######## spi_motor_cmd_rx ########
### Metal layers overlaid, spi_motor_cmd_rx

(4 px per um) Two of the layers only.
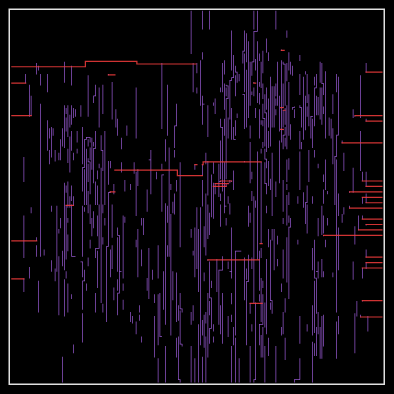

==> config.mk <==
export PLATFORM = sky130hd
export DESIGN_NAME = spi_motor_cmd_rx
export DESIGN_NICKNAME = d
export VERILOG_FILES = /design/src/rtl/gpg3_spi_pkg.sv /design/src/rtl/spi_slave_byte.sv /design/src/rtl/spi_motor_cmd_rx.sv
export SDC_FILE = /design/constraint.sdc
export NUM_CORES = 1
export LEC_CHECK = 0
export CORE_MARGIN = 3
export CORE_UTILIZATION = 49
export DETAILED_ROUTE_END_ITERATION = 7
export PLACE_DENSITY = 0.73
export SKIP_CTS_REPAIR_TIMING = 1
export SLEW_MARGIN = 20
export SYNTH_ARGS = -nofsm -noshare
export SYNTH_HDL_FRONTEND = slang
export SYNTH_SLANG_ARGS = --single-unit
==> constraint.sdc <==
create_clock -name clk -period 2.8 [get_ports clk]
set_input_delay 0.7 -clock clk [delete_from_list [all_inputs] [get_ports clk]]
set_output_delay 0.7 -clock clk [all_outputs]
set_load 0.1 [all_outputs]
==> src/rtl/gpg3_spi_pkg.sv <==
// gpg3_spi_pkg -- shared definitions for the GoPiGo3 SPI motor link.
// Used by the bot-side command receiver and the FPGA master controller,
// so both ends agree on the address, the opcode, the port codes and the
// reply byte shifted out during the first byte of a frame.
package gpg3_spi_pkg;

  localparam logic [7:0] GPG_ADDR          = 8'h08;
  localparam logic [7:0] MSG_SET_MOTOR_DPS = 8'h0E;
  localparam logic [1:0] PORT_LEFT         = 2'd1;
  localparam logic [1:0] PORT_RIGHT        = 2'd2;
  localparam logic [1:0] PORT_BOTH         = 2'd3;
  localparam logic [7:0] MISO_IDLE_BYTE    = 8'hA5;

  // Parser state, one-hot so the state register can drive the LEDs directly.
  typedef enum logic [7:0] {
    S_IDLE   = 8'h01,
    S_ADDR   = 8'h02,
    S_CMD    = 8'h04,
    S_PORT   = 8'h08,
    S_DHI    = 8'h10,
    S_DLO    = 8'h20,
    S_TAIL   = 8'h40,
    S_IGNORE = 8'h80
  } parser_state_t;

  // A port byte is usable only when it selects left, right or both motors.
  function automatic logic port_valid(input logic [7:0] b);
    return (b[7:2] == 6'd0) && (b[1:0] != 2'd0);
  endfunction

endpackage

==> src/rtl/spi_slave_byte.sv <==
// spi_slave_byte -- SPI mode-0 slave byte engine, oversampled in clk domain.
// Synchronizes sck/ssbar/mosi, detects SCK edges, shifts in MOSI on SCK rise
// and shifts out the reply on SCK fall. The reply for each byte is the byte
// received just before it; the first byte of a frame replies MISO_IDLE_BYTE.
// Ports:
//   clk, rst          system clock, async active-high reset
//   sck, ssbar, mosi  raw SPI pins from the master
//   miso              reply bit, MSB first
//   byte_done         one-clk pulse when rx_byte holds a fresh byte
//   rx_byte           last complete received byte
//   ss_active         synchronized slave-select, high while selected
module spi_slave_byte
  import gpg3_spi_pkg::*;
(
  input  logic       clk,
  input  logic       rst,
  input  logic       sck,
  input  logic       ssbar,
  input  logic       mosi,
  output logic       miso,
  output logic       byte_done,
  output logic [7:0] rx_byte,
  output logic       ss_active
);

  logic       sck_s1, sck_s2, sck_d;
  logic       ss_s1, ss_s2, ss_d;
  logic       mosi_s1, mosi_s2;
  logic [2:0] bit_cnt;
  logic [7:0] rx_shift;
  logic [7:0] tx_shift;

  logic sck_rise, sck_fall, ss_rise, ss_fall;
  logic [7:0] rx_next;

  assign sck_rise = sck_s2 & ~sck_d;
  assign sck_fall = ~sck_s2 & sck_d;
  assign ss_rise  = ss_s2 & ~ss_d;
  assign ss_fall  = ~ss_s2 & ss_d;
  assign rx_next  = {rx_shift[6:0], mosi_s2};
  assign miso     = tx_shift[7];

  // NOTE: every register here is assigned with <= so all stages of the
  // synchronizer chain sample the previous clock's values, not each other's
  // freshly updated ones.
  always_ff @(posedge clk or posedge rst) begin
    if (rst) begin
      sck_s1    <= 1'b0;
      sck_s2    <= 1'b0;
      sck_d     <= 1'b0;
      // SSBar chain resets to the deselected level so leaving reset is not
      // mistaken for the start of a frame.
      ss_s1     <= 1'b1;
      ss_s2     <= 1'b1;
      ss_d      <= 1'b1;
      mosi_s1   <= 1'b0;
      mosi_s2   <= 1'b0;
      bit_cnt   <= 3'd0;
      rx_shift  <= 8'h00;
      rx_byte   <= 8'h00;
      tx_shift  <= 8'h00;
      byte_done <= 1'b0;
      ss_active <= 1'b0;
    end else begin
      sck_s1    <= sck;
      sck_s2    <= sck_s1;
      sck_d     <= sck_s2;
      ss_s1     <= ssbar;
      ss_s2     <= ss_s1;
      ss_d      <= ss_s2;
      mosi_s1   <= mosi;
      mosi_s2   <= mosi_s1;
      byte_done <= 1'b0;
      ss_active <= ~ss_s2;

      if (ss_rise) begin
        // Deselect beats a coincident 8th SCK rise: the byte is dropped.
        bit_cnt  <= 3'd0;
        tx_shift <= 8'h00;
      end else if (ss_fall) begin
        bit_cnt  <= 3'd0;
        tx_shift <= MISO_IDLE_BYTE;
      end else if (!ss_s2) begin
        if (sck_rise) begin
          rx_shift <= rx_next;
          if (bit_cnt == 3'd7) begin
            bit_cnt   <= 3'd0;
            byte_done <= 1'b1;
            rx_byte   <= rx_next;
            // Echo: the byte just received becomes the next reply, with its
            // MSB on the wire before the next SCK rise.
            tx_shift  <= rx_next;
          end else begin
            bit_cnt <= bit_cnt + 3'd1;
          end
        end else if (sck_fall && bit_cnt != 3'd0) begin
          // The fall after the 8th rise must not shift: the freshly loaded
          // reply MSB is already presented.
          tx_shift <= {tx_shift[6:0], 1'b0};
        end
      end
    end
  end

endmodule

==> src/rtl/spi_motor_cmd_rx.sv <==
// spi_motor_cmd_rx -- GoPiGo3 SET_MOTOR_DPS frame decoder (SPI slave side).
// Parses address, command, port, dps_hi, dps_lo and updates the selected
// motor setpoints. Bytes after dps_lo, and all bytes of a rejected frame,
// are discarded until the master deselects.
// Ports:
//   clk, rst              12 MHz system clock, async active-high reset
//   sck, ssbar, mosi      SPI pins from the master (mode 0)
//   miso                  reply data (echo of the previous byte)
//   dps_left, dps_right   raw 16-bit motor setpoints
//   cmd_valid             one-clk pulse when setpoints are written
//   frame_err             one-clk pulse on bad command or bad port
//   state_leds            one-hot parser state
module spi_motor_cmd_rx
  import gpg3_spi_pkg::*;
#(
  parameter logic [7:0] ADDR    = GPG_ADDR,
  parameter logic [7:0] CMD_DPS = MSG_SET_MOTOR_DPS
) (
  input  logic        clk,
  input  logic        rst,
  input  logic        sck,
  input  logic        ssbar,
  input  logic        mosi,
  output logic        miso,
  output logic [15:0] dps_left,
  output logic [15:0] dps_right,
  output logic        cmd_valid,
  output logic        frame_err,
  output logic [7:0]  state_leds
);

  logic          byte_done;
  logic [7:0]    rx_byte;
  logic          ss_active;
  parser_state_t state;
  logic [1:0]    port_q;
  logic [7:0]    dhi_q;

  spi_slave_byte u_byte (
    .clk       (clk),
    .rst       (rst),
    .sck       (sck),
    .ssbar     (ssbar),
    .mosi      (mosi),
    .miso      (miso),
    .byte_done (byte_done),
    .rx_byte   (rx_byte),
    .ss_active (ss_active)
  );

  assign state_leds = state;

  always_ff @(posedge clk or posedge rst) begin
    if (rst) begin
      state     <= S_IDLE;
      port_q    <= 2'd0;
      dhi_q     <= 8'h00;
      dps_left  <= 16'h0000;
      dps_right <= 16'h0000;
      cmd_valid <= 1'b0;
      frame_err <= 1'b0;
    end else begin
      cmd_valid <= 1'b0;
      frame_err <= 1'b0;
      if (!ss_active) begin
        // Deselect from any state ends the frame; nothing partial is kept.
        state <= S_IDLE;
      end else begin
        case (state)
          S_IDLE: state <= S_ADDR;
          S_ADDR: if (byte_done) begin
            // Other slaves may share the bus, so a foreign address is silent.
            state <= (rx_byte == ADDR) ? S_CMD : S_IGNORE;
          end
          S_CMD: if (byte_done) begin
            if (rx_byte == CMD_DPS) begin
              state <= S_PORT;
            end else begin
              frame_err <= 1'b1;
              state     <= S_IGNORE;
            end
          end
          S_PORT: if (byte_done) begin
            if (port_valid(rx_byte)) begin
              port_q <= rx_byte[1:0];
              state  <= S_DHI;
            end else begin
              frame_err <= 1'b1;
              state     <= S_IGNORE;
            end
          end
          S_DHI: if (byte_done) begin
            dhi_q <= rx_byte;
            state <= S_DLO;
          end
          S_DLO: if (byte_done) begin
            if (port_q[0]) dps_left  <= {dhi_q, rx_byte};
            if (port_q[1]) dps_right <= {dhi_q, rx_byte};
            cmd_valid <= 1'b1;
            state     <= S_TAIL;
          end
          S_TAIL, S_IGNORE: state <= state;
          default: state <= S_IDLE;
        endcase
      end
    end
  end

endmodule

######## instr_fetch_flat ########
--- src/rtl/instr_fetch_pkg.sv ---
// Shared CPU definitions: opcode constants, fetch FSM encoding, reset PC.
package instr_fetch_pkg;

  // 4-bit opcodes carried in Instr[15:12]
  localparam logic [3:0] OP_ADD  = 4'h0;
  localparam logic [3:0] OP_SUB  = 4'h1;
  localparam logic [3:0] OP_AND  = 4'h2;
  localparam logic [3:0] OP_OR   = 4'h3;
  localparam logic [3:0] OP_XOR  = 4'h4;
  localparam logic [3:0] OP_SLT  = 4'h5;
  localparam logic [3:0] OP_SLL  = 4'h6;
  localparam logic [3:0] OP_SRL  = 4'h7;
  localparam logic [3:0] OP_ADDI = 4'h8;
  localparam logic [3:0] OP_LW   = 4'h9;
  localparam logic [3:0] OP_SW   = 4'hA;
  localparam logic [3:0] OP_BEQ  = 4'hB;
  localparam logic [3:0] OP_JMP  = 4'hC;
  localparam logic [3:0] OP_LUI  = 4'hD;
  localparam logic [3:0] OP_NOP  = 4'hE;
  localparam logic [3:0] OP_HLT  = 4'hF;

  // Instruction fetch FSM encoding
  typedef enum logic [1:0] {
    S_IDLE  = 2'd0,
    S_FETCH = 2'd1,
    S_EXEC  = 2'd2,
    S_HALT  = 2'd3
  } fetch_state_e;

  localparam logic [15:0] RESET_PC = 16'h0000;

  // Branch displacement: sign-extended 6-bit word offset turned into bytes
  function automatic logic [15:0] branch_offset(input logic [5:0] imm);
    return {{9{imm[5]}}, imm, 1'b0};
  endfunction

endpackage

--- src/rtl/instr_fetch_if.sv ---
// Bus between the fetch unit and its memory / control-unit neighbours.
//
// Handshake: the fetch unit raises IMemReq with IMemAddr stable and keeps
// both unchanged until it samples IMemAck=1 on a rising edge; IMemData is
// taken on that same edge. IMemAck while IMemReq is low carries no meaning.
// InstrValid=1 means Instr/OPCODE/PC describe the instruction to execute;
// Stall=1 holds that instruction in place, Stall=0 retires it on the edge.
interface instr_fetch_if;
  logic        IMemReq;
  logic [15:0] IMemAddr;
  logic        IMemAck;
  logic [15:0] IMemData;
  logic        Stall;
  logic        Branch;
  logic        Zero;
  logic        Jump;
  logic [15:0] Instr;
  logic [3:0]  OPCODE;
  logic        InstrValid;
  logic [15:0] PC;
  logic        FetchErr;

  // Fetch unit side
  modport master (
    output IMemReq, IMemAddr, Instr, OPCODE, InstrValid, PC, FetchErr,
    input  IMemAck, IMemData, Stall, Branch, Zero, Jump
  );

  // Memory / control-unit side
  modport slave (
    input  IMemReq, IMemAddr, Instr, OPCODE, InstrValid, PC, FetchErr,
    output IMemAck, IMemData, Stall, Branch, Zero, Jump
  );
endinterface

--- src/rtl/pc_next.sv ---
// Combinational next-PC selection: jump, taken branch or sequential.
module pc_next
  import instr_fetch_pkg::*;
(
  input  logic [15:0] pc,
  input  logic [15:0] instr,
  input  logic        branch,
  input  logic        zero,
  input  logic        jump,
  output logic [15:0] next_pc
);

  logic [15:0] pcp2;
  logic        unused_opcode;

  // Opcode bits are decoded by the control unit, not here
  assign unused_opcode = ^instr[15:12];

  // Jump wins over branch; all arithmetic wraps at 16 bits
  always_comb begin
    pcp2 = pc + 16'd2;
    if (jump) begin
      next_pc = {pcp2[15:13], instr[11:0], 1'b0};
    end else if (branch && zero) begin
      next_pc = pcp2 + branch_offset(instr[5:0]);
    end else begin
      next_pc = pcp2;
    end
  end

endmodule

--- src/rtl/instr_fetch.sv ---
// Instruction fetch unit: requests the word at PC, holds it for execution,
// then advances PC. A memory that never answers sends the unit to HALT.
module instr_fetch
  import instr_fetch_pkg::*;
#(
  parameter int TIMEOUT = 15
) (
  input  logic          Clock,
  input  logic          ResetN,
  instr_fetch_if.master bus,
  output fetch_state_e  state_dbg
);

  localparam int CW = $clog2(TIMEOUT + 1);

  fetch_state_e  state;
  logic [15:0]   pc;
  logic [15:0]   instr;
  logic          imem_req;
  logic          instr_valid;
  logic          fetch_err;
  logic [CW-1:0] wait_cnt;
  logic [15:0]   pc_nxt;

  pc_next u_pc_next (
    .pc      (pc),
    .instr   (instr),
    .branch  (bus.Branch),
    .zero    (bus.Zero),
    .jump    (bus.Jump),
    .next_pc (pc_nxt)
  );

  // Fetch FSM with registered request/valid/error outputs
  always_ff @(posedge Clock) begin
    if (!ResetN) begin
      state       <= S_IDLE;
      pc          <= RESET_PC;
      instr       <= 16'h0000;
      imem_req    <= 1'b0;
      instr_valid <= 1'b0;
      fetch_err   <= 1'b0;
      wait_cnt    <= '0;
    end else begin
      case (state)
        S_IDLE: begin
          state    <= S_FETCH;
          imem_req <= 1'b1;
          wait_cnt <= '0;
        end
        S_FETCH: begin
          // An ack on the final allowed cycle is still accepted
          if (bus.IMemAck) begin
            instr       <= bus.IMemData;
            state       <= S_EXEC;
            imem_req    <= 1'b0;
            instr_valid <= 1'b1;
          end else if (wait_cnt == CW'(TIMEOUT - 1)) begin
            wait_cnt  <= wait_cnt + 1'b1;
            state     <= S_HALT;
            imem_req  <= 1'b0;
            fetch_err <= 1'b1;
          end else begin
            wait_cnt <= wait_cnt + 1'b1;
          end
        end
        S_EXEC: begin
          // Stall freezes everything; branch inputs only matter on retire
          if (!bus.Stall) begin
            pc          <= pc_nxt;
            state       <= S_FETCH;
            imem_req    <= 1'b1;
            instr_valid <= 1'b0;
            wait_cnt    <= '0;
          end
        end
        S_HALT: begin
          imem_req    <= 1'b0;
          instr_valid <= 1'b0;
          fetch_err   <= 1'b1;
        end
        default: begin
          state <= S_IDLE;
        end
      endcase
    end
  end

  assign bus.IMemReq    = imem_req;
  assign bus.IMemAddr   = pc;
  assign bus.Instr      = instr;
  assign bus.OPCODE     = instr[15:12];
  assign bus.InstrValid = instr_valid;
  assign bus.PC         = pc;
  assign bus.FetchErr   = fetch_err;
  assign state_dbg      = state;

endmodule

--- src/flat_wrapper.sv ---
// flat-port wrapper written by rule: the top's interface ports become plain ports
module instr_fetch_flat import instr_fetch_pkg::*;
#(
  parameter int TIMEOUT = 15
)
  (Clock, ResetN, state_dbg, bus_IMemReq, bus_IMemAddr, bus_Instr, bus_OPCODE, bus_InstrValid, bus_PC, bus_FetchErr, bus_IMemAck, bus_IMemData, bus_Stall, bus_Branch, bus_Zero, bus_Jump);
  instr_fetch_if bus_i ();
  input  logic Clock;
  input  logic ResetN;
  output fetch_state_e state_dbg;
  output wire logic [$bits(bus_i.IMemReq)-1:0] bus_IMemReq;
  output wire logic [$bits(bus_i.IMemAddr)-1:0] bus_IMemAddr;
  output wire logic [$bits(bus_i.Instr)-1:0] bus_Instr;
  output wire logic [$bits(bus_i.OPCODE)-1:0] bus_OPCODE;
  output wire logic [$bits(bus_i.InstrValid)-1:0] bus_InstrValid;
  output wire logic [$bits(bus_i.PC)-1:0] bus_PC;
  output wire logic [$bits(bus_i.FetchErr)-1:0] bus_FetchErr;
  input wire logic [$bits(bus_i.IMemAck)-1:0] bus_IMemAck;
  input wire logic [$bits(bus_i.IMemData)-1:0] bus_IMemData;
  input wire logic [$bits(bus_i.Stall)-1:0] bus_Stall;
  input wire logic [$bits(bus_i.Branch)-1:0] bus_Branch;
  input wire logic [$bits(bus_i.Zero)-1:0] bus_Zero;
  input wire logic [$bits(bus_i.Jump)-1:0] bus_Jump;
  assign bus_IMemReq = bus_i.IMemReq;
  assign bus_IMemAddr = bus_i.IMemAddr;
  assign bus_Instr = bus_i.Instr;
  assign bus_OPCODE = bus_i.OPCODE;
  assign bus_InstrValid = bus_i.InstrValid;
  assign bus_PC = bus_i.PC;
  assign bus_FetchErr = bus_i.FetchErr;
  assign bus_i.IMemAck = bus_IMemAck;
  assign bus_i.IMemData = bus_IMemData;
  assign bus_i.Stall = bus_Stall;
  assign bus_i.Branch = bus_Branch;
  assign bus_i.Zero = bus_Zero;
  assign bus_i.Jump = bus_Jump;
  instr_fetch #(.TIMEOUT(TIMEOUT)) u_core (.Clock(Clock), .ResetN(ResetN), .bus(bus_i), .state_dbg(state_dbg));
endmodule
--- config.mk ---
export PLATFORM = sky130hd
export DESIGN_NAME = instr_fetch_flat
export DESIGN_NICKNAME = d
export VERILOG_FILES = /design/src/rtl/instr_fetch_pkg.sv /design/src/rtl/instr_fetch_if.sv /design/src/rtl/pc_next.sv /design/src/rtl/instr_fetch.sv /design/src/flat_wrapper.sv
export SDC_FILE = /design/constraint.sdc
export NUM_CORES = 1
export LEC_CHECK = 0
export ABC_AREA = 1
export CAP_MARGIN = 20
export CORE_MARGIN = 5
export CORE_UTILIZATION = 53
export CTS_CLUSTER_DIAMETER = 30
export DETAILED_ROUTE_END_ITERATION = 8
export GPL_TIMING_DRIVEN = 1
export PLACE_DENSITY = 0.86
export SETUP_SLACK_MARGIN = 0.1
export SLEW_MARGIN = 0
export SYNTH_ARGS = -nofsm -noshare
export SYNTH_HDL_FRONTEND = slang
export SYNTH_SLANG_ARGS = --single-unit
--- constraint.sdc ---
create_clock -name Clock -period 4.5 [get_ports Clock]
set_input_delay 0.9 -clock Clock [delete_from_list [all_inputs] [get_ports Clock]]
set_output_delay 0.9 -clock Clock [all_outputs]
set_load 0.02 [all_outputs]
######## regfile_sb ########
--- config.mk ---
export PLATFORM = sky130hd
export DESIGN_NAME = regfile_sb
export DESIGN_NICKNAME = d
export VERILOG_FILES = /design/src/rtl/regfile_sb.sv
export SDC_FILE = /design/constraint.sdc
export NUM_CORES = 2
export LEC_CHECK = 0
export ABC_AREA = 0
export CORE_MARGIN = 2
export CORE_UTILIZATION = 60
export DETAILED_ROUTE_END_ITERATION = 16
export PLACE_DENSITY = 0.77
export SLEW_MARGIN = 20
export SYNTH_ARGS = -nofsm -noshare
export SYNTH_HDL_FRONTEND = slang
export SYNTH_SLANG_ARGS = --single-unit
--- constraint.sdc ---
create_clock -name clk -period 9.9 [get_ports clk]
set_input_delay 2.97 -clock clk [delete_from_list [all_inputs] [get_ports clk]]
set_output_delay 2.97 -clock clk [all_outputs]
set_load 0.05 [all_outputs]
--- src/rtl/regfile_sb.sv ---
// Multi-read-port integer register file with an integrated busy scoreboard.
// Issue reserves a destination; writeback stores data and releases it.
module regfile_sb #(
    parameter int XLEN   = 32,
    parameter int NREGS  = 32,
    parameter int NRD    = 2,
    parameter int BYPASS = 1,
    localparam int AW    = $clog2(NREGS)
) (
    input  logic                clk,
    input  logic                rst,
    input  logic [NRD*AW-1:0]   r_reg,
    output logic [NRD*XLEN-1:0] r_dat,
    output logic [NRD-1:0]      r_busy,
    input  logic [AW-1:0]       w_reg,
    input  logic [XLEN-1:0]     w_dat,
    input  logic                write,
    input  logic                rsv,
    input  logic [AW-1:0]       rsv_reg,
    output logic                rsv_conflict,
    output logic [AW:0]         pending
);

    logic [XLEN-1:0]  regs [NREGS];
    logic [NREGS-1:0] busy;
    logic [NREGS-1:0] busy_nx;
    logic [AW:0]      cnt_nx;
    logic             wr_en;
    logic             rsv_en;
    logic             conflict_nx;

    assign wr_en  = write && (w_reg != '0);
    assign rsv_en = rsv && (rsv_reg != '0);

    // Clear-then-set ordering lets a same-cycle reservation win over writeback.
    always_comb begin
        busy_nx = busy;
        if (wr_en) begin
            busy_nx[w_reg] = 1'b0;
        end
        if (rsv_en) begin
            busy_nx[rsv_reg] = 1'b1;
        end
    end

    always_comb begin
        cnt_nx = '0;
        for (int i = 0; i < NREGS; i++) begin
            cnt_nx = cnt_nx + {{AW{1'b0}}, busy_nx[i]};
        end
    end

    assign conflict_nx = rsv_en && busy[rsv_reg]
                         && !(wr_en && (w_reg == rsv_reg));

    always_ff @(posedge clk) begin
        if (rst) begin
            for (int i = 0; i < NREGS; i++) begin
                regs[i] <= '0;
            end
            busy         <= '0;
            pending      <= '0;
            rsv_conflict <= 1'b0;
        end else begin
            if (wr_en) begin
                regs[w_reg] <= w_dat;
            end
            busy         <= busy_nx;
            pending      <= cnt_nx;
            rsv_conflict <= conflict_nx;
        end
    end

    for (genvar p = 0; p < NRD; p++) begin : g_rd
        logic [AW-1:0]   addr;
        logic [XLEN-1:0] dat;
        logic            bsy;

        assign addr = r_reg[p*AW +: AW];

        always_comb begin
            dat = regs[addr];
            bsy = busy[addr];
            if (addr == '0) begin
                dat = '0;
                bsy = 1'b0;
            end else if ((BYPASS != 0) && write && (w_reg == addr)) begin
                dat = w_dat;
                bsy = 1'b0;
            end
        end

        assign r_dat[p*XLEN +: XLEN] = dat;
        assign r_busy[p]             = bsy;
    end

endmodule


==> screenshots <==
A small window of the routed layout.
image #1
Region (32, 32) to (62, 62) um. Cells in grey, sequential cells in the stronger grey; small squares are vias.
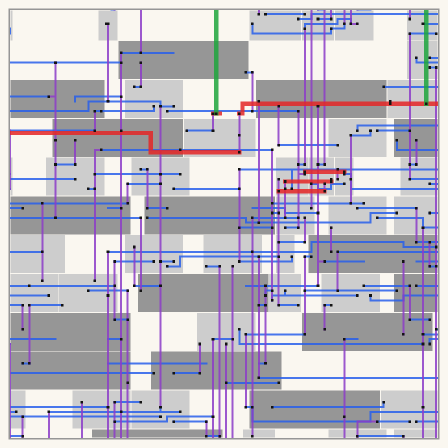
image #2
Region (28, 28) to (58, 58) um. Cells in grey, sequential cells in the stronger grey; small squares are vias.
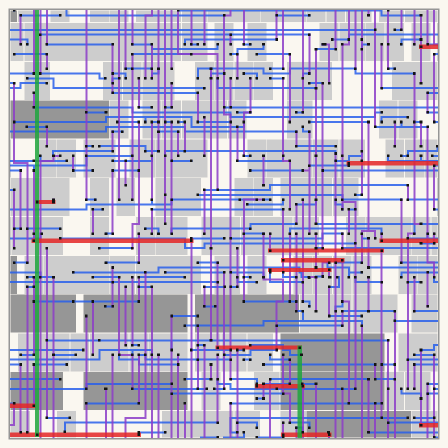
image #3
Region (143, 143) to (173, 173) um. Cells in grey, sequential cells in the stronger grey; small squares are vias.
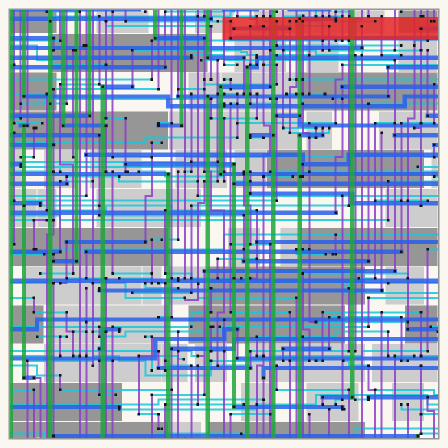
regfile_sb: image #3
spi_motor_cmd_rx: image #1
instr_fetch_flat: image #2

Key to image #3:
layer	colour
M1	cyan
M5	red
M2	purple
M3	blue
M4	green
most frequent	edfxtp_1 (9), and2_1 (7), mux4_2 (6)
cells with their middle in the window	46
netlist names of flops here include	regs (9)
sequential cells in the window	9

### Cell placement, spi_motor_cmd_rx

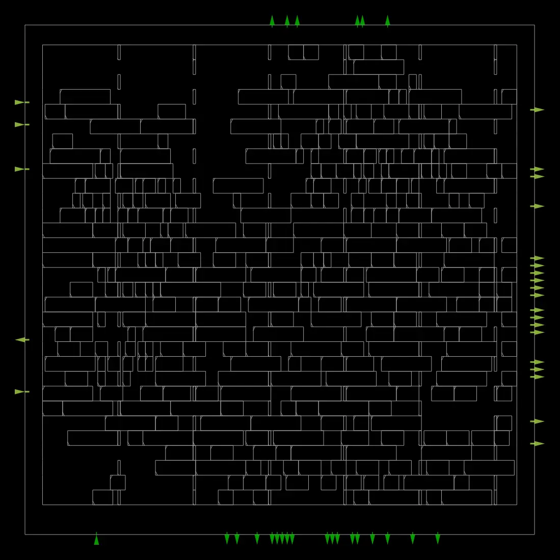
Finished Core Util: 60.62%
Flops: 88
number of cell rows: 31
Floorplan Core Area: 7331 um^2

### Signal metal coverage by tile, spi_motor_cmd_rx

(3 px per um) The die is cut into 19 by 19 equal tiles; dark purple is low, yellow is high, scaled to the fullest tile. Values are wire area over tile area, all layers added.
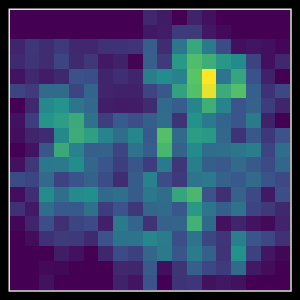
fullest tile	0.52
tiles over half the peak	8.6%
mean over tiles	0.12

Notes on 'Metal layers overlaid' of spi_motor_cmd_rx above:
layer	colour	wire length
M3	red	248 um
M2	purple	3,250 um

==> reports/summary.log, spi_motor_cmd_rx <==
qor: outcome.result_of_the_run finished clean
qor: run.stage_log_warnings 29
qor: yosys.yosys.area_share.xor_xnor 0.9358%
qor: setup_path.crit-reg2reg-capture dps_left[2]$_DFFE_PP0P_
qor: setup_path.timing.critical_path.cells xor2_1, o2111ai_2, o311ai_4, nor2_2, mux2_1
qor: cells_and_area.clk_share 4.786%
qor: worst_hold_path.min_delay_worst_endpoint u_byte.mosi_s2$_DFF_PP0_
qor: pwr.vdd_ir_drop_max 0.0003630 V
qor: worst_hold_path.holdCritStartpoint u_byte.mosi_s1$_DFF_PP0_
qor: pwr.power_frac_clock 31.4%
qor: yosys.synthFlopType sky130_fd_sc_hd__dfrtp_1
qor: floorplan.chip_area 8724 um^2
qor: detailed_routing.dr.max_layer_used met4
qor: yosys.synth_simple_gate_area_share 9.860%
qor: pwr.p_sw_share 30.65%
qor: cells_and_area.final.signal_inverter_count 12
qor: yosys.synth.ff_latch_count 88
qor: floorplan.design.portCount 48
qor: yosys.syn_nets 296
qor: global_route.globalRouteMet2Util 27.81%
qor: floorplan.floorplan.tapcells 99
qor: place.dpl.hpwl 4844 um
[spi_motor_cmd_rx: synthesized netlist by cell type, types with 2 or more instances]
master,number
sky130_fd_sc_hd__a31oi_1,3
sky130_fd_sc_hd__dfrtp_1,84
sky130_fd_sc_hd__inv_1,12
sky130_fd_sc_hd__ha_1,6
sky130_fd_sc_hd__buf_6,2
sky130_fd_sc_hd__nor4_1,3
sky130_fd_sc_hd__nand4_1,5
sky130_fd_sc_hd__and2_1,2
sky130_fd_sc_hd__xor2_1,3
sky130_fd_sc_hd__dfstp_2,4
sky130_fd_sc_hd__clkbuf_1,5
sky130_fd_sc_hd__mux2_2,33
sky130_fd_sc_hd__nor2_1,14
sky130_fd_sc_hd__o21ai_0,7
sky130_fd_sc_hd__nor2b_1,2
sky130_fd_sc_hd__a21oi_1,11
sky130_fd_sc_hd__o211ai_1,3
sky130_fd_sc_hd__mux2_1,32
sky130_fd_sc_hd__nand3_1,6
sky130_fd_sc_hd__nand2_1,24
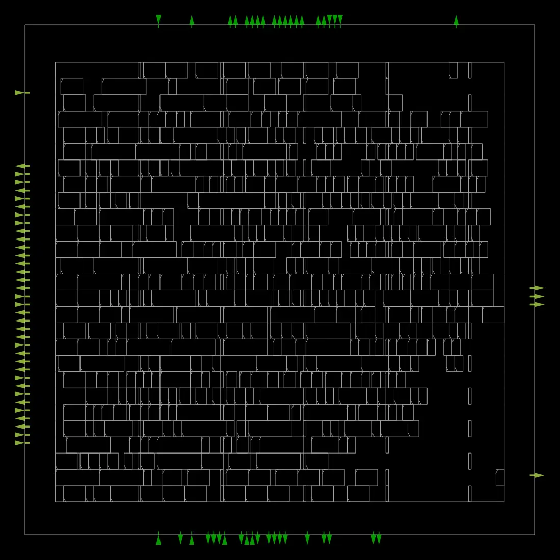
*Cell placement, instr_fetch_flat*
Floorplan Core Area: 5507 um^2
Flops: 40
number of cell rows: 27
Final Instance Count excl. Fillers: 584
Filler Cells Inserted: 451

==> reports/summary.log, instr_fetch_flat <==
qor: yosys.top_area_share 26.80%
qor: setup_path.startpoint_of_the_most_critical_setup_path u_core.bus.IMemAddr[1]$_SDFFE_PN0P_
qor: pwr.design_power_total 1.006 mW
qor: pwr.p_sw_share 31.32%
qor: outcome.result_of_the_run finished clean
qor: detailed_routing.routed_wirelength 8297 um
qor: setup_path.worst_path_max_delay_cell sky130_fd_sc_hd__dfxtp_1
qor: clock_tree.tritoncts.num_buffers 5
qor: yosys.synth_simple_gate_area_share 29.15%
qor: pwr.power_combinational 0.274 mW
qor: setup_path.timing.critical_path.mode_cell sky130_fd_sc_hd__nand2_1
qor: floorplan.dieWidth 85.09 um
qor: clock_tree.clockRootBuffer sky130_fd_sc_hd__clkbuf_8
qor: pwr.power_clock 0.319 mW
qor: yosys.yosys.area_share.xor_xnor 4.397%
qor: sta.final_tns_setup 0 ns
qor: clock_tree.holdBufCountCts 0
qor: floorplan.design.portCount 80
qor: cells_and_area.final_util 68.42%
qor: setup_path.criticalPathCategory reg2reg
qor: pwr.power.combinational.fraction 27.3%
instr_fetch_flat: layer usage:
layer	GRT usage (%)	vias to the layer above	share of wire [%]
met5	0	-	0
met4	5.324	0	1.0
met3	5.243	9	6.8
met2	39.41	103	48
met1	29.85	1395	44
li1	-	1578	-
instr_fetch_flat: registers in the layout, summed over array words and instances, names as in the netlist:
register / cells
u_core.bus.IMemAddr: 15
u_core.wait_cnt: 4
u_core.bus.InstrValid: 1
u_core.bus.FetchErr: 1
u_core.state_dbg: 2
u_core.bus.IMemReq: 1
u_core.bus.Instr: 16
instr_fetch_flat: layout make-up:
| class | instances | area, um^2 | share of cell area (%) |
|---|---|---|---|
| Multi-Input combinational cell | 338 | 1795 | 47.66 |
| Sequential cell | 40 | 800.8 | 21.26 |
| Timing Repair Buffer | 77 | 770.7 | 20.46 |
| Inverter | 49 | 183.9 | 4.882 |
| Clock buffer | 7 | 96.34 | 2.557 |
| Tap cell | 72 | 90.09 | 2.391 |
| Clock inverter | 1 | 30.03 | 0.7971 |
instr_fetch_flat: per-stage QoR:
step	instance area (um^2)	instances
2_1_floorplan	2992	461
3_3_place_gp	3641	576
3_5_place_dp	3641	576
4_1_cts	3767	584
5_1_grt	3767	584
6_report	3767	584
### Cell placement, regfile_sb

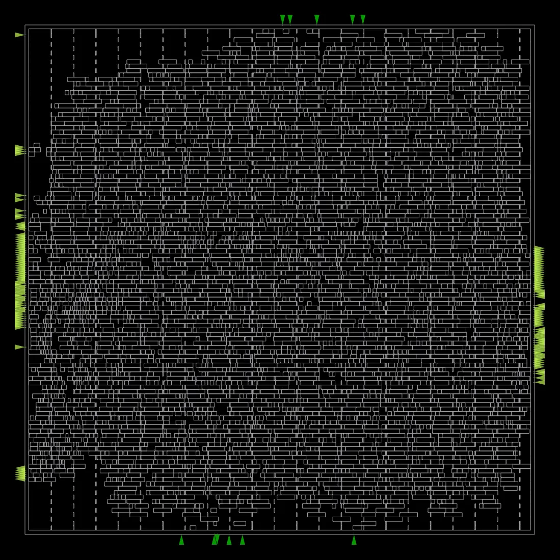
Filler Cells Inserted: 6,592
fraction of area in registers: 48.66%
Flops: 1,063
Final Instance Count excl. Fillers: 5,405
inserted tap cell count: 1,276

### Metal layers overlaid, regfile_sb

(1 px per um) Two of the layers only.
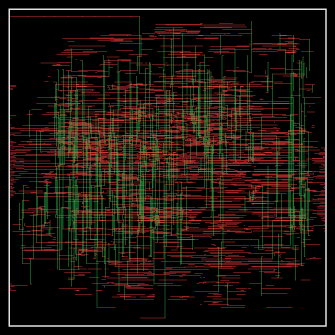
layer	colour	wire length
M4	green	14,600 um
M3	red	29.7 mm
Total GRT Usage: 39.66%
average detailed-routed wire length per instance: 36.22 um
final routed wirelength across all metal layers: 195,800 um

==> reports/summary.log, regfile_sb <==
qor: outcome.result_of_the_run finished clean
qor: clock_tree.path_clk_slew 0.05 ns
qor: clock_tree.holdBufCountCts 0
qor: sta.rsz0062_at_grt false
qor: cells_and_area.layout.cells.largest_class registers
qor: setup_path.startpoint_of_the_most_critical_setup_path r_reg[4]
qor: detailed_routing.drt_first_pass_iters 8
qor: yosys.post_synth_inst_count 4,004
qor: floorplan.chipHeight 315.2 um
qor: clock_tree.latest_clock_arrival_within_the_worst_skew_pair 0.70 ns
qor: place.dp_worst_setup_slack 0.6192 ns
qor: floorplan.std_cell_rows 114
qor: yosys.synth_simple_gate_area_share 13.39%
qor: setup_path.cpPeakStageDelay 1.24 ns
qor: sta.final_tns_setup 0 ns
qor: clock_tree.postCtsSetupRepairBufs 0
qor: detailed_routing.wl_met3 29,740 um
qor: cells_and_area.comb_share 38.37%
qor: yosys.synth-edff-count 1,024
qor: worst_hold_path.min_delay_worst_endpoint busy[3]$_SDFF_PP0_
qor: setup_path.worstRegToRegCells 18
qor: sta.min_period 9.603 ns
qor: sta.final.period_utilization 97.00%
qor: global_route.overflow 0
qor: detailed_routing.routed-wl-met2 86,740 um
qor: global_route.antenna_found_initial 10
qor: yosys.synth_async_sr_flop_share 0%
qor: clock_tree.clockRootBuffer sky130_fd_sc_hd__clkbuf_16
regfile_sb: synthesized netlist by cell type (all sizes together) (3+ instances only):
cell     count  share of area, %
a2111oi     16              0.29
a211o       14              0.21
a211oi      10              0.13
a21oi       55              0.47
a221o        4             0.069
a221oi      19              0.29
a22o        55              0.83
a22oi       75              0.97
a31oi        5             0.054
a32o        28              0.48
and2       998                11
and3         4             0.043
buf        142               1.6
clkbuf     287               1.9
dfxtp       39               1.3
edfxtp    1024                53
fa          24              0.83
ha           7              0.15
inv         27              0.17
mux2        32              0.62
mux2i      195               3.4
mux4       454                18
nand2      108              0.70
nand2b      33              0.36
nand3       21              0.18
nand3b       3             0.039
nand4        9             0.097
nor2        60              0.39
nor2b       42              0.45
nor3        10             0.086
nor3b        6             0.086
o211ai      12              0.16
o21ai       34              0.30
o221a       12              0.23
o221ai      46              0.69
o22a        11              0.17
o22ai       37              0.40
o2bb2ai      4             0.060
or2          8             0.086
xnor2        7              0.11
xor2        10              0.15
regfile_sb: flip-flops by register name (all words and copies together) (netlist names):
name,flops
busy,32
regs,1024
rsv_conflict,1
pending,6
regfile_sb: report_power, final:
group	internal [mW]	switching (mW)
combinational	0.666	1.03
sequential	5.18	0.129
clock	2.26	1.79

######## ex_issue_ctrl ########
### Signal metal coverage by tile, ex_issue_ctrl

(2 px per um) The die is cut into 23 by 23 equal tiles; dark purple is low, yellow is high, scaled to the fullest tile. Values are wire area over tile area, all layers added.
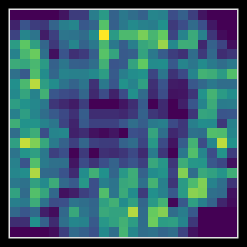

$ cat src/rtl/ex_issue_ctrl.sv
// Issue controller on the ID side of the execution block: issues one instruction at a time,
// owns the intermediate-value registers and holds the EX result until writeback accepts it.
module ex_issue_ctrl #(
  parameter int unsigned MaxCycles = 40,
  parameter int unsigned CntWidth  = 6
) (
  input  logic                clk_i,
  input  logic                rst_i,
  input  logic                instr_valid_i,
  input  logic [1:0]          instr_kind_i,
  output logic                instr_ready_o,
  input  logic                flush_i,
  output logic                alu_instr_first_cycle_o,
  output logic                mult_en_o,
  output logic                div_en_o,
  output logic                multdiv_ready_id_o,
  input  logic                ex_valid_i,
  input  logic [31:0]         result_ex_i,
  input  logic [1:0]          imd_val_we_i,
  input  logic [33:0]         imd_val_d0_i,
  input  logic [33:0]         imd_val_d1_i,
  output logic [33:0]         imd_val_q0_o,
  output logic [33:0]         imd_val_q1_o,
  output logic                wb_valid_o,
  output logic [31:0]         wb_data_o,
  input  logic                wb_ready_i,
  output logic                busy_o,
  output logic [CntWidth-1:0] exec_cycles_o,
  output logic                err_timeout_o
);

  typedef enum logic [1:0] {StIdle, StExec, StWbHold} state_e;

  localparam logic [1:0]          KindMult = 2'd1;
  localparam logic [1:0]          KindDiv  = 2'd2;
  localparam logic [CntWidth-1:0] CntSat   = {CntWidth{1'b1}};
  localparam logic [CntWidth-1:0] CntLimit = CntWidth'(MaxCycles);
  localparam logic [CntWidth-1:0] CntOne   = CntWidth'(1);

  state_e              r_state;
  logic [1:0]          r_kind;
  logic [CntWidth-1:0] r_cnt;
  logic                r_first;
  logic                r_err;
  logic [31:0]         r_wb_data;
  logic [33:0]         r_imd0;
  logic [33:0]         r_imd1;

  logic w_idle;
  logic w_exec;
  logic w_hold;
  logic w_ready;
  logic w_accept;
  logic w_imd_ok;

  assign w_idle   = (r_state == StIdle);
  assign w_exec   = (r_state == StExec);
  assign w_hold   = (r_state == StWbHold);
  // A held result frees the slot in the same cycle it is consumed, allowing back-to-back issue.
  assign w_ready  = !flush_i && (w_idle || (w_hold && wb_ready_i));
  assign w_accept = instr_valid_i && w_ready;
  assign w_imd_ok = w_exec && !flush_i;

  always_ff @(posedge clk_i) begin
    if (rst_i) begin
      r_state   <= StIdle;
      r_kind    <= 2'd0;
      r_cnt     <= '0;
      r_first   <= 1'b0;
      r_err     <= 1'b0;
      r_wb_data <= 32'd0;
      r_imd0    <= 34'd0;
      r_imd1    <= 34'd0;
    end else begin
      r_err <= 1'b0;
      if (w_imd_ok && imd_val_we_i[0]) begin
        r_imd0 <= imd_val_d0_i;
      end
      if (w_imd_ok && imd_val_we_i[1]) begin
        r_imd1 <= imd_val_d1_i;
      end
      unique case (r_state)
        StIdle: begin
          if (w_accept) begin
            r_state <= StExec;
            r_kind  <= instr_kind_i;
            r_cnt   <= CntOne;
            r_first <= 1'b1;
          end
        end
        StExec: begin
          r_first <= 1'b0;
          if (flush_i) begin
            r_state <= StIdle;
          end else if (ex_valid_i) begin
            r_wb_data <= result_ex_i;
            r_state   <= StWbHold;
          end else if (r_cnt == CntLimit) begin
            r_state <= StIdle;
            r_err   <= 1'b1;
          end else if (r_cnt != CntSat) begin
            r_cnt <= r_cnt + CntOne;
          end
        end
        StWbHold: begin
          if (flush_i) begin
            r_state <= StIdle;
          end else if (wb_ready_i) begin
            if (w_accept) begin
              r_state <= StExec;
              r_kind  <= instr_kind_i;
              r_cnt   <= CntOne;
              r_first <= 1'b1;
            end else begin
              r_state <= StIdle;
            end
          end
        end
        default: begin
          r_state <= StIdle;
        end
      endcase
    end
  end

  assign instr_ready_o           = w_ready;
  assign alu_instr_first_cycle_o = w_exec && r_first;
  assign mult_en_o               = w_exec && (r_kind == KindMult);
  assign div_en_o                = w_exec && (r_kind == KindDiv);
  assign multdiv_ready_id_o      = w_exec;
  assign imd_val_q0_o            = r_imd0;
  assign imd_val_q1_o            = r_imd1;
  assign wb_valid_o              = w_hold;
  assign wb_data_o               = r_wb_data;
  assign busy_o                  = !w_idle;
  assign exec_cycles_o           = r_cnt;
  assign err_timeout_o           = r_err;

endmodule

$ cat config.mk
export PLATFORM = sky130hd
export DESIGN_NAME = ex_issue_ctrl
export DESIGN_NICKNAME = d
export VERILOG_FILES = /design/src/rtl/ex_issue_ctrl.sv
export SDC_FILE = /design/constraint.sdc
export NUM_CORES = 1
export LEC_CHECK = 0
export ABC_AREA = 1
export CAP_MARGIN = 20
export CORE_MARGIN = 2
export CORE_UTILIZATION = 35
export DETAILED_ROUTE_END_ITERATION = 8
export MAX_ROUTING_LAYER = met4
export PLACE_DENSITY_LB_ADDON = 0.2
export SLEW_MARGIN = 20
export SYNTH_ARGS = -nofsm -noshare
export SYNTH_HDL_FRONTEND = slang
export SYNTH_SLANG_ARGS = --single-unit
$ cat constraint.sdc
create_clock -name clk_i -period 2.45 [get_ports clk_i]
set_input_delay 0.245 -clock clk_i [delete_from_list [all_inputs] [get_ports clk_i]]
set_output_delay 0.245 -clock clk_i [all_outputs]
set_load 0.03 [all_outputs]
######## mult_arbiter ########
$ cat src/rtl/mult_arb_pkg.sv
// Shared defaults and helpers for the multiplier arbiter slice.
package mult_arb_pkg;

  localparam int DEF_N_REQ     = 4;
  localparam int DEF_DATA_W    = 32;
  localparam int DEF_TAG_DEPTH = 8;

  function automatic int tag_width(input int n);
    return (n > 1) ? $clog2(n) : 1;
  endfunction

  localparam int DEF_TAG_W = tag_width(DEF_N_REQ);

  function automatic int rr_next(input int idx, input int n);
    return (idx + 1) % n;
  endfunction

endpackage

$ cat src/rtl/tag_fifo.sv
// Synchronous FIFO holding the requester index of every in-flight multiply.
module tag_fifo
  import mult_arb_pkg::*;
#(
  parameter int DEPTH = DEF_TAG_DEPTH,
  parameter int W     = DEF_TAG_W
) (
  input  logic                       clk,
  input  logic                       sclr_n,
  input  logic                       push,
  input  logic [W-1:0]               din,
  input  logic                       pop,
  output logic [W-1:0]               dout,
  output logic                       full,
  output logic                       empty,
  output logic [$clog2(DEPTH+1)-1:0] count
);

  localparam int CNT_W = $clog2(DEPTH + 1);
  localparam int PTR_W = tag_width(DEPTH);

  logic [W-1:0]     mem [DEPTH];
  logic [PTR_W-1:0] wr_ptr;
  logic [PTR_W-1:0] rd_ptr;
  logic [CNT_W-1:0] cnt;
  logic             do_push;
  logic             do_pop;

  function automatic logic [PTR_W-1:0] ptr_inc(input logic [PTR_W-1:0] p);
    return (p == PTR_W'(DEPTH - 1)) ? '0 : p + 1'b1;
  endfunction

  assign do_push = push && !full;
  assign do_pop  = pop && !empty;

  always_ff @(posedge clk) begin
    if (!sclr_n) begin
      wr_ptr <= '0;
      rd_ptr <= '0;
      cnt    <= '0;
    end else begin
      if (do_push) wr_ptr <= ptr_inc(wr_ptr);
      if (do_pop)  rd_ptr <= ptr_inc(rd_ptr);
      case ({do_push, do_pop})
        2'b10:   cnt <= cnt + 1'b1;
        2'b01:   cnt <= cnt - 1'b1;
        default: cnt <= cnt;
      endcase
    end
  end

  always_ff @(posedge clk) begin
    if (do_push) mem[wr_ptr] <= din;
  end

  assign dout  = mem[rd_ptr];
  assign full  = (cnt == CNT_W'(DEPTH));
  assign empty = (cnt == '0);
  assign count = cnt;

endmodule

$ cat src/rtl/mult_arbiter.sv
// Round-robin arbiter sharing one in-order pipelined multiplier among N_REQ requesters.
module mult_arbiter
  import mult_arb_pkg::*;
#(
  parameter int N_REQ     = DEF_N_REQ,
  parameter int DATA_W    = DEF_DATA_W,
  parameter int TAG_DEPTH = DEF_TAG_DEPTH
) (
  input  logic                    clk,
  input  logic                    sclr_n,
  input  logic [N_REQ-1:0]        req_valid,
  input  logic [N_REQ*DATA_W-1:0] req_a,
  input  logic [N_REQ*DATA_W-1:0] req_b,
  output logic [N_REQ-1:0]        req_ready,
  output logic [N_REQ-1:0]        rsp_valid,
  output logic [DATA_W-1:0]       rsp_result,
  output logic                    mult_sclr,
  output logic                    mult_nd,
  output logic [DATA_W-1:0]       mult_a,
  output logic [DATA_W-1:0]       mult_b,
  input  logic                    mult_rfd,
  input  logic                    mult_rdy,
  input  logic [DATA_W-1:0]       mult_result,
  output logic                    busy,
  output logic                    err
);

  localparam int TAG_W = tag_width(N_REQ);
  localparam int CNT_W = $clog2(TAG_DEPTH + 1);

  logic [TAG_W-1:0]  rr_ptr;
  logic [TAG_W-1:0]  gnt_idx;
  logic [TAG_W-1:0]  cand;
  logic              gnt_any;

  logic              vld_p1;
  logic [DATA_W-1:0] a_p1;
  logic [DATA_W-1:0] b_p1;

  logic [N_REQ-1:0]  rsp_vld_p1;
  logic [DATA_W-1:0] rsp_res_p1;
  logic              err_q;

  logic              fifo_full;
  logic              fifo_empty;
  logic [TAG_W-1:0]  fifo_dout;
  logic [CNT_W-1:0]  fifo_count;
  logic              rsp_pop;

  // Stage p0: combinational round-robin grant starting at rr_ptr
  always_comb begin
    req_ready = '0;
    gnt_any   = 1'b0;
    gnt_idx   = '0;
    cand      = '0;
    if (sclr_n && mult_rfd && !fifo_full) begin
      for (int i = 0; i < N_REQ; i++) begin
        cand = TAG_W'((int'(rr_ptr) + i) % N_REQ);
        if (!gnt_any && req_valid[cand]) begin
          gnt_any = 1'b1;
          gnt_idx = cand;
        end
      end
    end
    if (gnt_any) req_ready[gnt_idx] = 1'b1;
  end

  // Stage p1: issue register toward the multiplier
  always_ff @(posedge clk) begin
    if (!sclr_n) begin
      vld_p1 <= 1'b0;
      a_p1   <= '0;
      b_p1   <= '0;
      rr_ptr <= '0;
    end else begin
      vld_p1 <= gnt_any;
      if (gnt_any) begin
        a_p1   <= req_a[int'(gnt_idx)*DATA_W +: DATA_W];
        b_p1   <= req_b[int'(gnt_idx)*DATA_W +: DATA_W];
        rr_ptr <= TAG_W'(rr_next(int'(gnt_idx), N_REQ));
      end
    end
  end

  tag_fifo #(
    .DEPTH (TAG_DEPTH),
    .W     (TAG_W)
  ) u_tag_fifo (
    .clk    (clk),
    .sclr_n (sclr_n),
    .push   (gnt_any),
    .din    (gnt_idx),
    .pop    (rsp_pop),
    .dout   (fifo_dout),
    .full   (fifo_full),
    .empty  (fifo_empty),
    .count  (fifo_count)
  );

  assign rsp_pop = mult_rdy && !fifo_empty;

  // Stage p1 (return path): route the result to the tag at the FIFO head
  always_ff @(posedge clk) begin
    if (!sclr_n) begin
      rsp_vld_p1 <= '0;
      rsp_res_p1 <= '0;
      err_q      <= 1'b0;
    end else begin
      rsp_vld_p1 <= '0;
      if (rsp_pop) begin
        rsp_vld_p1[fifo_dout] <= 1'b1;
        rsp_res_p1            <= mult_result;
      end
      if (mult_rdy && fifo_empty) err_q <= 1'b1;
    end
  end

  assign mult_sclr  = ~sclr_n;
  assign mult_nd    = vld_p1;
  assign mult_a     = a_p1;
  assign mult_b     = b_p1;
  assign rsp_valid  = rsp_vld_p1;
  assign rsp_result = rsp_res_p1;
  assign busy       = (fifo_count != '0) || vld_p1;
  assign err        = err_q;

endmodule

$ cat config.mk
export PLATFORM = sky130hd
export DESIGN_NAME = mult_arbiter
export DESIGN_NICKNAME = d
export VERILOG_FILES = /design/src/rtl/mult_arb_pkg.sv /design/src/rtl/tag_fifo.sv /design/src/rtl/mult_arbiter.sv
export SDC_FILE = /design/constraint.sdc
export NUM_CORES = 1
export LEC_CHECK = 0
export CAP_MARGIN = 40
export CORE_AREA = 2 2 157 159
export CTS_BUF_LIST = sky130_fd_sc_hd__clkbuf_8 sky130_fd_sc_hd__clkbuf_16
export DETAILED_ROUTE_END_ITERATION = 10
export DIE_AREA = 0 0 159 161
export PLACE_DENSITY = 0.67
export REMOVE_ABC_BUFFERS = 1
export SETUP_SLACK_MARGIN = 0.3
export SLEW_MARGIN = 0
export SYNTH_ARGS = -nofsm -noshare
export SYNTH_HDL_FRONTEND = slang
export SYNTH_HIERARCHICAL = 1
export SYNTH_SLANG_ARGS = --single-unit
$ cat constraint.sdc
create_clock -name clk -period 3.14 [get_ports clk]
set_input_delay 0.471 -clock clk [delete_from_list [all_inputs] [get_ports clk]]
set_output_delay 0.471 -clock clk [all_outputs]
set_load 0.01 [all_outputs]
######## i2s_rx ########
### src/rtl/i2s_rx.sv
// rtl/i2s_rx.sv - Philips I2S receiver: SDATA to parallel left/right pair with one-cycle valid.
// Optional slot-length error pulse on len_err_out when I2S_RX_LEN_CHECK_EN is defined.
module i2s_rx #(
    parameter int PDATA_WIDTH = 32
) (
    input  logic                   sclk_in,
    input  logic                   rst_in,
    input  logic                   lrck_in,
    input  logic                   sdata_in,
    output logic [PDATA_WIDTH-1:0] pldata_out,
    output logic [PDATA_WIDTH-1:0] prdata_out,
    output logic                   valid_out,
    output logic                   len_err_out
);

    localparam int CW = $clog2(PDATA_WIDTH + 2);

    typedef enum logic {
        SYNC,
        RUN
    } state_t;

    state_t                 state_q;
    state_t                 state_d;
    logic                   lrck_d1;
    logic                   edge_det;
    logic [PDATA_WIDTH-1:0] asm_q;
    logic [PDATA_WIDTH-1:0] word_now;
    logic [PDATA_WIDTH-1:0] left_hold;
    logic [CW-1:0]          bit_cnt;
    logic                   left_ok;

    // word_now is the slot word with the bit on the wire merged in; bits past the word width fall off
    always_comb begin
        edge_det = lrck_in ^ lrck_d1;
        state_d  = state_q;
        word_now = asm_q;
        case (state_q)
            SYNC:    if (edge_det) state_d = RUN;
            RUN:     state_d = RUN;
            default: state_d = SYNC;
        endcase
        for (int i = 0; i < PDATA_WIDTH; i++) begin
            if (bit_cnt == CW'(PDATA_WIDTH - 1 - i)) word_now[i] = sdata_in;
        end
    end

`ifdef I2S_RX_LEN_CHECK_EN
    logic len_err_q;
    assign len_err_out = len_err_q;
`else
    assign len_err_out = 1'b0;
`endif

    always_ff @(posedge sclk_in) begin
        if (rst_in) begin
            state_q    <= SYNC;
            lrck_d1    <= 1'b0;
            asm_q      <= '0;
            bit_cnt    <= '0;
            left_hold  <= '0;
            left_ok    <= 1'b0;
            pldata_out <= '0;
            prdata_out <= '0;
            valid_out  <= 1'b0;
`ifdef I2S_RX_LEN_CHECK_EN
            len_err_q  <= 1'b0;
`endif
        end else begin
            state_q   <= state_d;
            lrck_d1   <= lrck_in;
            valid_out <= 1'b0;
`ifdef I2S_RX_LEN_CHECK_EN
            len_err_q <= 1'b0;
`endif
            if (edge_det) begin
                // The edge bit closes the old slot; the next posedge carries the new MSB
                asm_q   <= '0;
                bit_cnt <= '0;
                if (state_q == RUN) begin
`ifdef I2S_RX_LEN_CHECK_EN
                    len_err_q <= (bit_cnt != CW'(PDATA_WIDTH - 1));
`endif
                    if (!lrck_d1) begin
                        left_hold <= word_now;
                        left_ok   <= 1'b1;
                    end else if (left_ok) begin
                        pldata_out <= left_hold;
                        prdata_out <= word_now;
                        valid_out  <= 1'b1;
                        left_ok    <= 1'b0;
                    end
                end else begin
                    left_ok <= 1'b0;
                end
            end else if (state_q == RUN) begin
                asm_q <= word_now;
                if (bit_cnt != CW'(PDATA_WIDTH + 1)) bit_cnt <= bit_cnt + CW'(1);
            end
        end
    end

endmodule

### config.mk
export PLATFORM = sky130hd
export DESIGN_NAME = i2s_rx
export DESIGN_NICKNAME = d
export VERILOG_FILES = /design/src/rtl/i2s_rx.sv
export SDC_FILE = /design/constraint.sdc
export NUM_CORES = 1
export LEC_CHECK = 0
export CAP_MARGIN = 20
export CORE_MARGIN = 3
export CORE_UTILIZATION = 25
export CTS_BUF_LIST = sky130_fd_sc_hd__clkbuf_16
export DETAILED_ROUTE_END_ITERATION = 12
export PLACE_DENSITY = 0.5
export SYNTH_ARGS = -nofsm -noshare
export SYNTH_HDL_FRONTEND = slang
export SYNTH_SLANG_ARGS = --single-unit
### constraint.sdc
create_clock -name sclk_in -period 2.24 [get_ports sclk_in]
set_clock_uncertainty 0.2 [all_clocks]
set_input_delay 0.448 -clock sclk_in [delete_from_list [all_inputs] [get_ports sclk_in]]
set_output_delay 0.448 -clock sclk_in [all_outputs]
set_load 0.01 [all_outputs]
### Metal layers overlaid, ex_issue_ctrl

(3 px per um) Two of the layers only.
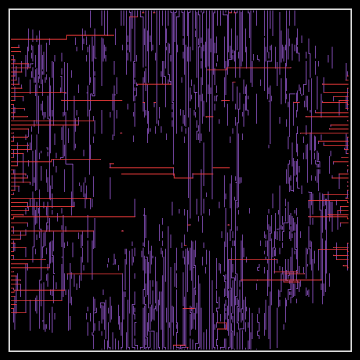
layer	colour	wire length
M3	red	899 um
M2	purple	6,090 um

Notes on 'Signal metal coverage by tile' of ex_issue_ctrl above:
tiles over half the peak	25%
fullest tile	0.45
nearly empty tiles	7.4%
emptiest ninth of the die	middle
mean over tiles	0.16

==> reports/summary.log, ex_issue_ctrl <==
qor: yosys.postSynthSeqShare 53.46%
qor: pwr.design_power_total 3.898 mW
qor: yosys.synth_async_sr_flop_share 0%
qor: sta.rsz0062_at_grt false
qor: yosys.synth_area_leader_cell sky130_fd_sc_hd__dfxtp_1
qor: setup_path.worst_path_max_delay_cell sky130_fd_sc_hd__clkdlybuf4s50_1
qor: yosys.synth.ff_latch_count 112
qor: outcome.result_of_the_run finished clean
qor: sta.final_critical_path_setup_slack 0.3311 ns
qor: setup_path.criticalPathCategory reg2out
qor: floorplan.chip_area 12,870 um^2
qor: cells_and_area.bufAreaShareNonClock 33.62%
qor: cells_and_area.flops 112
qor: detailed_routing.drt_first_pass_iters 4
qor: worst_hold_path.timing.hold.worst_path_depth 2
qor: run.cap_violations 0
qor: detailed_routing.routedWlPerCell 13.92 um
qor: detailed_routing.drc 0
qor: clock_tree.number_of_levels_the_h_tree_was_split_into 3
-- ex_issue_ctrl: report_power, final --
group,total [mW],internal (mW),leakage [nW],switching [mW]
clock network,1.45,0.814,0.139,0.633
registers,1.90,1.87,0.907,0.0317
logic,0.550,0.289,1.44,0.262
-- ex_issue_ctrl: registers in the layout (all words and copies together), names as in the netlist --
name           count
err_timeout_o      1
exec_cycles_o      6
imd_val_q0_o      34
imd_val_q1_o      34
r_first            1
r_kind             2
r_state            2
wb_data_o         32
-- ex_issue_ctrl: metal layers --
layer  vias up  track usage, %  share of wire, %
li1       2145               -                 -
met5         -               -                 0
met4         0           8.293               2.8
met3        27           6.217               7.2
met1      1936           21.82                41
met2       153           33.61                49
-- ex_issue_ctrl: logic make-up (layout without fill, tap and decap cells) --
| kind of cell | after synthesis | in the layout | synth area share (%) |
|---|---|---|---|
| simple gates | 263 | 263 | 25.57 |
| fa+ha+maj | 2 | 2 | 0.5966 |
| compound gates | 115 | 115 | 13.78 |
| flops | 112 | 112 | 53.46 |
| buf+inv | 51 | 263 | 6.593 |
### Cell placement, i2s_rx

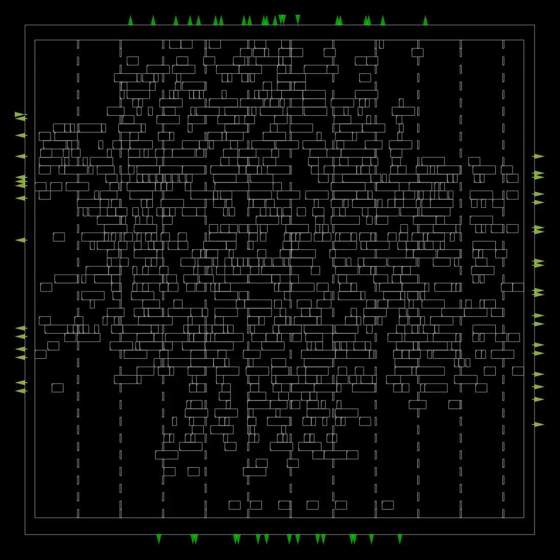
number of cell rows: 57
Floorplan Core Area: 24,600 um^2
Finished Core Util: 34.04%

==> reports/summary.log, i2s_rx <==
qor: outcome.result_of_the_run finished clean
qor: pwr.power_report.internal_total 4.617 mW
qor: yosys.synthFlopType sky130_fd_sc_hd__dfxtp_1
qor: yosys.synth_async_sr_flop_share 0%
qor: clock_tree.path_clk_slew 0.06 ns
qor: setup_path.timing.critical_path.cells clkdlybuf4s50_1, inv_1, ha_4, and4b_4, buf_12, nor2_1, a2111oi_0
qor: yosys.yosys.cell_types.count 44
qor: yosys.syn_nets 714
qor: sta.final.period_utilization 98.71%
qor: sta.hold_viol_final 0
qor: global_route.grt_start_max_net_pins 36
qor: worst_hold_path.min_delay_worst_endpoint lrck_d1$_SDFF_PP0_
qor: setup_path.worstRegToRegCells 3
qor: yosys.mux_area_share 4.099%
qor: cells_and_area.nonClockBufferCount 124
qor: pwr.power_frac_clock 51.1%
qor: worst_hold_path.holdCritStartpoint rst_in
qor: pwr.design_power_total 5.982 mW
qor: yosys.syn-mean-instance-area 9.007 um^2
-- i2s_rx: Yosys cell counts (all sizes together), types with 3 or more instances --
cell type,count,area (um^2)
a21oi,44,220.2
nor3,4,20.02
nand3b,5,37.54
nand2,97,364.1
dfxtp,138,2763
a2111oi,64,727.0
inv,5,18.77
and4b,3,30.03
a211oi,60,450.4
and2,23,153.9
ha,5,62.56
a311oi,4,35.03
clkbuf,32,121.4
o21ai,9,45.04
mux2i,26,260.3
and3b,5,43.79
nand3,32,160.2
nor2,75,286.5
buf,49,301.5
-- i2s_rx: placed cells by master, fill, tap and decap left out, drive strengths merged, types with 23 or more instances in the layout --
master         instances
dfxtp                138
nand2                 97
nor2                  75
clkdlybuf4s50         67
a2111oi               64
a211oi                60
buf                   55
a21oi                 44
nand3                 32
mux2i                 26
and2                  23
-- i2s_rx: metal layers --
layer / wire length (um) / up-vias / GRT usage (%)
met1: 8801 / 2568 / 18.09
met5: 0 / - / 0
li1: - / 2686 / -
met4: 237 / 0 / 4.083
met3: 595 / 14 / 2.993
met2: 8807 / 76 / 21.84
### Gate families picked out, mult_arbiter

(2 px per um)
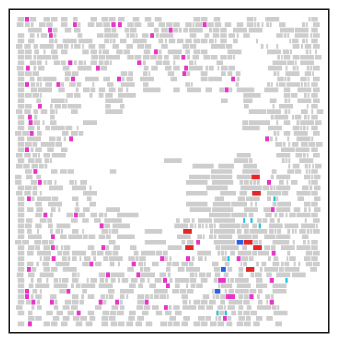
family	colour	cells
non-inverting ao/oa cells	blue	3
fa/ha/maj cells	red	7
and/or cells	magenta	71
inv cells	cyan	8

==> reports/summary.log, mult_arbiter <==
qor: outcome.result_of_the_run finished clean
qor: worst_hold_path.min_delay_worst_endpoint rsp_result[8]$_SDFFE_PN0P_
qor: sta.rsz0062_at_grt true
qor: run.stage_log_warnings 33
qor: place.detailed_place.area 11,270 um^2
qor: place.dp.cells 1,476
qor: pwr.power.density 492.4 nW/um^2
qor: yosys.netlist.top_cell.by_instances sky130_fd_sc_hd__nand2_1
qor: clock_tree.tritoncts.num_buffers 17
qor: sta.hold_viol_final 0
qor: clock_tree.postCtsSetupRepairBufs 1
qor: setup_path.critical_path_cell_count 7
qor: sta.min_period 2.717 ns
qor: setup_path.critical_path.max_fanout 6
qor: cells_and_area.seq_cell_area 2826 um^2
qor: detailed_routing.drtAntennaViolNets 0
qor: clock_tree.clockRootBuffer sky130_fd_sc_hd__clkbuf_16
qor: global_route.globalRouteMet2Util 35.57%
qor: cells_and_area.layout.cells.largest_class non-clock buffers
qor: cells_and_area.final_cell_mix 399 x sky130_fd_sc_hd__clkdlybuf4s50_1, 138 x sky130_fd_sc_hd__nand2_1, 116 x sky130_fd_sc_hd__dfxtp_1
qor: clock_tree.holdBufCountCts 0
qor: yosys.ys_chip_area 6912 um^2
qor: cells_and_area.layoutNonFillerInstCount 1,520
qor: floorplan.chip_area 25,600 um^2
[mult_arbiter: kinds of logic after synthesis]
logic type               after synthesis  synth area share, %
buffers and inverters                 76                5.105
XOR/XNOR                               4               0.5070
multiplexers                          75                11.62
adder cells (fa/ha/maj)                7                1.267
AND/OR/NAND/NOR                      256                17.90
AND-OR/OR-AND                        243                22.76
flip-flops                           133                40.84
[mult_arbiter: power by group through the flow]
stage / Combinational, mW / Sequential, mW / Clock, mW
after global routing: 1.87 / 2.01 / 2.35
after floorplan: 0.664 / 2.10 / 0
after global placement: 1.70 / 2.02 / 0
final: 1.73 / 1.99 / 2.21
after CTS: 1.72 / 1.99 / 2.27
after detailed placement: 1.71 / 2.03 / 0
[mult_arbiter: state kept, by name, indices dropped and copies added, names as in the netlist, named ones only]
name               count
rsp_result            32
u_tag_fifo/rd_ptr      3
rr_ptr                 2
mult_nd                1
mult_b                32
u_tag_fifo/count       4
err                    1
mult_a                32
u_tag_fifo/mem        16
rsp_valid              4
u_tag_fifo/wr_ptr      3

######## quick_spi_slave ########
### Cell placement, quick_spi_slave

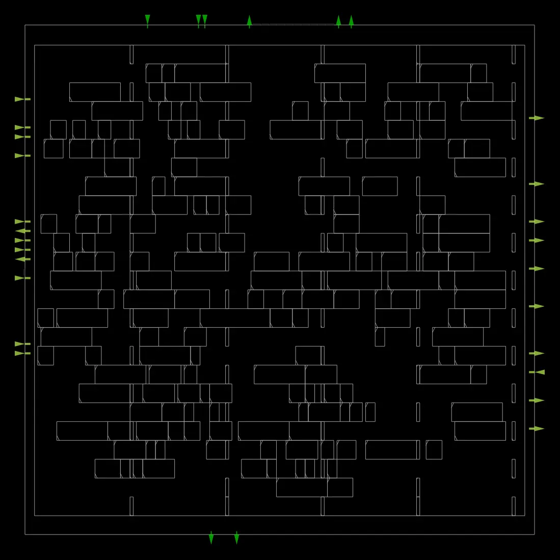

### src/rtl/quick_spi_pkg.sv
// Shared types and SPI mode constants for the quick_spi master/slave pair.
// Mode numbering follows the usual {CPOL, CPHA} convention.
package quick_spi_pkg;

  typedef enum logic [1:0] {
    WAIT_IDLE = 2'd0,
    IDLE      = 2'd1,
    ACTIVE    = 2'd2
  } state_t;

  localparam logic [1:0] SPI_MODE0 = 2'b00;
  localparam logic [1:0] SPI_MODE1 = 2'b01;
  localparam logic [1:0] SPI_MODE2 = 2'b10;
  localparam logic [1:0] SPI_MODE3 = 2'b11;

  localparam int MIN_SYNC_STAGES = 2;

  // Data is sampled on the rising sclk edge in modes 0 and 3, falling in 1 and 2.
  function automatic logic sample_on_rise(input logic [1:0] mode);
    logic rise;
    case (mode)
      SPI_MODE0, SPI_MODE3: rise = 1'b1;
      SPI_MODE1, SPI_MODE2: rise = 1'b0;
      default:              rise = 1'b1;
    endcase
    return rise;
  endfunction

endpackage

### src/rtl/spi_input_sync.sv
// Multi-flop synchronizer for the asynchronous SPI pins, with edge detection
// performed on the synchronized sclk and ss_n levels.
module spi_input_sync
  import quick_spi_pkg::*;
#(
  parameter int SYNC_STAGES = 2
) (
  input  logic clk,
  input  logic rst_n,
  input  logic sclk,
  input  logic ss_n,
  input  logic mosi,
  output logic ss_n_s,
  output logic mosi_s,
  output logic sclk_rise,
  output logic sclk_fall,
  output logic ss_rise,
  output logic ss_fall
);

  localparam int STAGES = (SYNC_STAGES < MIN_SYNC_STAGES) ? MIN_SYNC_STAGES : SYNC_STAGES;

  logic [STAGES-1:0] sclk_q;
  logic [STAGES-1:0] ss_q;
  logic [STAGES-1:0] mosi_q;
  logic              sclk_d;
  logic              ss_d;

  // NOTE: non-blocking assignments let every stage take the previous stage's old value, forming a true shift chain.
  always_ff @(posedge clk) begin
    if (!rst_n) begin
      sclk_q <= '0;
      ss_q   <= '0;
      mosi_q <= '0;
      sclk_d <= 1'b0;
      ss_d   <= 1'b0;
    end else begin
      sclk_q <= {sclk_q[STAGES-2:0], sclk};
      ss_q   <= {ss_q[STAGES-2:0], ss_n};
      mosi_q <= {mosi_q[STAGES-2:0], mosi};
      sclk_d <= sclk_q[STAGES-1];
      ss_d   <= ss_q[STAGES-1];
    end
  end

  assign ss_n_s    = ss_q[STAGES-1];
  assign mosi_s    = mosi_q[STAGES-1];
  assign sclk_rise = sclk_q[STAGES-1] & ~sclk_d;
  assign sclk_fall = ~sclk_q[STAGES-1] & sclk_d;
  assign ss_rise   = ss_q[STAGES-1] & ~ss_d;
  assign ss_fall   = ~ss_q[STAGES-1] & ss_d;

endmodule

### src/rtl/quick_spi_slave.sv
// Oversampling SPI responder: receives words on mosi, returns tx words on miso,
// and exchanges words with local logic through valid/ack pulses.
module quick_spi_slave
  import quick_spi_pkg::*;
#(
  parameter int DATA_WIDTH  = 8,
  parameter int CPOL        = 0,
  parameter int CPHA        = 0,
  parameter int LSB_FIRST   = 1,
  parameter int SYNC_STAGES = 2
) (
  input  logic                  clk,
  input  logic                  rst_n,
  input  logic                  sclk,
  input  logic                  ss_n,
  input  logic                  mosi,
  output logic                  miso,
  output logic                  miso_oe,
  input  logic [DATA_WIDTH-1:0] tx_data,
  input  logic                  tx_valid,
  output logic                  tx_ack,
  output logic                  tx_underrun,
  output logic [DATA_WIDTH-1:0] rx_data,
  output logic                  rx_valid,
  output logic                  busy,
  output logic                  end_of_transaction,
  output logic                  frame_error
);

  localparam int                CNT_W       = (DATA_WIDTH > 2) ? $clog2(DATA_WIDTH) : 1;
  localparam logic [CNT_W-1:0]  LAST_BIT    = CNT_W'(DATA_WIDTH - 1);
  localparam logic [1:0]        MODE        = {CPOL[0], CPHA[0]};
  localparam logic              SAMPLE_RISE = sample_on_rise(MODE);

  logic ss_n_s;
  logic mosi_s;
  logic sclk_rise;
  logic sclk_fall;
  logic ss_rise;
  logic ss_fall;

  spi_input_sync #(
    .SYNC_STAGES(SYNC_STAGES)
  ) u_sync (
    .clk      (clk),
    .rst_n    (rst_n),
    .sclk     (sclk),
    .ss_n     (ss_n),
    .mosi     (mosi),
    .ss_n_s   (ss_n_s),
    .mosi_s   (mosi_s),
    .sclk_rise(sclk_rise),
    .sclk_fall(sclk_fall),
    .ss_rise  (ss_rise),
    .ss_fall  (ss_fall)
  );

  state_t                state;
  logic [CNT_W-1:0]      bit_cnt;
  logic [DATA_WIDTH-1:0] rx_shift;
  logic [DATA_WIDTH-1:0] tx_shift;
  logic                  rx_done;

  logic                  sample_edge;
  logic                  shift_edge;
  logic                  in_frame;
  logic                  load_now;
  logic                  shift_now;
  logic [DATA_WIDTH-1:0] rx_next;
  logic [DATA_WIDTH-1:0] tx_advanced;
  logic                  tx_bit;

  assign sample_edge = SAMPLE_RISE ? sclk_rise : sclk_fall;
  assign shift_edge  = SAMPLE_RISE ? sclk_fall : sclk_rise;

  // A rising ss_n in the same cycle as an sclk edge wins; the edge is ignored.
  assign in_frame = (state == ACTIVE) && !ss_rise;

  // NOTE: every always_comb output gets a default first so no path can hold a value and infer a latch.
  always_comb begin
    load_now    = 1'b0;
    shift_now   = 1'b0;
    rx_next     = rx_shift;
    tx_advanced = tx_shift;
    if (CPHA == 0) begin
      load_now  = ((state == IDLE) && ss_fall) ||
                  (in_frame && sample_edge && (bit_cnt == LAST_BIT));
    end else begin
      load_now  = in_frame && shift_edge && (bit_cnt == '0);
    end
    // bit_cnt==0 on a shift edge means a fresh word: loaded, not advanced.
    shift_now = in_frame && shift_edge && (bit_cnt != '0);
    if (LSB_FIRST != 0) begin
      rx_next     = {mosi_s, rx_shift[DATA_WIDTH-1:1]};
      tx_advanced = {1'b0, tx_shift[DATA_WIDTH-1:1]};
    end else begin
      rx_next     = {rx_shift[DATA_WIDTH-2:0], mosi_s};
      tx_advanced = {tx_shift[DATA_WIDTH-2:0], 1'b0};
    end
  end

  assign tx_bit  = (LSB_FIRST != 0) ? tx_shift[0] : tx_shift[DATA_WIDTH-1];
  assign busy    = (state == ACTIVE);
  assign miso_oe = busy;
  assign miso    = busy & tx_bit;

  always_ff @(posedge clk) begin
    if (!rst_n) begin
      state              <= WAIT_IDLE;
      bit_cnt            <= '0;
      rx_shift           <= '0;
      tx_shift           <= '0;
      rx_done            <= 1'b0;
      rx_data            <= '0;
      rx_valid           <= 1'b0;
      tx_ack             <= 1'b0;
      tx_underrun        <= 1'b0;
      end_of_transaction <= 1'b0;
      frame_error        <= 1'b0;
    end else begin
      rx_valid           <= rx_done;
      rx_done            <= 1'b0;
      tx_ack             <= 1'b0;
      tx_underrun        <= 1'b0;
      end_of_transaction <= 1'b0;
      frame_error        <= 1'b0;

      if (load_now) begin
        tx_shift    <= tx_valid ? tx_data : '0;
        tx_ack      <= tx_valid;
        tx_underrun <= !tx_valid;
      end else if (shift_now) begin
        tx_shift    <= tx_advanced;
      end

      case (state)
        WAIT_IDLE: begin
          if (ss_n_s) state <= IDLE;
        end
        IDLE: begin
          if (ss_fall) begin
            state   <= ACTIVE;
            bit_cnt <= '0;
            // With CPHA=1 the first word is loaded on the first leading edge.
            if (CPHA != 0) tx_shift <= '0;
          end
        end
        ACTIVE: begin
          if (ss_rise) begin
            state              <= IDLE;
            end_of_transaction <= 1'b1;
            frame_error        <= (bit_cnt != '0);
            bit_cnt            <= '0;
          end else if (sample_edge) begin
            rx_shift <= rx_next;
            if (bit_cnt == LAST_BIT) begin
              bit_cnt <= '0;
              rx_data <= rx_next;
              rx_done <= 1'b1;
            end else begin
              bit_cnt <= bit_cnt + 1'b1;
            end
          end
        end
        default: state <= WAIT_IDLE;
      endcase
    end
  end

endmodule

### config.mk
export PLATFORM = sky130hd
export DESIGN_NAME = quick_spi_slave
export DESIGN_NICKNAME = d
export VERILOG_FILES = /design/src/rtl/quick_spi_pkg.sv /design/src/rtl/spi_input_sync.sv /design/src/rtl/quick_spi_slave.sv
export SDC_FILE = /design/constraint.sdc
export NUM_CORES = 1
export LEC_CHECK = 0
export CORE_UTILIZATION = 37
export CTS_CLUSTER_DIAMETER = 200
export DETAILED_ROUTE_END_ITERATION = 10
export DONT_BUFFER_PORTS = 1
export PLACE_DENSITY = 0.47
export SLEW_MARGIN = 10
export SYNTH_ARGS = -nofsm -noshare
export SYNTH_HDL_FRONTEND = slang
export SYNTH_SLANG_ARGS = --single-unit
### constraint.sdc
create_clock -name clk -period 2.2 [get_ports clk]
set_clock_uncertainty 0.15 [all_clocks]
set_input_delay 0.44 -clock clk [delete_from_list [all_inputs] [get_ports clk]]
set_output_delay 0.44 -clock clk [all_outputs]
set_load 0.005 [all_outputs]
######## sync_fifo_ext_flat ########
`src/rtl/sync_fifo_pkg.sv`:
```
// Shared constants and helpers for the sync_fifo_ext FIFO family:
// default geometry/threshold values and the threshold legality check.
package sync_fifo_pkg;

  localparam int unsigned DEF_DATA_WIDTH = 8;
  localparam int unsigned DEF_ADDR_WIDTH = 4;
  localparam int unsigned DEF_AE_THRESH  = 2;
  // almost_full defaults to this many entries below DEPTH
  localparam int unsigned DEF_AF_MARGIN  = 2;

  function automatic int unsigned def_af_thresh(input int unsigned addr_width);
    return (32'd1 << addr_width) - DEF_AF_MARGIN;
  endfunction

  // Thresholds must satisfy AE < AF <= DEPTH
  function automatic logic thresholds_ok(input int unsigned ae,
                                         input int unsigned af,
                                         input int unsigned depth);
    return (ae < af) && (af <= depth);
  endfunction

endpackage

```
`src/rtl/sync_fifo_ext_if.sv`:
```
// Handshake/status bundle for sync_fifo_ext. master = user side, slave = FIFO.
interface sync_fifo_ext_if
  import sync_fifo_pkg::*;
#(
  parameter int unsigned DATA_WIDTH = DEF_DATA_WIDTH,
  parameter int unsigned ADDR_WIDTH = DEF_ADDR_WIDTH
);

  logic                  flush;
  logic                  wr_en;
  logic [DATA_WIDTH-1:0] din;
  logic                  rd_en;
  logic                  clr_err;
  logic [DATA_WIDTH-1:0] dout;
  logic                  full;
  logic                  empty;
  logic                  almost_full;
  logic                  almost_empty;
  logic [ADDR_WIDTH:0]   level;
  logic                  overflow;
  logic                  underflow;

  modport master (
    output flush, wr_en, din, rd_en, clr_err,
    input  dout, full, empty, almost_full, almost_empty, level, overflow, underflow
  );

  modport slave (
    input  flush, wr_en, din, rd_en, clr_err,
    output dout, full, empty, almost_full, almost_empty, level, overflow, underflow
  );

endinterface

```
`src/rtl/sync_fifo_mem.sv`:
```
// FIFO storage: DEPTH x DATA_WIDTH, one synchronous write port, one
// asynchronous read port. Contents are never reset.
module sync_fifo_mem
  import sync_fifo_pkg::*;
#(
  parameter int unsigned DATA_WIDTH = DEF_DATA_WIDTH,
  parameter int unsigned ADDR_WIDTH = DEF_ADDR_WIDTH
) (
  input  logic                  clk,
  input  logic                  we,
  input  logic [ADDR_WIDTH-1:0] waddr,
  input  logic [DATA_WIDTH-1:0] wdata,
  input  logic [ADDR_WIDTH-1:0] raddr,
  output logic [DATA_WIDTH-1:0] rdata
);

  logic [DATA_WIDTH-1:0] mem_q [2**ADDR_WIDTH];

  // Write port: store wdata at waddr on an accepted write
  always_ff @(posedge clk) begin
    if (we) begin
      mem_q[waddr] <= wdata;
    end
  end

  assign rdata = mem_q[raddr];

endmodule

```
`src/rtl/sync_fifo_ext.sv`:
```
// Synchronous FIFO with level, almost-full/empty thresholds, sticky
// overflow/underflow flags and synchronous flush.
// Macro SYNC_FIFO_FWFT_EN: defined -> first-word-fall-through read port;
// undefined -> registered dout loaded on each accepted read.
module sync_fifo_ext
  import sync_fifo_pkg::*;
#(
  parameter int unsigned DATA_WIDTH = DEF_DATA_WIDTH,
  parameter int unsigned ADDR_WIDTH = DEF_ADDR_WIDTH,
  parameter int unsigned AF_THRESH  = def_af_thresh(ADDR_WIDTH),
  parameter int unsigned AE_THRESH  = DEF_AE_THRESH
) (
  input logic            clk,
  input logic            rst,
  sync_fifo_ext_if.slave bus
);

  localparam int unsigned         DEPTH  = 2**ADDR_WIDTH;
  localparam logic [ADDR_WIDTH:0] DEPTH_L = (ADDR_WIDTH+1)'(DEPTH);
  localparam logic [ADDR_WIDTH:0] AF_L    = (ADDR_WIDTH+1)'(AF_THRESH);
  localparam logic [ADDR_WIDTH:0] AE_L    = (ADDR_WIDTH+1)'(AE_THRESH);

  if (!thresholds_ok(AE_THRESH, AF_THRESH, DEPTH)) begin : g_bad_thresh
    $fatal(1, "sync_fifo_ext: require AE_THRESH < AF_THRESH <= DEPTH");
  end

  logic [ADDR_WIDTH-1:0] wr_ptr_q, wr_ptr_d;
  logic [ADDR_WIDTH-1:0] rd_ptr_q, rd_ptr_d;
  logic [ADDR_WIDTH:0]   level_q, level_d;
  logic                  overflow_q, overflow_d;
  logic                  underflow_q, underflow_d;
  logic                  wr_acc, rd_acc, ovf_set, udf_set;
  logic [DATA_WIDTH-1:0] rdata;

  assign bus.full         = (level_q == DEPTH_L);
  assign bus.empty        = (level_q == '0);
  assign bus.almost_full  = (level_q >= AF_L);
  assign bus.almost_empty = (level_q <= AE_L);
  assign bus.level        = level_q;
  assign bus.overflow     = overflow_q;
  assign bus.underflow    = underflow_q;

  sync_fifo_mem #(
    .DATA_WIDTH (DATA_WIDTH),
    .ADDR_WIDTH (ADDR_WIDTH)
  ) u_mem (
    .clk   (clk),
    .we    (wr_acc),
    .waddr (wr_ptr_q),
    .wdata (bus.din),
    .raddr (rd_ptr_q),
    .rdata (rdata)
  );

  // Accept decisions, next pointers/level and sticky error flags
  always_comb begin
    rd_acc      = !bus.flush && bus.rd_en && !bus.empty;
    // a read in the same cycle frees a slot, so a write at full still lands
    wr_acc      = !bus.flush && bus.wr_en && (!bus.full || rd_acc);
    ovf_set     = !bus.flush && bus.wr_en && !wr_acc;
    udf_set     = !bus.flush && bus.rd_en && bus.empty;
    wr_ptr_d    = wr_ptr_q;
    rd_ptr_d    = rd_ptr_q;
    level_d     = level_q;
    overflow_d  = overflow_q;
    underflow_d = underflow_q;
    if (bus.flush) begin
      wr_ptr_d    = '0;
      rd_ptr_d    = '0;
      level_d     = '0;
      overflow_d  = 1'b0;
      underflow_d = 1'b0;
    end else begin
      if (wr_acc) wr_ptr_d = wr_ptr_q + 1'b1;
      if (rd_acc) rd_ptr_d = rd_ptr_q + 1'b1;
      level_d     = level_q + (ADDR_WIDTH+1)'(wr_acc) - (ADDR_WIDTH+1)'(rd_acc);
      overflow_d  = ovf_set || (overflow_q && !bus.clr_err);
      underflow_d = udf_set || (underflow_q && !bus.clr_err);
    end
  end

  // State registers with synchronous reset
  always_ff @(posedge clk) begin
    if (rst) begin
      wr_ptr_q    <= '0;
      rd_ptr_q    <= '0;
      level_q     <= '0;
      overflow_q  <= 1'b0;
      underflow_q <= 1'b0;
    end else begin
      wr_ptr_q    <= wr_ptr_d;
      rd_ptr_q    <= rd_ptr_d;
      level_q     <= level_d;
      overflow_q  <= overflow_d;
      underflow_q <= underflow_d;
    end
  end

`ifdef SYNC_FIFO_FWFT_EN
  assign bus.dout = bus.empty ? '0 : rdata;
`else
  logic [DATA_WIDTH-1:0] dout_q, dout_d;

  // Output register captures the head word on an accepted read, else holds
  always_comb begin
    dout_d = dout_q;
    if (rd_acc) dout_d = rdata;
  end

  // Read data register with synchronous reset
  always_ff @(posedge clk) begin
    if (rst) dout_q <= '0;
    else     dout_q <= dout_d;
  end

  assign bus.dout = dout_q;
`endif

endmodule

```
`src/flat_wrapper.sv`:
```
// flat-port wrapper written by rule: the top's interface ports become plain ports
module sync_fifo_ext_flat import sync_fifo_pkg::*;
#(
  parameter int unsigned DATA_WIDTH = DEF_DATA_WIDTH,
  parameter int unsigned ADDR_WIDTH = DEF_ADDR_WIDTH,
  parameter int unsigned AF_THRESH  = def_af_thresh(ADDR_WIDTH),
  parameter int unsigned AE_THRESH  = DEF_AE_THRESH
)
  (clk, rst, bus_flush, bus_wr_en, bus_din, bus_rd_en, bus_clr_err, bus_dout, bus_full, bus_empty, bus_almost_full, bus_almost_empty, bus_level, bus_overflow, bus_underflow);
  sync_fifo_ext_if #(.DATA_WIDTH(DATA_WIDTH), .ADDR_WIDTH(ADDR_WIDTH)) bus_i ();
  input logic clk;
  input logic rst;
  input wire logic [$bits(bus_i.flush)-1:0] bus_flush;
  input wire logic [$bits(bus_i.wr_en)-1:0] bus_wr_en;
  input wire logic [$bits(bus_i.din)-1:0] bus_din;
  input wire logic [$bits(bus_i.rd_en)-1:0] bus_rd_en;
  input wire logic [$bits(bus_i.clr_err)-1:0] bus_clr_err;
  output wire logic [$bits(bus_i.dout)-1:0] bus_dout;
  output wire logic [$bits(bus_i.full)-1:0] bus_full;
  output wire logic [$bits(bus_i.empty)-1:0] bus_empty;
  output wire logic [$bits(bus_i.almost_full)-1:0] bus_almost_full;
  output wire logic [$bits(bus_i.almost_empty)-1:0] bus_almost_empty;
  output wire logic [$bits(bus_i.level)-1:0] bus_level;
  output wire logic [$bits(bus_i.overflow)-1:0] bus_overflow;
  output wire logic [$bits(bus_i.underflow)-1:0] bus_underflow;
  assign bus_i.flush = bus_flush;
  assign bus_i.wr_en = bus_wr_en;
  assign bus_i.din = bus_din;
  assign bus_i.rd_en = bus_rd_en;
  assign bus_i.clr_err = bus_clr_err;
  assign bus_dout = bus_i.dout;
  assign bus_full = bus_i.full;
  assign bus_empty = bus_i.empty;
  assign bus_almost_full = bus_i.almost_full;
  assign bus_almost_empty = bus_i.almost_empty;
  assign bus_level = bus_i.level;
  assign bus_overflow = bus_i.overflow;
  assign bus_underflow = bus_i.underflow;
  sync_fifo_ext #(.DATA_WIDTH(DATA_WIDTH), .ADDR_WIDTH(ADDR_WIDTH), .AF_THRESH(AF_THRESH), .AE_THRESH(AE_THRESH)) u_core (.clk(clk), .rst(rst), .bus(bus_i));
endmodule
```
`config.mk`:
```
export PLATFORM = sky130hd
export DESIGN_NAME = sync_fifo_ext_flat
export DESIGN_NICKNAME = d
export VERILOG_FILES = /design/src/rtl/sync_fifo_pkg.sv /design/src/rtl/sync_fifo_ext_if.sv /design/src/rtl/sync_fifo_mem.sv /design/src/rtl/sync_fifo_ext.sv /design/src/flat_wrapper.sv
export SDC_FILE = /design/constraint.sdc
export NUM_CORES = 1
export LEC_CHECK = 0
export ABC_AREA = 0
export CAP_MARGIN = 25
export CORE_MARGIN = 3
export CORE_UTILIZATION = 38
export DETAILED_ROUTE_END_ITERATION = 8
export PLACE_DENSITY_LB_ADDON = 0.15
export SYNTH_ARGS = -nofsm -noshare
export SYNTH_HDL_FRONTEND = slang
export SYNTH_SLANG_ARGS = --single-unit
```
`constraint.sdc`:
```
create_clock -name clk -period 2.74 [get_ports clk]
set_input_delay 0.274 -clock clk [delete_from_list [all_inputs] [get_ports clk]]
set_output_delay 0.274 -clock clk [all_outputs]
set_load 0.02 [all_outputs]
```
######## bnn_mem_sequencer_flat ########
<file path="config.mk">
export PLATFORM = sky130hd
export DESIGN_NAME = bnn_mem_sequencer_flat
export DESIGN_NICKNAME = d
export VERILOG_FILES = /design/src/rtl/bnn_mem_sequencer_if.sv /design/src/rtl/bnn_mem_sequencer.sv /design/src/flat_wrapper.sv
export SDC_FILE = /design/constraint.sdc
export NUM_CORES = 1
export LEC_CHECK = 0
export CAP_MARGIN = 25
export CORE_AREA = 2 2 39 41
export CTS_CLUSTER_DIAMETER = 40
export DETAILED_ROUTE_END_ITERATION = 16
export DIE_AREA = 0 0 41 43
export SETUP_SLACK_MARGIN = 0.3
export SLEW_MARGIN = 0
export SYNTH_ARGS = -nofsm -noshare
export SYNTH_HDL_FRONTEND = slang
export SYNTH_SLANG_ARGS = --single-unit
</file>
<file path="constraint.sdc">
create_clock -name iCLK -period 2.7 [get_ports iCLK]
set_input_delay 0.675 -clock iCLK [delete_from_list [all_inputs] [get_ports iCLK]]
set_output_delay 0.675 -clock iCLK [all_outputs]
set_load 0.02 [all_outputs]
</file>
<file path="src/rtl/bnn_mem_sequencer_if.sv">
// Control and memory-bus bundle for the BNN address sequencer.
// The master side issues start/stall/clear; the slave (sequencer) drives the buffer bus.
interface bnn_mem_sequencer_if #(
  parameter int AW = 5,
  parameter int CW = 1
);
  logic          iCLR;
  logic          iSTART;
  logic          iSTALL;
  logic [AW-1:0] oADDR;
  logic          oRd_EN;
  logic          oWr_EN;
  logic [CW-1:0] oCH;
  logic          oBUSY;
  logic          oDONE;

  modport master (
    output iCLR, iSTART, iSTALL,
    input  oADDR, oRd_EN, oWr_EN, oCH, oBUSY, oDONE
  );

  modport slave (
    input  iCLR, iSTART, iSTALL,
    output oADDR, oRd_EN, oWr_EN, oCH, oBUSY, oDONE
  );
endinterface

</file>
<file path="src/rtl/bnn_mem_sequencer.sv">
// Address sequencer: NCH passes of LEN reads per START, optional write-back pass
// after each read pass when BNN_SEQ_WRITEBACK_EN is defined.
module bnn_mem_sequencer #(
  parameter int AW      = 5,
  parameter int LEN     = 20,
  parameter int NCH     = 1,
  parameter int CW      = 1,
  parameter int RD_BASE = 0,
  parameter int WR_BASE = 0,
  parameter int STRIDE  = 20
) (
  input logic iCLK,
  input logic iRSTn,
  bnn_mem_sequencer_if.slave bus
);

`ifdef BNN_SEQ_WRITEBACK_EN
  typedef enum logic [1:0] {IDLE = 2'd0, READ = 2'd1, WRITE = 2'd2, DONE = 2'd3} stateT;
`else
  typedef enum logic [1:0] {IDLE = 2'd0, READ = 2'd1, DONE = 2'd3} stateT;
`endif

  localparam logic [AW-1:0] LAST_IDX = AW'(LEN - 1);

  // Bad parameter sets stop elaboration rather than producing a silently broken sequencer.
  if (LEN < 1 || LEN > (1 << AW) || NCH < 1 || (1 << CW) < NCH ||
      RD_BASE < 0 || WR_BASE < 0 || STRIDE < 0) begin : gBadParams
    $error("bnn_mem_sequencer: illegal parameter combination");
  end

  stateT         state;
  logic [AW-1:0] idx;
  logic [CW-1:0] ch;
  logic          lastWord;
  logic          moreCh;

  assign lastWord = (idx == LAST_IDX);
  assign moreCh   = (32'(ch) < 32'(NCH - 1));

  always_ff @(posedge iCLK) begin
    if (!iRSTn || bus.iCLR) begin
      state <= IDLE;
      idx   <= '0;
      ch    <= '0;
    end else begin
      case (state)
        IDLE: if (bus.iSTART) state <= READ;
        READ: if (!bus.iSTALL) begin
          if (lastWord) begin
            idx <= '0;
`ifdef BNN_SEQ_WRITEBACK_EN
            state <= WRITE;
`else
            if (moreCh) ch <= ch + 1'b1;
            else        state <= DONE;
`endif
          end else begin
            idx <= idx + 1'b1;
          end
        end
`ifdef BNN_SEQ_WRITEBACK_EN
        WRITE: if (!bus.iSTALL) begin
          if (lastWord) begin
            idx <= '0;
            if (moreCh) begin
              ch    <= ch + 1'b1;
              state <= READ;
            end else begin
              state <= DONE;
            end
          end else begin
            idx <= idx + 1'b1;
          end
        end
`endif
        DONE: begin
          state <= IDLE;
          ch    <= '0;
        end
        default: state <= IDLE;
      endcase
    end
  end

  // Addresses are summed at 32 bits and truncated, so oversize bases wrap silently.
  always_comb begin
    bus.oADDR  = '0;
    bus.oRd_EN = 1'b0;
    bus.oWr_EN = 1'b0;
    case (state)
      READ: begin
        bus.oADDR  = AW'(32'(RD_BASE) + 32'(ch) * 32'(STRIDE) + 32'(idx));
        bus.oRd_EN = !bus.iSTALL;
      end
`ifdef BNN_SEQ_WRITEBACK_EN
      WRITE: begin
        bus.oADDR  = AW'(32'(WR_BASE) + 32'(ch) * 32'(STRIDE) + 32'(idx));
        bus.oWr_EN = !bus.iSTALL;
      end
`endif
      default: ;
    endcase
  end

  assign bus.oCH   = ch;
  assign bus.oBUSY = (state != IDLE);
  assign bus.oDONE = (state == DONE);

endmodule
</file>
<file path="src/flat_wrapper.sv">
// flat-port wrapper written by rule: the top's interface ports become plain ports
module bnn_mem_sequencer_flat 
#(
  parameter int AW      = 5,
  parameter int LEN     = 20,
  parameter int NCH     = 1,
  parameter int CW      = 1,
  parameter int RD_BASE = 0,
  parameter int WR_BASE = 0,
  parameter int STRIDE  = 20
)
  (iCLK, iRSTn, bus_iCLR, bus_iSTART, bus_iSTALL, bus_oADDR, bus_oRd_EN, bus_oWr_EN, bus_oCH, bus_oBUSY, bus_oDONE);
  bnn_mem_sequencer_if #(.AW(AW), .CW(CW)) bus_i ();
  input logic iCLK;
  input logic iRSTn;
  input wire logic [$bits(bus_i.iCLR)-1:0] bus_iCLR;
  input wire logic [$bits(bus_i.iSTART)-1:0] bus_iSTART;
  input wire logic [$bits(bus_i.iSTALL)-1:0] bus_iSTALL;
  output wire logic [$bits(bus_i.oADDR)-1:0] bus_oADDR;
  output wire logic [$bits(bus_i.oRd_EN)-1:0] bus_oRd_EN;
  output wire logic [$bits(bus_i.oWr_EN)-1:0] bus_oWr_EN;
  output wire logic [$bits(bus_i.oCH)-1:0] bus_oCH;
  output wire logic [$bits(bus_i.oBUSY)-1:0] bus_oBUSY;
  output wire logic [$bits(bus_i.oDONE)-1:0] bus_oDONE;
  assign bus_i.iCLR = bus_iCLR;
  assign bus_i.iSTART = bus_iSTART;
  assign bus_i.iSTALL = bus_iSTALL;
  assign bus_oADDR = bus_i.oADDR;
  assign bus_oRd_EN = bus_i.oRd_EN;
  assign bus_oWr_EN = bus_i.oWr_EN;
  assign bus_oCH = bus_i.oCH;
  assign bus_oBUSY = bus_i.oBUSY;
  assign bus_oDONE = bus_i.oDONE;
  bnn_mem_sequencer #(.AW(AW), .LEN(LEN), .NCH(NCH), .CW(CW), .RD_BASE(RD_BASE), .WR_BASE(WR_BASE), .STRIDE(STRIDE)) u_core (.iCLK(iCLK), .iRSTn(iRSTn), .bus(bus_i));
endmodule
</file>
######## uart_host_master ########
$ cat src/rtl/qmfir_uart_pkg.sv
// Shared definitions for the QM-FIR UART register/memory access protocol.
// Used by the host-side master and the chip-side responder.
package qmfir_uart_pkg;

    localparam int ADDR_W        = 14;
    localparam int DATA_W        = 24;
    localparam int DATA_BYTES    = 3;
    localparam int BYTE0_WR_BIT  = 7;
    localparam int BYTE0_MEM_BIT = 6;

    typedef enum logic [3:0] {
        ST_IDLE,
        ST_CMD_HI,
        ST_CMD_LO,
        ST_WD2,
        ST_WD1,
        ST_WD0,
        ST_RD2,
        ST_RD1,
        ST_RD0,
        ST_DONE
    } state_e;

    // Command byte 0 carries the access kind above the upper address bits.
    function automatic logic [7:0] cmd_byte0(
        input logic              wr,
        input logic              mem,
        input logic [ADDR_W-1:0] addr
    );
        logic [7:0] b;
        b                = {2'b00, addr[ADDR_W-1:8]};
        b[BYTE0_WR_BIT]  = wr;
        b[BYTE0_MEM_BIT] = mem;
        return b;
    endfunction

endpackage

$ cat src/rtl/uart_rsp_timer.sv
// Read-response timeout counter: clear/increment with a terminal-count flag
// that fires on the increment that would reach TO_CYC-1.
module uart_rsp_timer #(
    parameter int          TO_W   = 20,
    parameter int unsigned TO_CYC = 20'hFFFFF
) (
    input  logic clk,
    input  logic arst_n,
    input  logic clr_i,
    input  logic inc_i,
    output logic tc_o
);

    localparam logic [TO_W-1:0] TC_VAL =
        (TO_CYC >= 2) ? TO_W'(TO_CYC - 2) : '0;

    logic [TO_W-1:0] cnt_q, cnt_d;

    always_comb begin
        cnt_d = cnt_q;
        if (clr_i) begin
            cnt_d = '0;
        end else if (inc_i) begin
            cnt_d = cnt_q + 1'b1;
        end
    end

    always_ff @(posedge clk or negedge arst_n) begin
        if (!arst_n) begin
            cnt_q <= '0;
        end else begin
            cnt_q <= cnt_d;
        end
    end

    assign tc_o = inc_i && ((TO_CYC < 2) || (cnt_q == TC_VAL));

endmodule

$ cat src/rtl/uart_host_master.sv
// Host-side initiator: serialises a register/memory access into UART command
// bytes and collects the 3-byte read response from the RX FIFO.
module uart_host_master
    import qmfir_uart_pkg::*;
#(
    parameter int          TO_W   = 20,
    parameter int unsigned TO_CYC = 20'hFFFFF
) (
    input  logic              clk,
    input  logic              arst_n,
    input  logic              req_valid,
    output logic              req_ready,
    input  logic              req_wr,
    input  logic              req_mem,
    input  logic [ADDR_W-1:0] req_addr,
    input  logic [DATA_W-1:0] req_wdata,
    output logic              rsp_valid,
    output logic [DATA_W-1:0] rsp_rdata,
    output logic              rsp_err,
    output logic              busy,
    output logic [7:0]        tx_data,
    output logic              tx_we,
    input  logic              tx_full,
    input  logic [7:0]        rx_data,
    output logic              rx_re,
    input  logic              rx_empty
);

    state_e            state_q, state_d;
    logic              wr_q, wr_d;
    logic              mem_q, mem_d;
    logic [ADDR_W-1:0] addr_q, addr_d;
    logic [DATA_W-1:0] wdata_q, wdata_d;
    logic [DATA_W-1:0] rdata_q, rdata_d;
    logic              rsp_valid_q, rsp_valid_d;
    logic [DATA_W-1:0] rsp_rdata_q, rsp_rdata_d;
    logic              rsp_err_q, rsp_err_d;
    logic              in_rx, to_tc, to_hit;

    assign in_rx = (state_q == ST_RD2) || (state_q == ST_RD1)
                || (state_q == ST_RD0);

    // Restart the wait window on entry to the RX states and on every byte.
    uart_rsp_timer #(
        .TO_W   (TO_W),
        .TO_CYC (TO_CYC)
    ) u_timer (
        .clk    (clk),
        .arst_n (arst_n),
        .clr_i  (~in_rx | ~rx_empty),
        .inc_i  (in_rx & rx_empty),
        .tc_o   (to_tc)
    );

    always_comb begin
        state_d     = state_q;
        wr_d        = wr_q;
        mem_d       = mem_q;
        addr_d      = addr_q;
        wdata_d     = wdata_q;
        rdata_d     = rdata_q;
        rsp_valid_d = 1'b0;
        rsp_rdata_d = rsp_rdata_q;
        rsp_err_d   = rsp_err_q;
        tx_data     = 8'h00;
        tx_we       = 1'b0;
        rx_re       = 1'b0;
        to_hit      = 1'b0;
        case (state_q)
            ST_IDLE: begin
                rx_re = ~rx_empty;
                if (req_valid) begin
                    wr_d    = req_wr;
                    mem_d   = req_mem;
                    addr_d  = req_addr;
                    wdata_d = req_wdata;
                    rdata_d = '0;
                    state_d = ST_CMD_HI;
                end
            end
            ST_CMD_HI: begin
                tx_data = cmd_byte0(wr_q, mem_q, addr_q);
                tx_we   = ~tx_full;
                if (!tx_full) state_d = ST_CMD_LO;
            end
            ST_CMD_LO: begin
                tx_data = addr_q[7:0];
                tx_we   = ~tx_full;
                if (!tx_full) state_d = wr_q ? ST_WD2 : ST_RD2;
            end
            ST_WD2: begin
                tx_data = wdata_q[23:16];
                tx_we   = ~tx_full;
                if (!tx_full) state_d = ST_WD1;
            end
            ST_WD1: begin
                tx_data = wdata_q[15:8];
                tx_we   = ~tx_full;
                if (!tx_full) state_d = ST_WD0;
            end
            ST_WD0: begin
                tx_data = wdata_q[7:0];
                tx_we   = ~tx_full;
                if (!tx_full) state_d = ST_DONE;
            end
            ST_RD2: begin
                rx_re = ~rx_empty;
                if (!rx_empty) begin
                    rdata_d[23:16] = rx_data;
                    state_d        = ST_RD1;
                end else if (to_tc) begin
                    to_hit  = 1'b1;
                    state_d = ST_DONE;
                end
            end
            ST_RD1: begin
                rx_re = ~rx_empty;
                if (!rx_empty) begin
                    rdata_d[15:8] = rx_data;
                    state_d       = ST_RD0;
                end else if (to_tc) begin
                    to_hit  = 1'b1;
                    state_d = ST_DONE;
                end
            end
            ST_RD0: begin
                rx_re = ~rx_empty;
                if (!rx_empty) begin
                    rdata_d[7:0] = rx_data;
                    state_d      = ST_DONE;
                end else if (to_tc) begin
                    to_hit  = 1'b1;
                    state_d = ST_DONE;
                end
            end
            ST_DONE: state_d = ST_IDLE;
            default: state_d = ST_IDLE;
        endcase
        if (to_hit) rdata_d = '0;
        // Response registers load on entry to DONE so they are valid there.
        if (state_d == ST_DONE) begin
            rsp_valid_d = 1'b1;
            rsp_err_d   = to_hit;
            rsp_rdata_d = rdata_d;
        end
    end

    always_ff @(posedge clk or negedge arst_n) begin
        if (!arst_n) begin
            state_q     <= ST_IDLE;
            wr_q        <= 1'b0;
            mem_q       <= 1'b0;
            addr_q      <= '0;
            wdata_q     <= '0;
            rdata_q     <= '0;
            rsp_valid_q <= 1'b0;
            rsp_rdata_q <= '0;
            rsp_err_q   <= 1'b0;
        end else begin
            state_q     <= state_d;
            wr_q        <= wr_d;
            mem_q       <= mem_d;
            addr_q      <= addr_d;
            wdata_q     <= wdata_d;
            rdata_q     <= rdata_d;
            rsp_valid_q <= rsp_valid_d;
            rsp_rdata_q <= rsp_rdata_d;
            rsp_err_q   <= rsp_err_d;
        end
    end

    assign req_ready = (state_q == ST_IDLE);
    assign busy      = (state_q != ST_IDLE);
    assign rsp_valid = rsp_valid_q;
    assign rsp_rdata = rsp_rdata_q;
    assign rsp_err   = rsp_err_q;

endmodule

$ cat config.mk
export PLATFORM = sky130hd
export DESIGN_NAME = uart_host_master
export DESIGN_NICKNAME = d
export VERILOG_FILES = /design/src/rtl/qmfir_uart_pkg.sv /design/src/rtl/uart_rsp_timer.sv /design/src/rtl/uart_host_master.sv
export SDC_FILE = /design/constraint.sdc
export NUM_CORES = 1
export LEC_CHECK = 0
export ABC_AREA = 1
export ABC_CLOCK_PERIOD_IN_PS = 2100
export CAP_MARGIN = 20
export CORE_MARGIN = 2
export CORE_UTILIZATION = 50
export DETAILED_ROUTE_END_ITERATION = 10
export PLACE_DENSITY_LB_ADDON = 0.15
export SYNTH_ARGS = -nofsm -noshare
export SYNTH_HDL_FRONTEND = slang
export SYNTH_SLANG_ARGS = --single-unit
$ cat constraint.sdc
create_clock -name clk -period 2.1 [get_ports clk]
set_input_delay 0.42 -clock clk [delete_from_list [all_inputs] [get_ports clk]]
set_output_delay 0.42 -clock clk [all_outputs]
set_load 0.02 [all_outputs]
### Gate families picked out, bnn_mem_sequencer_flat

(8 px per um)
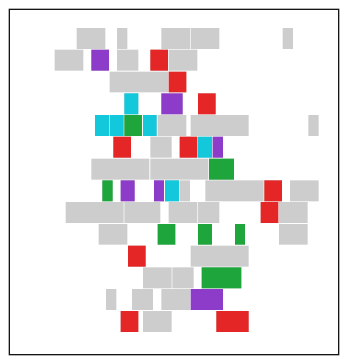
family	colour	cells
and/or cells	red	10
nand cells	purple	6
aoi and oai cells	cyan	6
nor cells	green	7

==> reports/summary.log, bnn_mem_sequencer_flat <==
qor: yosys.ys_chip_area 390.4 um^2
qor: setup_path.worst_path_max_delay_cell sky130_fd_sc_hd__clkdlybuf4s50_1
qor: detailed_routing.post_drt_via_cell_ratio 4.714
qor: clock_tree.numClockSinks 7
qor: sta.finalMaxSlewViolations 0
qor: floorplan.chip_area 1763 um^2
qor: cells_and_area.multiInputCombCellCount 35
qor: cells_and_area.num-nets-final 68
qor: sta.final_tns_setup 0 ns
qor: pwr.p_sw_share 23.07%
qor: clock_tree.cts_tree built
qor: place.gp_congestion 0.7301
qor: setup_path.criticalPathCategory in2out
qor: setup_path.setup.worst_path.end_class output pin
qor: setup_path.worstRegToRegCells 4
qor: detailed_routing.routed-wl-met2 427 um
qor: pwr.power_report.internal_total 0.1721 mW
qor: global_route.overflow 0
qor: clock_tree.clockRootBuffer sky130_fd_sc_hd__clkbuf_4
qor: outcome.result_of_the_run finished clean
## bnn_mem_sequencer_flat: synth_stat cells, drive strengths merged
cell     instances  area [um^2]
inv              2        7.510
o2bb2a           1        10.01
nand2b           1        6.260
mux2i            1        10.01
or3              2        12.51
o21ai            2        10.01
nand2            2        7.510
dfxtp            7        140.1
buf              3        20.01
nand3            1        5.000
nor3             1        5.000
clkbuf           1        3.750
nand3b           1        7.510
nor2             2        7.510
and2             6        37.54
conb             1        3.750
nor4b            1        8.760
nand4bb          1        11.26
nor2b            3        18.77
or3b             1        8.760
or2              1        6.260
ha               1        12.51
a21oi            4        20.02
a311o            1        10.01
## bnn_mem_sequencer_flat: through the flow
step	utilization (%)	instances	power, mW	cell area [um^2]
finish	39.87	77	0.2238	551.8
global route	39.87	77	0.2351	551.8
CTS	39.15	77	0.2277	541.8
detailed placement	37.43	73	0.1276	518.0
global placement	37.43	73	0.1273	518.0
floorplan	-	48	0.1197	394.1
## bnn_mem_sequencer_flat: kinds of logic after synthesis
| logic type | after synthesis |
|---|---|
| compound gates | 8 |
| buf+inv | 6 |
| other cells | 1 |
| simple gates | 23 |
| fa+ha+maj | 1 |
| flops | 7 |
| mux | 1 |
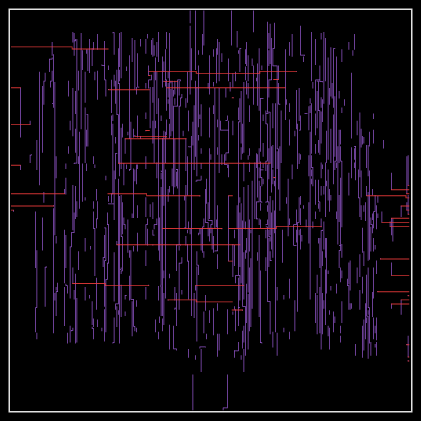
*Metal layers overlaid, sync_fifo_ext_flat*
(3 px per um) Two of the layers only.
layer	colour	wire length
M2	purple	6,250 um
M3	red	545 um

==> reports/summary.log, sync_fifo_ext_flat <==
qor: yosys.mux_area_share 14.56%
qor: yosys.yosys.area_share.xor_xnor 1.272%
qor: detailed_routing.metal_1_wl 5466 um
qor: detailed_routing.wl_met3 545 um
qor: global_route.antenna_found_initial 0
qor: global_route.global_route_wire_length_before_repair 19,530 um
qor: global_route.global_route.usage.met3 4.418%
qor: clock_tree.postCtsSetupRepairBufs 0
qor: yosys.post_synth_inst_count 342
qor: yosys.synth_async_sr_flop_share 0%
qor: cells_and_area.comb_share 23.08%
qor: pwr.power_report.internal_total 4.237 mW
qor: clock_tree.number_of_levels_the_h_tree_was_split_into 4
qor: sta.rsz0062_at_grt false
qor: detailed_routing.drt_first_pass_iters 4
qor: floorplan.std_cell_rows 46
qor: setup_path.startpoint_of_the_most_critical_setup_path u_core.bus.level[2]$_SDFF_PP0_
qor: floorplan.chipHeight 133.7 um
qor: outcome.result_of_the_run finished clean
qor: floorplan.fp-utilization 38.86%
## sync_fifo_ext_flat: stage by stage
stage / setup slack [ns] / utilization (%)
4_1_cts: 0.2466 / 46.85
5_1_grt: 0.1175 / 46.85
3_5_place_dp: 0.1814 / 43.16
3_3_place_gp: 0.2396 / 43.16
6_report: 0.2746 / 46.85
2_1_floorplan: 0.001904 / -
## sync_fifo_ext_flat: synthesized netlist by cell type, drive strengths merged (5+ instances only)
master	count
edfxtp	128
mux4	32
nor2	26
dfxtp	23
mux2i	17
ha	16
inv	15
buf	14
nand3b	9
nand2	8
o221ai	8
xnor2	8
a21oi	6
nand2b	5
nor3	5
## sync_fifo_ext_flat: power groups by stage
| stage | clock network [mW] | logic [mW] | registers (mW) |
|---|---|---|---|
| 2_1_floorplan | 0 | 0.309 | 2.64 |
| 3_3_place_gp | 0 | 0.569 | 2.62 |
| 3_5_place_dp | 0 | 0.580 | 2.62 |
| 4_1_cts | 2.36 | 0.584 | 2.57 |
| 5_1_grt | 2.47 | 0.623 | 2.57 |
| 6_report | 2.30 | 0.574 | 2.57 |
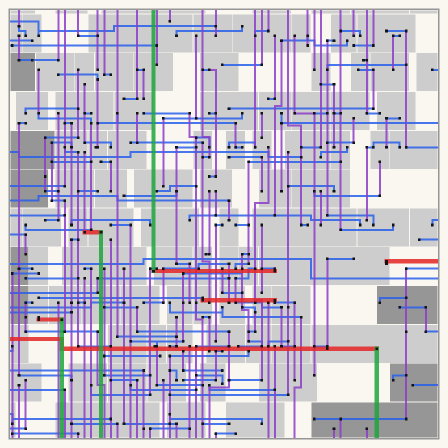
*A small window of the routed layout, uart_host_master*
Region (41, 41) to (71, 71) um. Cells in grey, sequential cells in the stronger grey; small squares are vias.
layer	colour
M4	green
M2	purple
M3	red
M1	blue
cells with their middle in the window	78
sequential cells in the window	1
most frequent	buf_4 (21), nand2_1 (10), nand2_4 (5)
netlist names of flops here include	wdata_q (1)

==> reports/summary.log, uart_host_master <==
qor: sta.final_critical_path_setup_slack -0.2148 ns
qor: outcome.violations_in_the_final_reports setup timing
qor: place.dpl.hpwl 10,210 um
qor: setup_path.worst_setup_path_endpoint tx_data[6]
qor: cells_and_area.num-nets-final 914
qor: outcome.result_of_the_run complete, but fails checks
qor: sta.rsz0062_at_grt true
qor: yosys.netlist.top_cell.by_instances sky130_fd_sc_hd__nand2_1
qor: pwr.p_sw_share 38.86%
qor: clock_tree.latest_clock_arrival_within_the_worst_skew_pair 0.41 ns
qor: place.dp.cells 974
qor: sta.min_period 2.315 ns
qor: yosys.synth_area_leader_cell sky130_fd_sc_hd__dfrtp_1
qor: clock_tree.path_clk_slew 0.05 ns
qor: detailed_routing.routed_wirelength 14,720 um
qor: cells_and_area.filler_cell_count 922
qor: yosys.synthFlopType sky130_fd_sc_hd__dfrtp_1
qor: global_route.first_global_vias 5,322
qor: sta.setup_viol 10
qor: clock_tree.numClockSinks 114
qor: run.cap_violations 0
qor: global_route.overflow 0
qor: cells_and_area.final_util 69.64%
qor: detailed_routing.via_count 5,261
-- uart_host_master: flip-flops by register name, indices dropped and copies added, names as in the netlist --
| name | count |
|---|---|
| addr_q | 14 |
| mem_q | 1 |
| rdata_q | 24 |
| rsp_err | 1 |
| rsp_rdata | 24 |
| rsp_valid | 1 |
| state_q | 4 |
| u_timer.cnt_q | 20 |
| wdata_q | 24 |
| wr_q | 1 |
-- uart_host_master: power groups by stage --
stage	Sequential (mW)	Combinational, mW	Clock [mW]
2_1_floorplan	3.62	2.53	0
3_3_place_gp	3.46	4.45	0
3_5_place_dp	3.48	4.56	0
4_1_cts	3.48	4.79	2.67
5_1_grt	3.59	5.37	2.76
6_report	3.50	4.93	2.62
-- uart_host_master: layout make-up --
cell class / count / area (um^2) / share of cell area [%]
clock buffer: 20 / 456.7 / 5.768
clock inverter: 11 / 88.84 / 1.122
inverter: 70 / 276.5 / 3.492
multi-input combinational: 502 / 2600 / 32.84
sequential: 114 / 2853 / 36.03
tap: 143 / 178.9 / 2.260
timing repair buffer: 154 / 1464 / 18.49
### Gate families picked out, quick_spi_slave

(4 px per um)
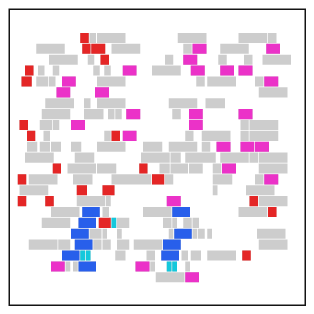
family	colour	cells
and/or cells	red	21
inv cells	cyan	5
mux cells	magenta	26
fa/ha/maj cells	blue	10
most common library cell in the layout ignoring fill and taps: sky130_fd_sc_hd__dfxtp_1
multi-input gate share of the layout cell area: 47.92%
Final Instance Count excl. Fillers: 246

### Signal metal coverage by tile, quick_spi_slave

(4 px per um) The die is cut into 15 by 15 equal tiles; dark purple is low, yellow is high, scaled to the fullest tile. Values are wire area over tile area, all layers added.
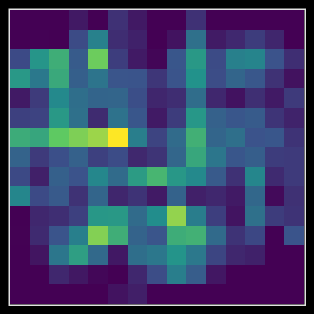
nearly empty tiles	20%
mean over tiles	0.087
fullest tile	0.37
emptiest ninth of the die	bottom right
tiles over half the peak	13%
Total GRT Usage: 12.65%
via count: 1,155

Notes on 'Cell placement' of quick_spi_slave above:
Filler Cells Inserted: 502
number of cell rows: 25
Finished Core Util: 41.84%
inserted tap cell count: 67
fraction of area in registers: 41.71%

==> reports/summary.log, quick_spi_slave <==
qor: outcome.result_of_the_run finished clean
qor: yosys.number_of_cell_instances_after_yosys_synthesis 179
qor: floorplan.fp-utilization 39.40%
qor: global_route.antenna_found_initial 0
qor: setup_path.worst_setup_path_endpoint tx_shift[0]$_SDFFE_PN0P_
qor: sta.rsz0062_at_grt false
qor: clock_tree.postCtsSetupRepairBufs 0
qor: setup_path.reg2reg_setup_slack 0.25 ns
qor: pwr.switchingPower 0.3640 mW
qor: cells_and_area.multiInputCombCellCount 122
qor: worst_hold_path.holdCritStartpoint tx_valid
qor: sta.max_clock_freq 513.7 MHz
qor: clock_tree.cts_tree built
qor: yosys.synth_simple_gate_area_share 22.54%
qor: sta.timing_worst_slew_pin_value 0.5090 ns
qor: cells_and_area.multi_input_comb_area 965.9 um^2
qor: yosys.synthFlopType sky130_fd_sc_hd__dfxtp_1
qor: setup_path.cp_data_arrival_time 2.01 ns
qor: yosys.postSynthSeqShare 44.30%
qor: yosys.post_synth_inst_count 179
qor: setup_path.startpoint_of_the_most_critical_setup_path state[1]$_SDFFE_PN0P_
qor: worst_hold_path.min_delay_worst_endpoint tx_underrun$_SDFF_PN0_
## quick_spi_slave: stage by stage
stage / setup WS (ns) / instance area (um^2) / hold WS, ns / utilization (%) / instances
2_1_floorplan: 0.5589 / 1898 / 0.2619 / - / 179
3_3_place_gp: 0.3462 / 1924 / 0.2686 / 39.95 / 238
3_5_place_dp: 0.2613 / 1924 / 0.2718 / 39.95 / 238
4_1_cts: 0.2313 / 2016 / 0.05356 / 41.84 / 246
5_1_grt: 0.06652 / 2016 / 0.05365 / 41.84 / 246
6_report: 0.2535 / 2016 / 0.06853 / 41.84 / 246
## quick_spi_slave: flip-flops by register name (all words and copies together), names as in the netlist
name                count
rx_data                 8
tx_shift                8
rx_shift                7
bit_cnt                 3
state                   2
u_sync.mosi_q           2
u_sync.sclk_q           2
u_sync.ss_q             2
end_of_transaction      1
frame_error             1
rx_done                 1
rx_valid                1
tx_ack                  1
tx_underrun             1
u_sync.sclk_d           1
u_sync.ss_d             1
## quick_spi_slave: layer usage
layer  up-vias  wire (um)  track usage, %
li1        599          -               -
met1       522       1382           14.92
met2        32       1405           20.29
met3         2        178           4.801
met4         0         24           5.769
met5         -          0               0


==> screenshots <==
Cell placement.
panel A
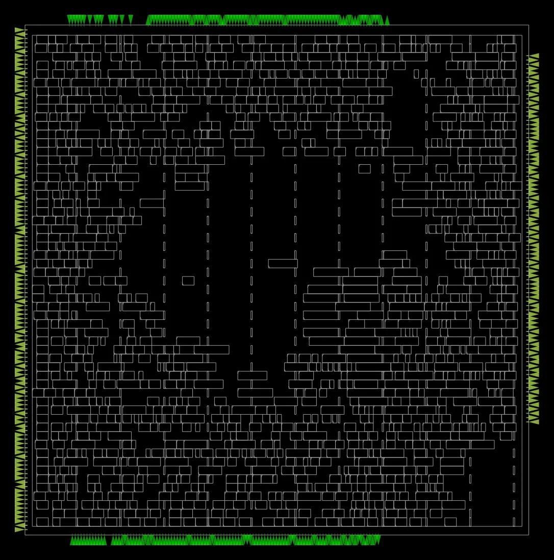
panel B
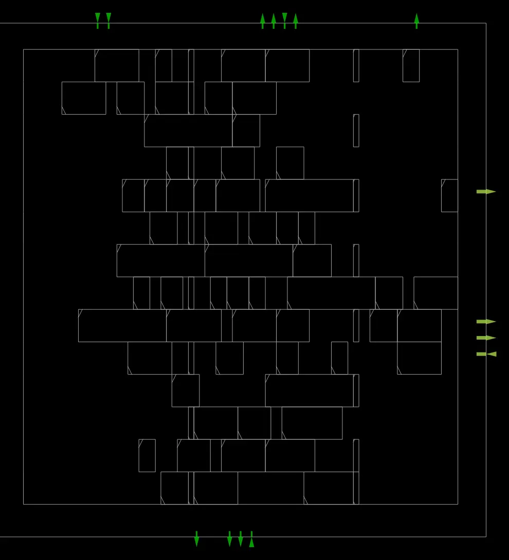
panel C
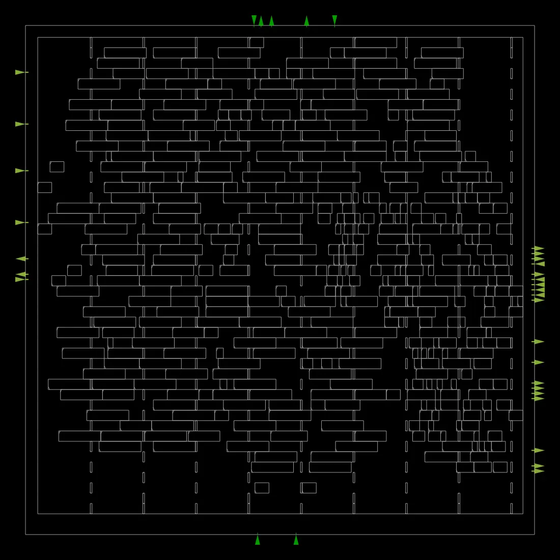
panel D
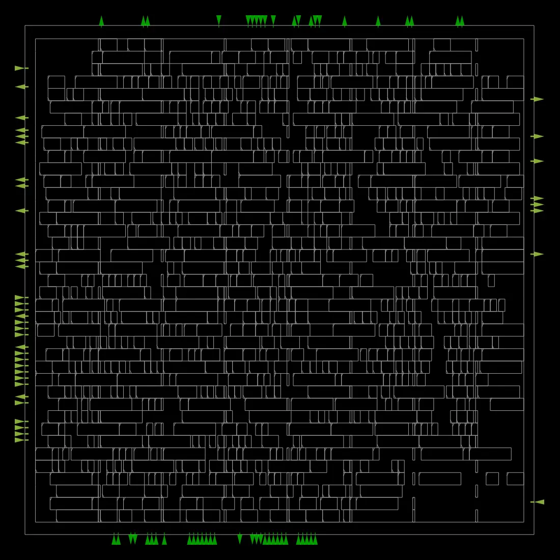
panel E
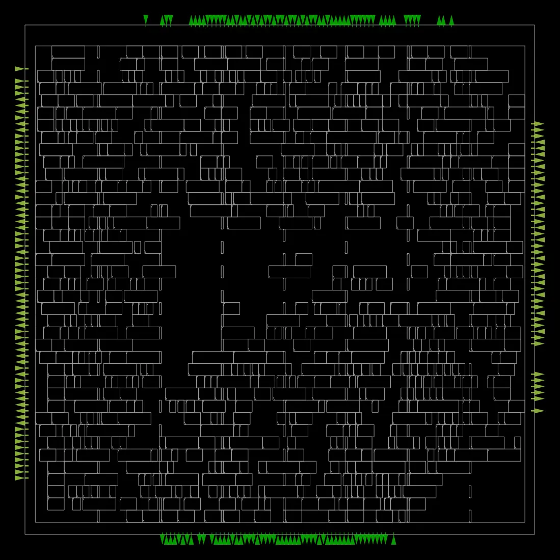
Panel D comes from uart_host_master.
Panel C comes from sync_fifo_ext_flat.
Panel E comes from ex_issue_ctrl.
Panel B comes from bnn_mem_sequencer_flat.
Panel A comes from mult_arbiter.


==> screenshots <==
Metal layers overlaid.
Plate I
(3 px per um) Two of the layers only.
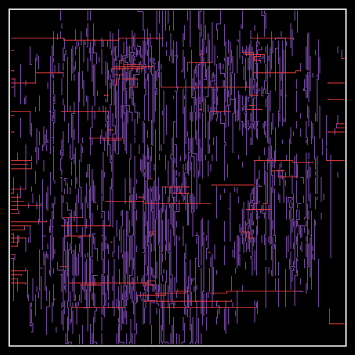
Plate II
(4 px per um) Two of the layers only.
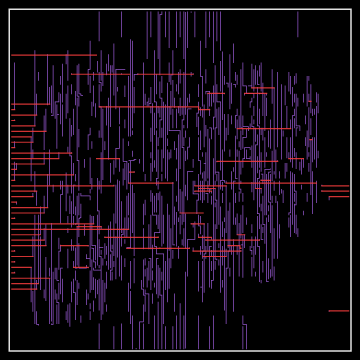
Plate III
(8 px per um) Two of the layers only.
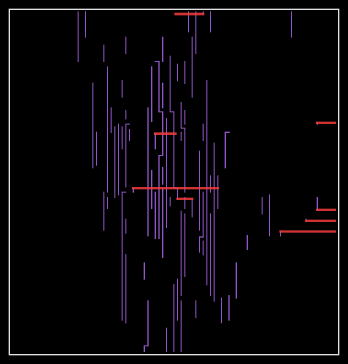
Plate IV
(2 px per um) Two of the layers only.
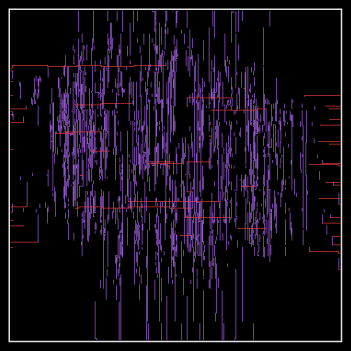
Plate V
(2 px per um) Two of the layers only.
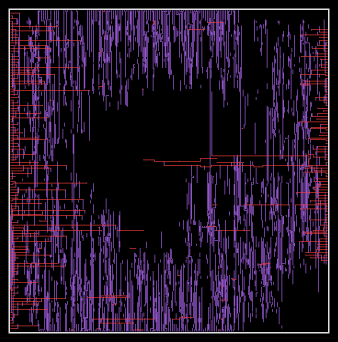
Plate VI
(4 px per um) Two of the layers only.
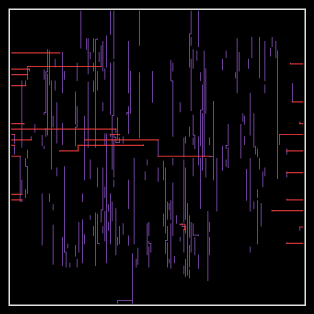
Plate III comes from bnn_mem_sequencer_flat.
Plate V comes from mult_arbiter.
Plate VI comes from quick_spi_slave.
Plate II comes from instr_fetch_flat.
Plate I comes from uart_host_master.
Plate IV comes from i2s_rx.

Key to Plate IV:
layer	colour	wire length
M3	red	596 um
M2	purple	8,810 um

No activity file was given, so power comes from the tool's default toggle rates.
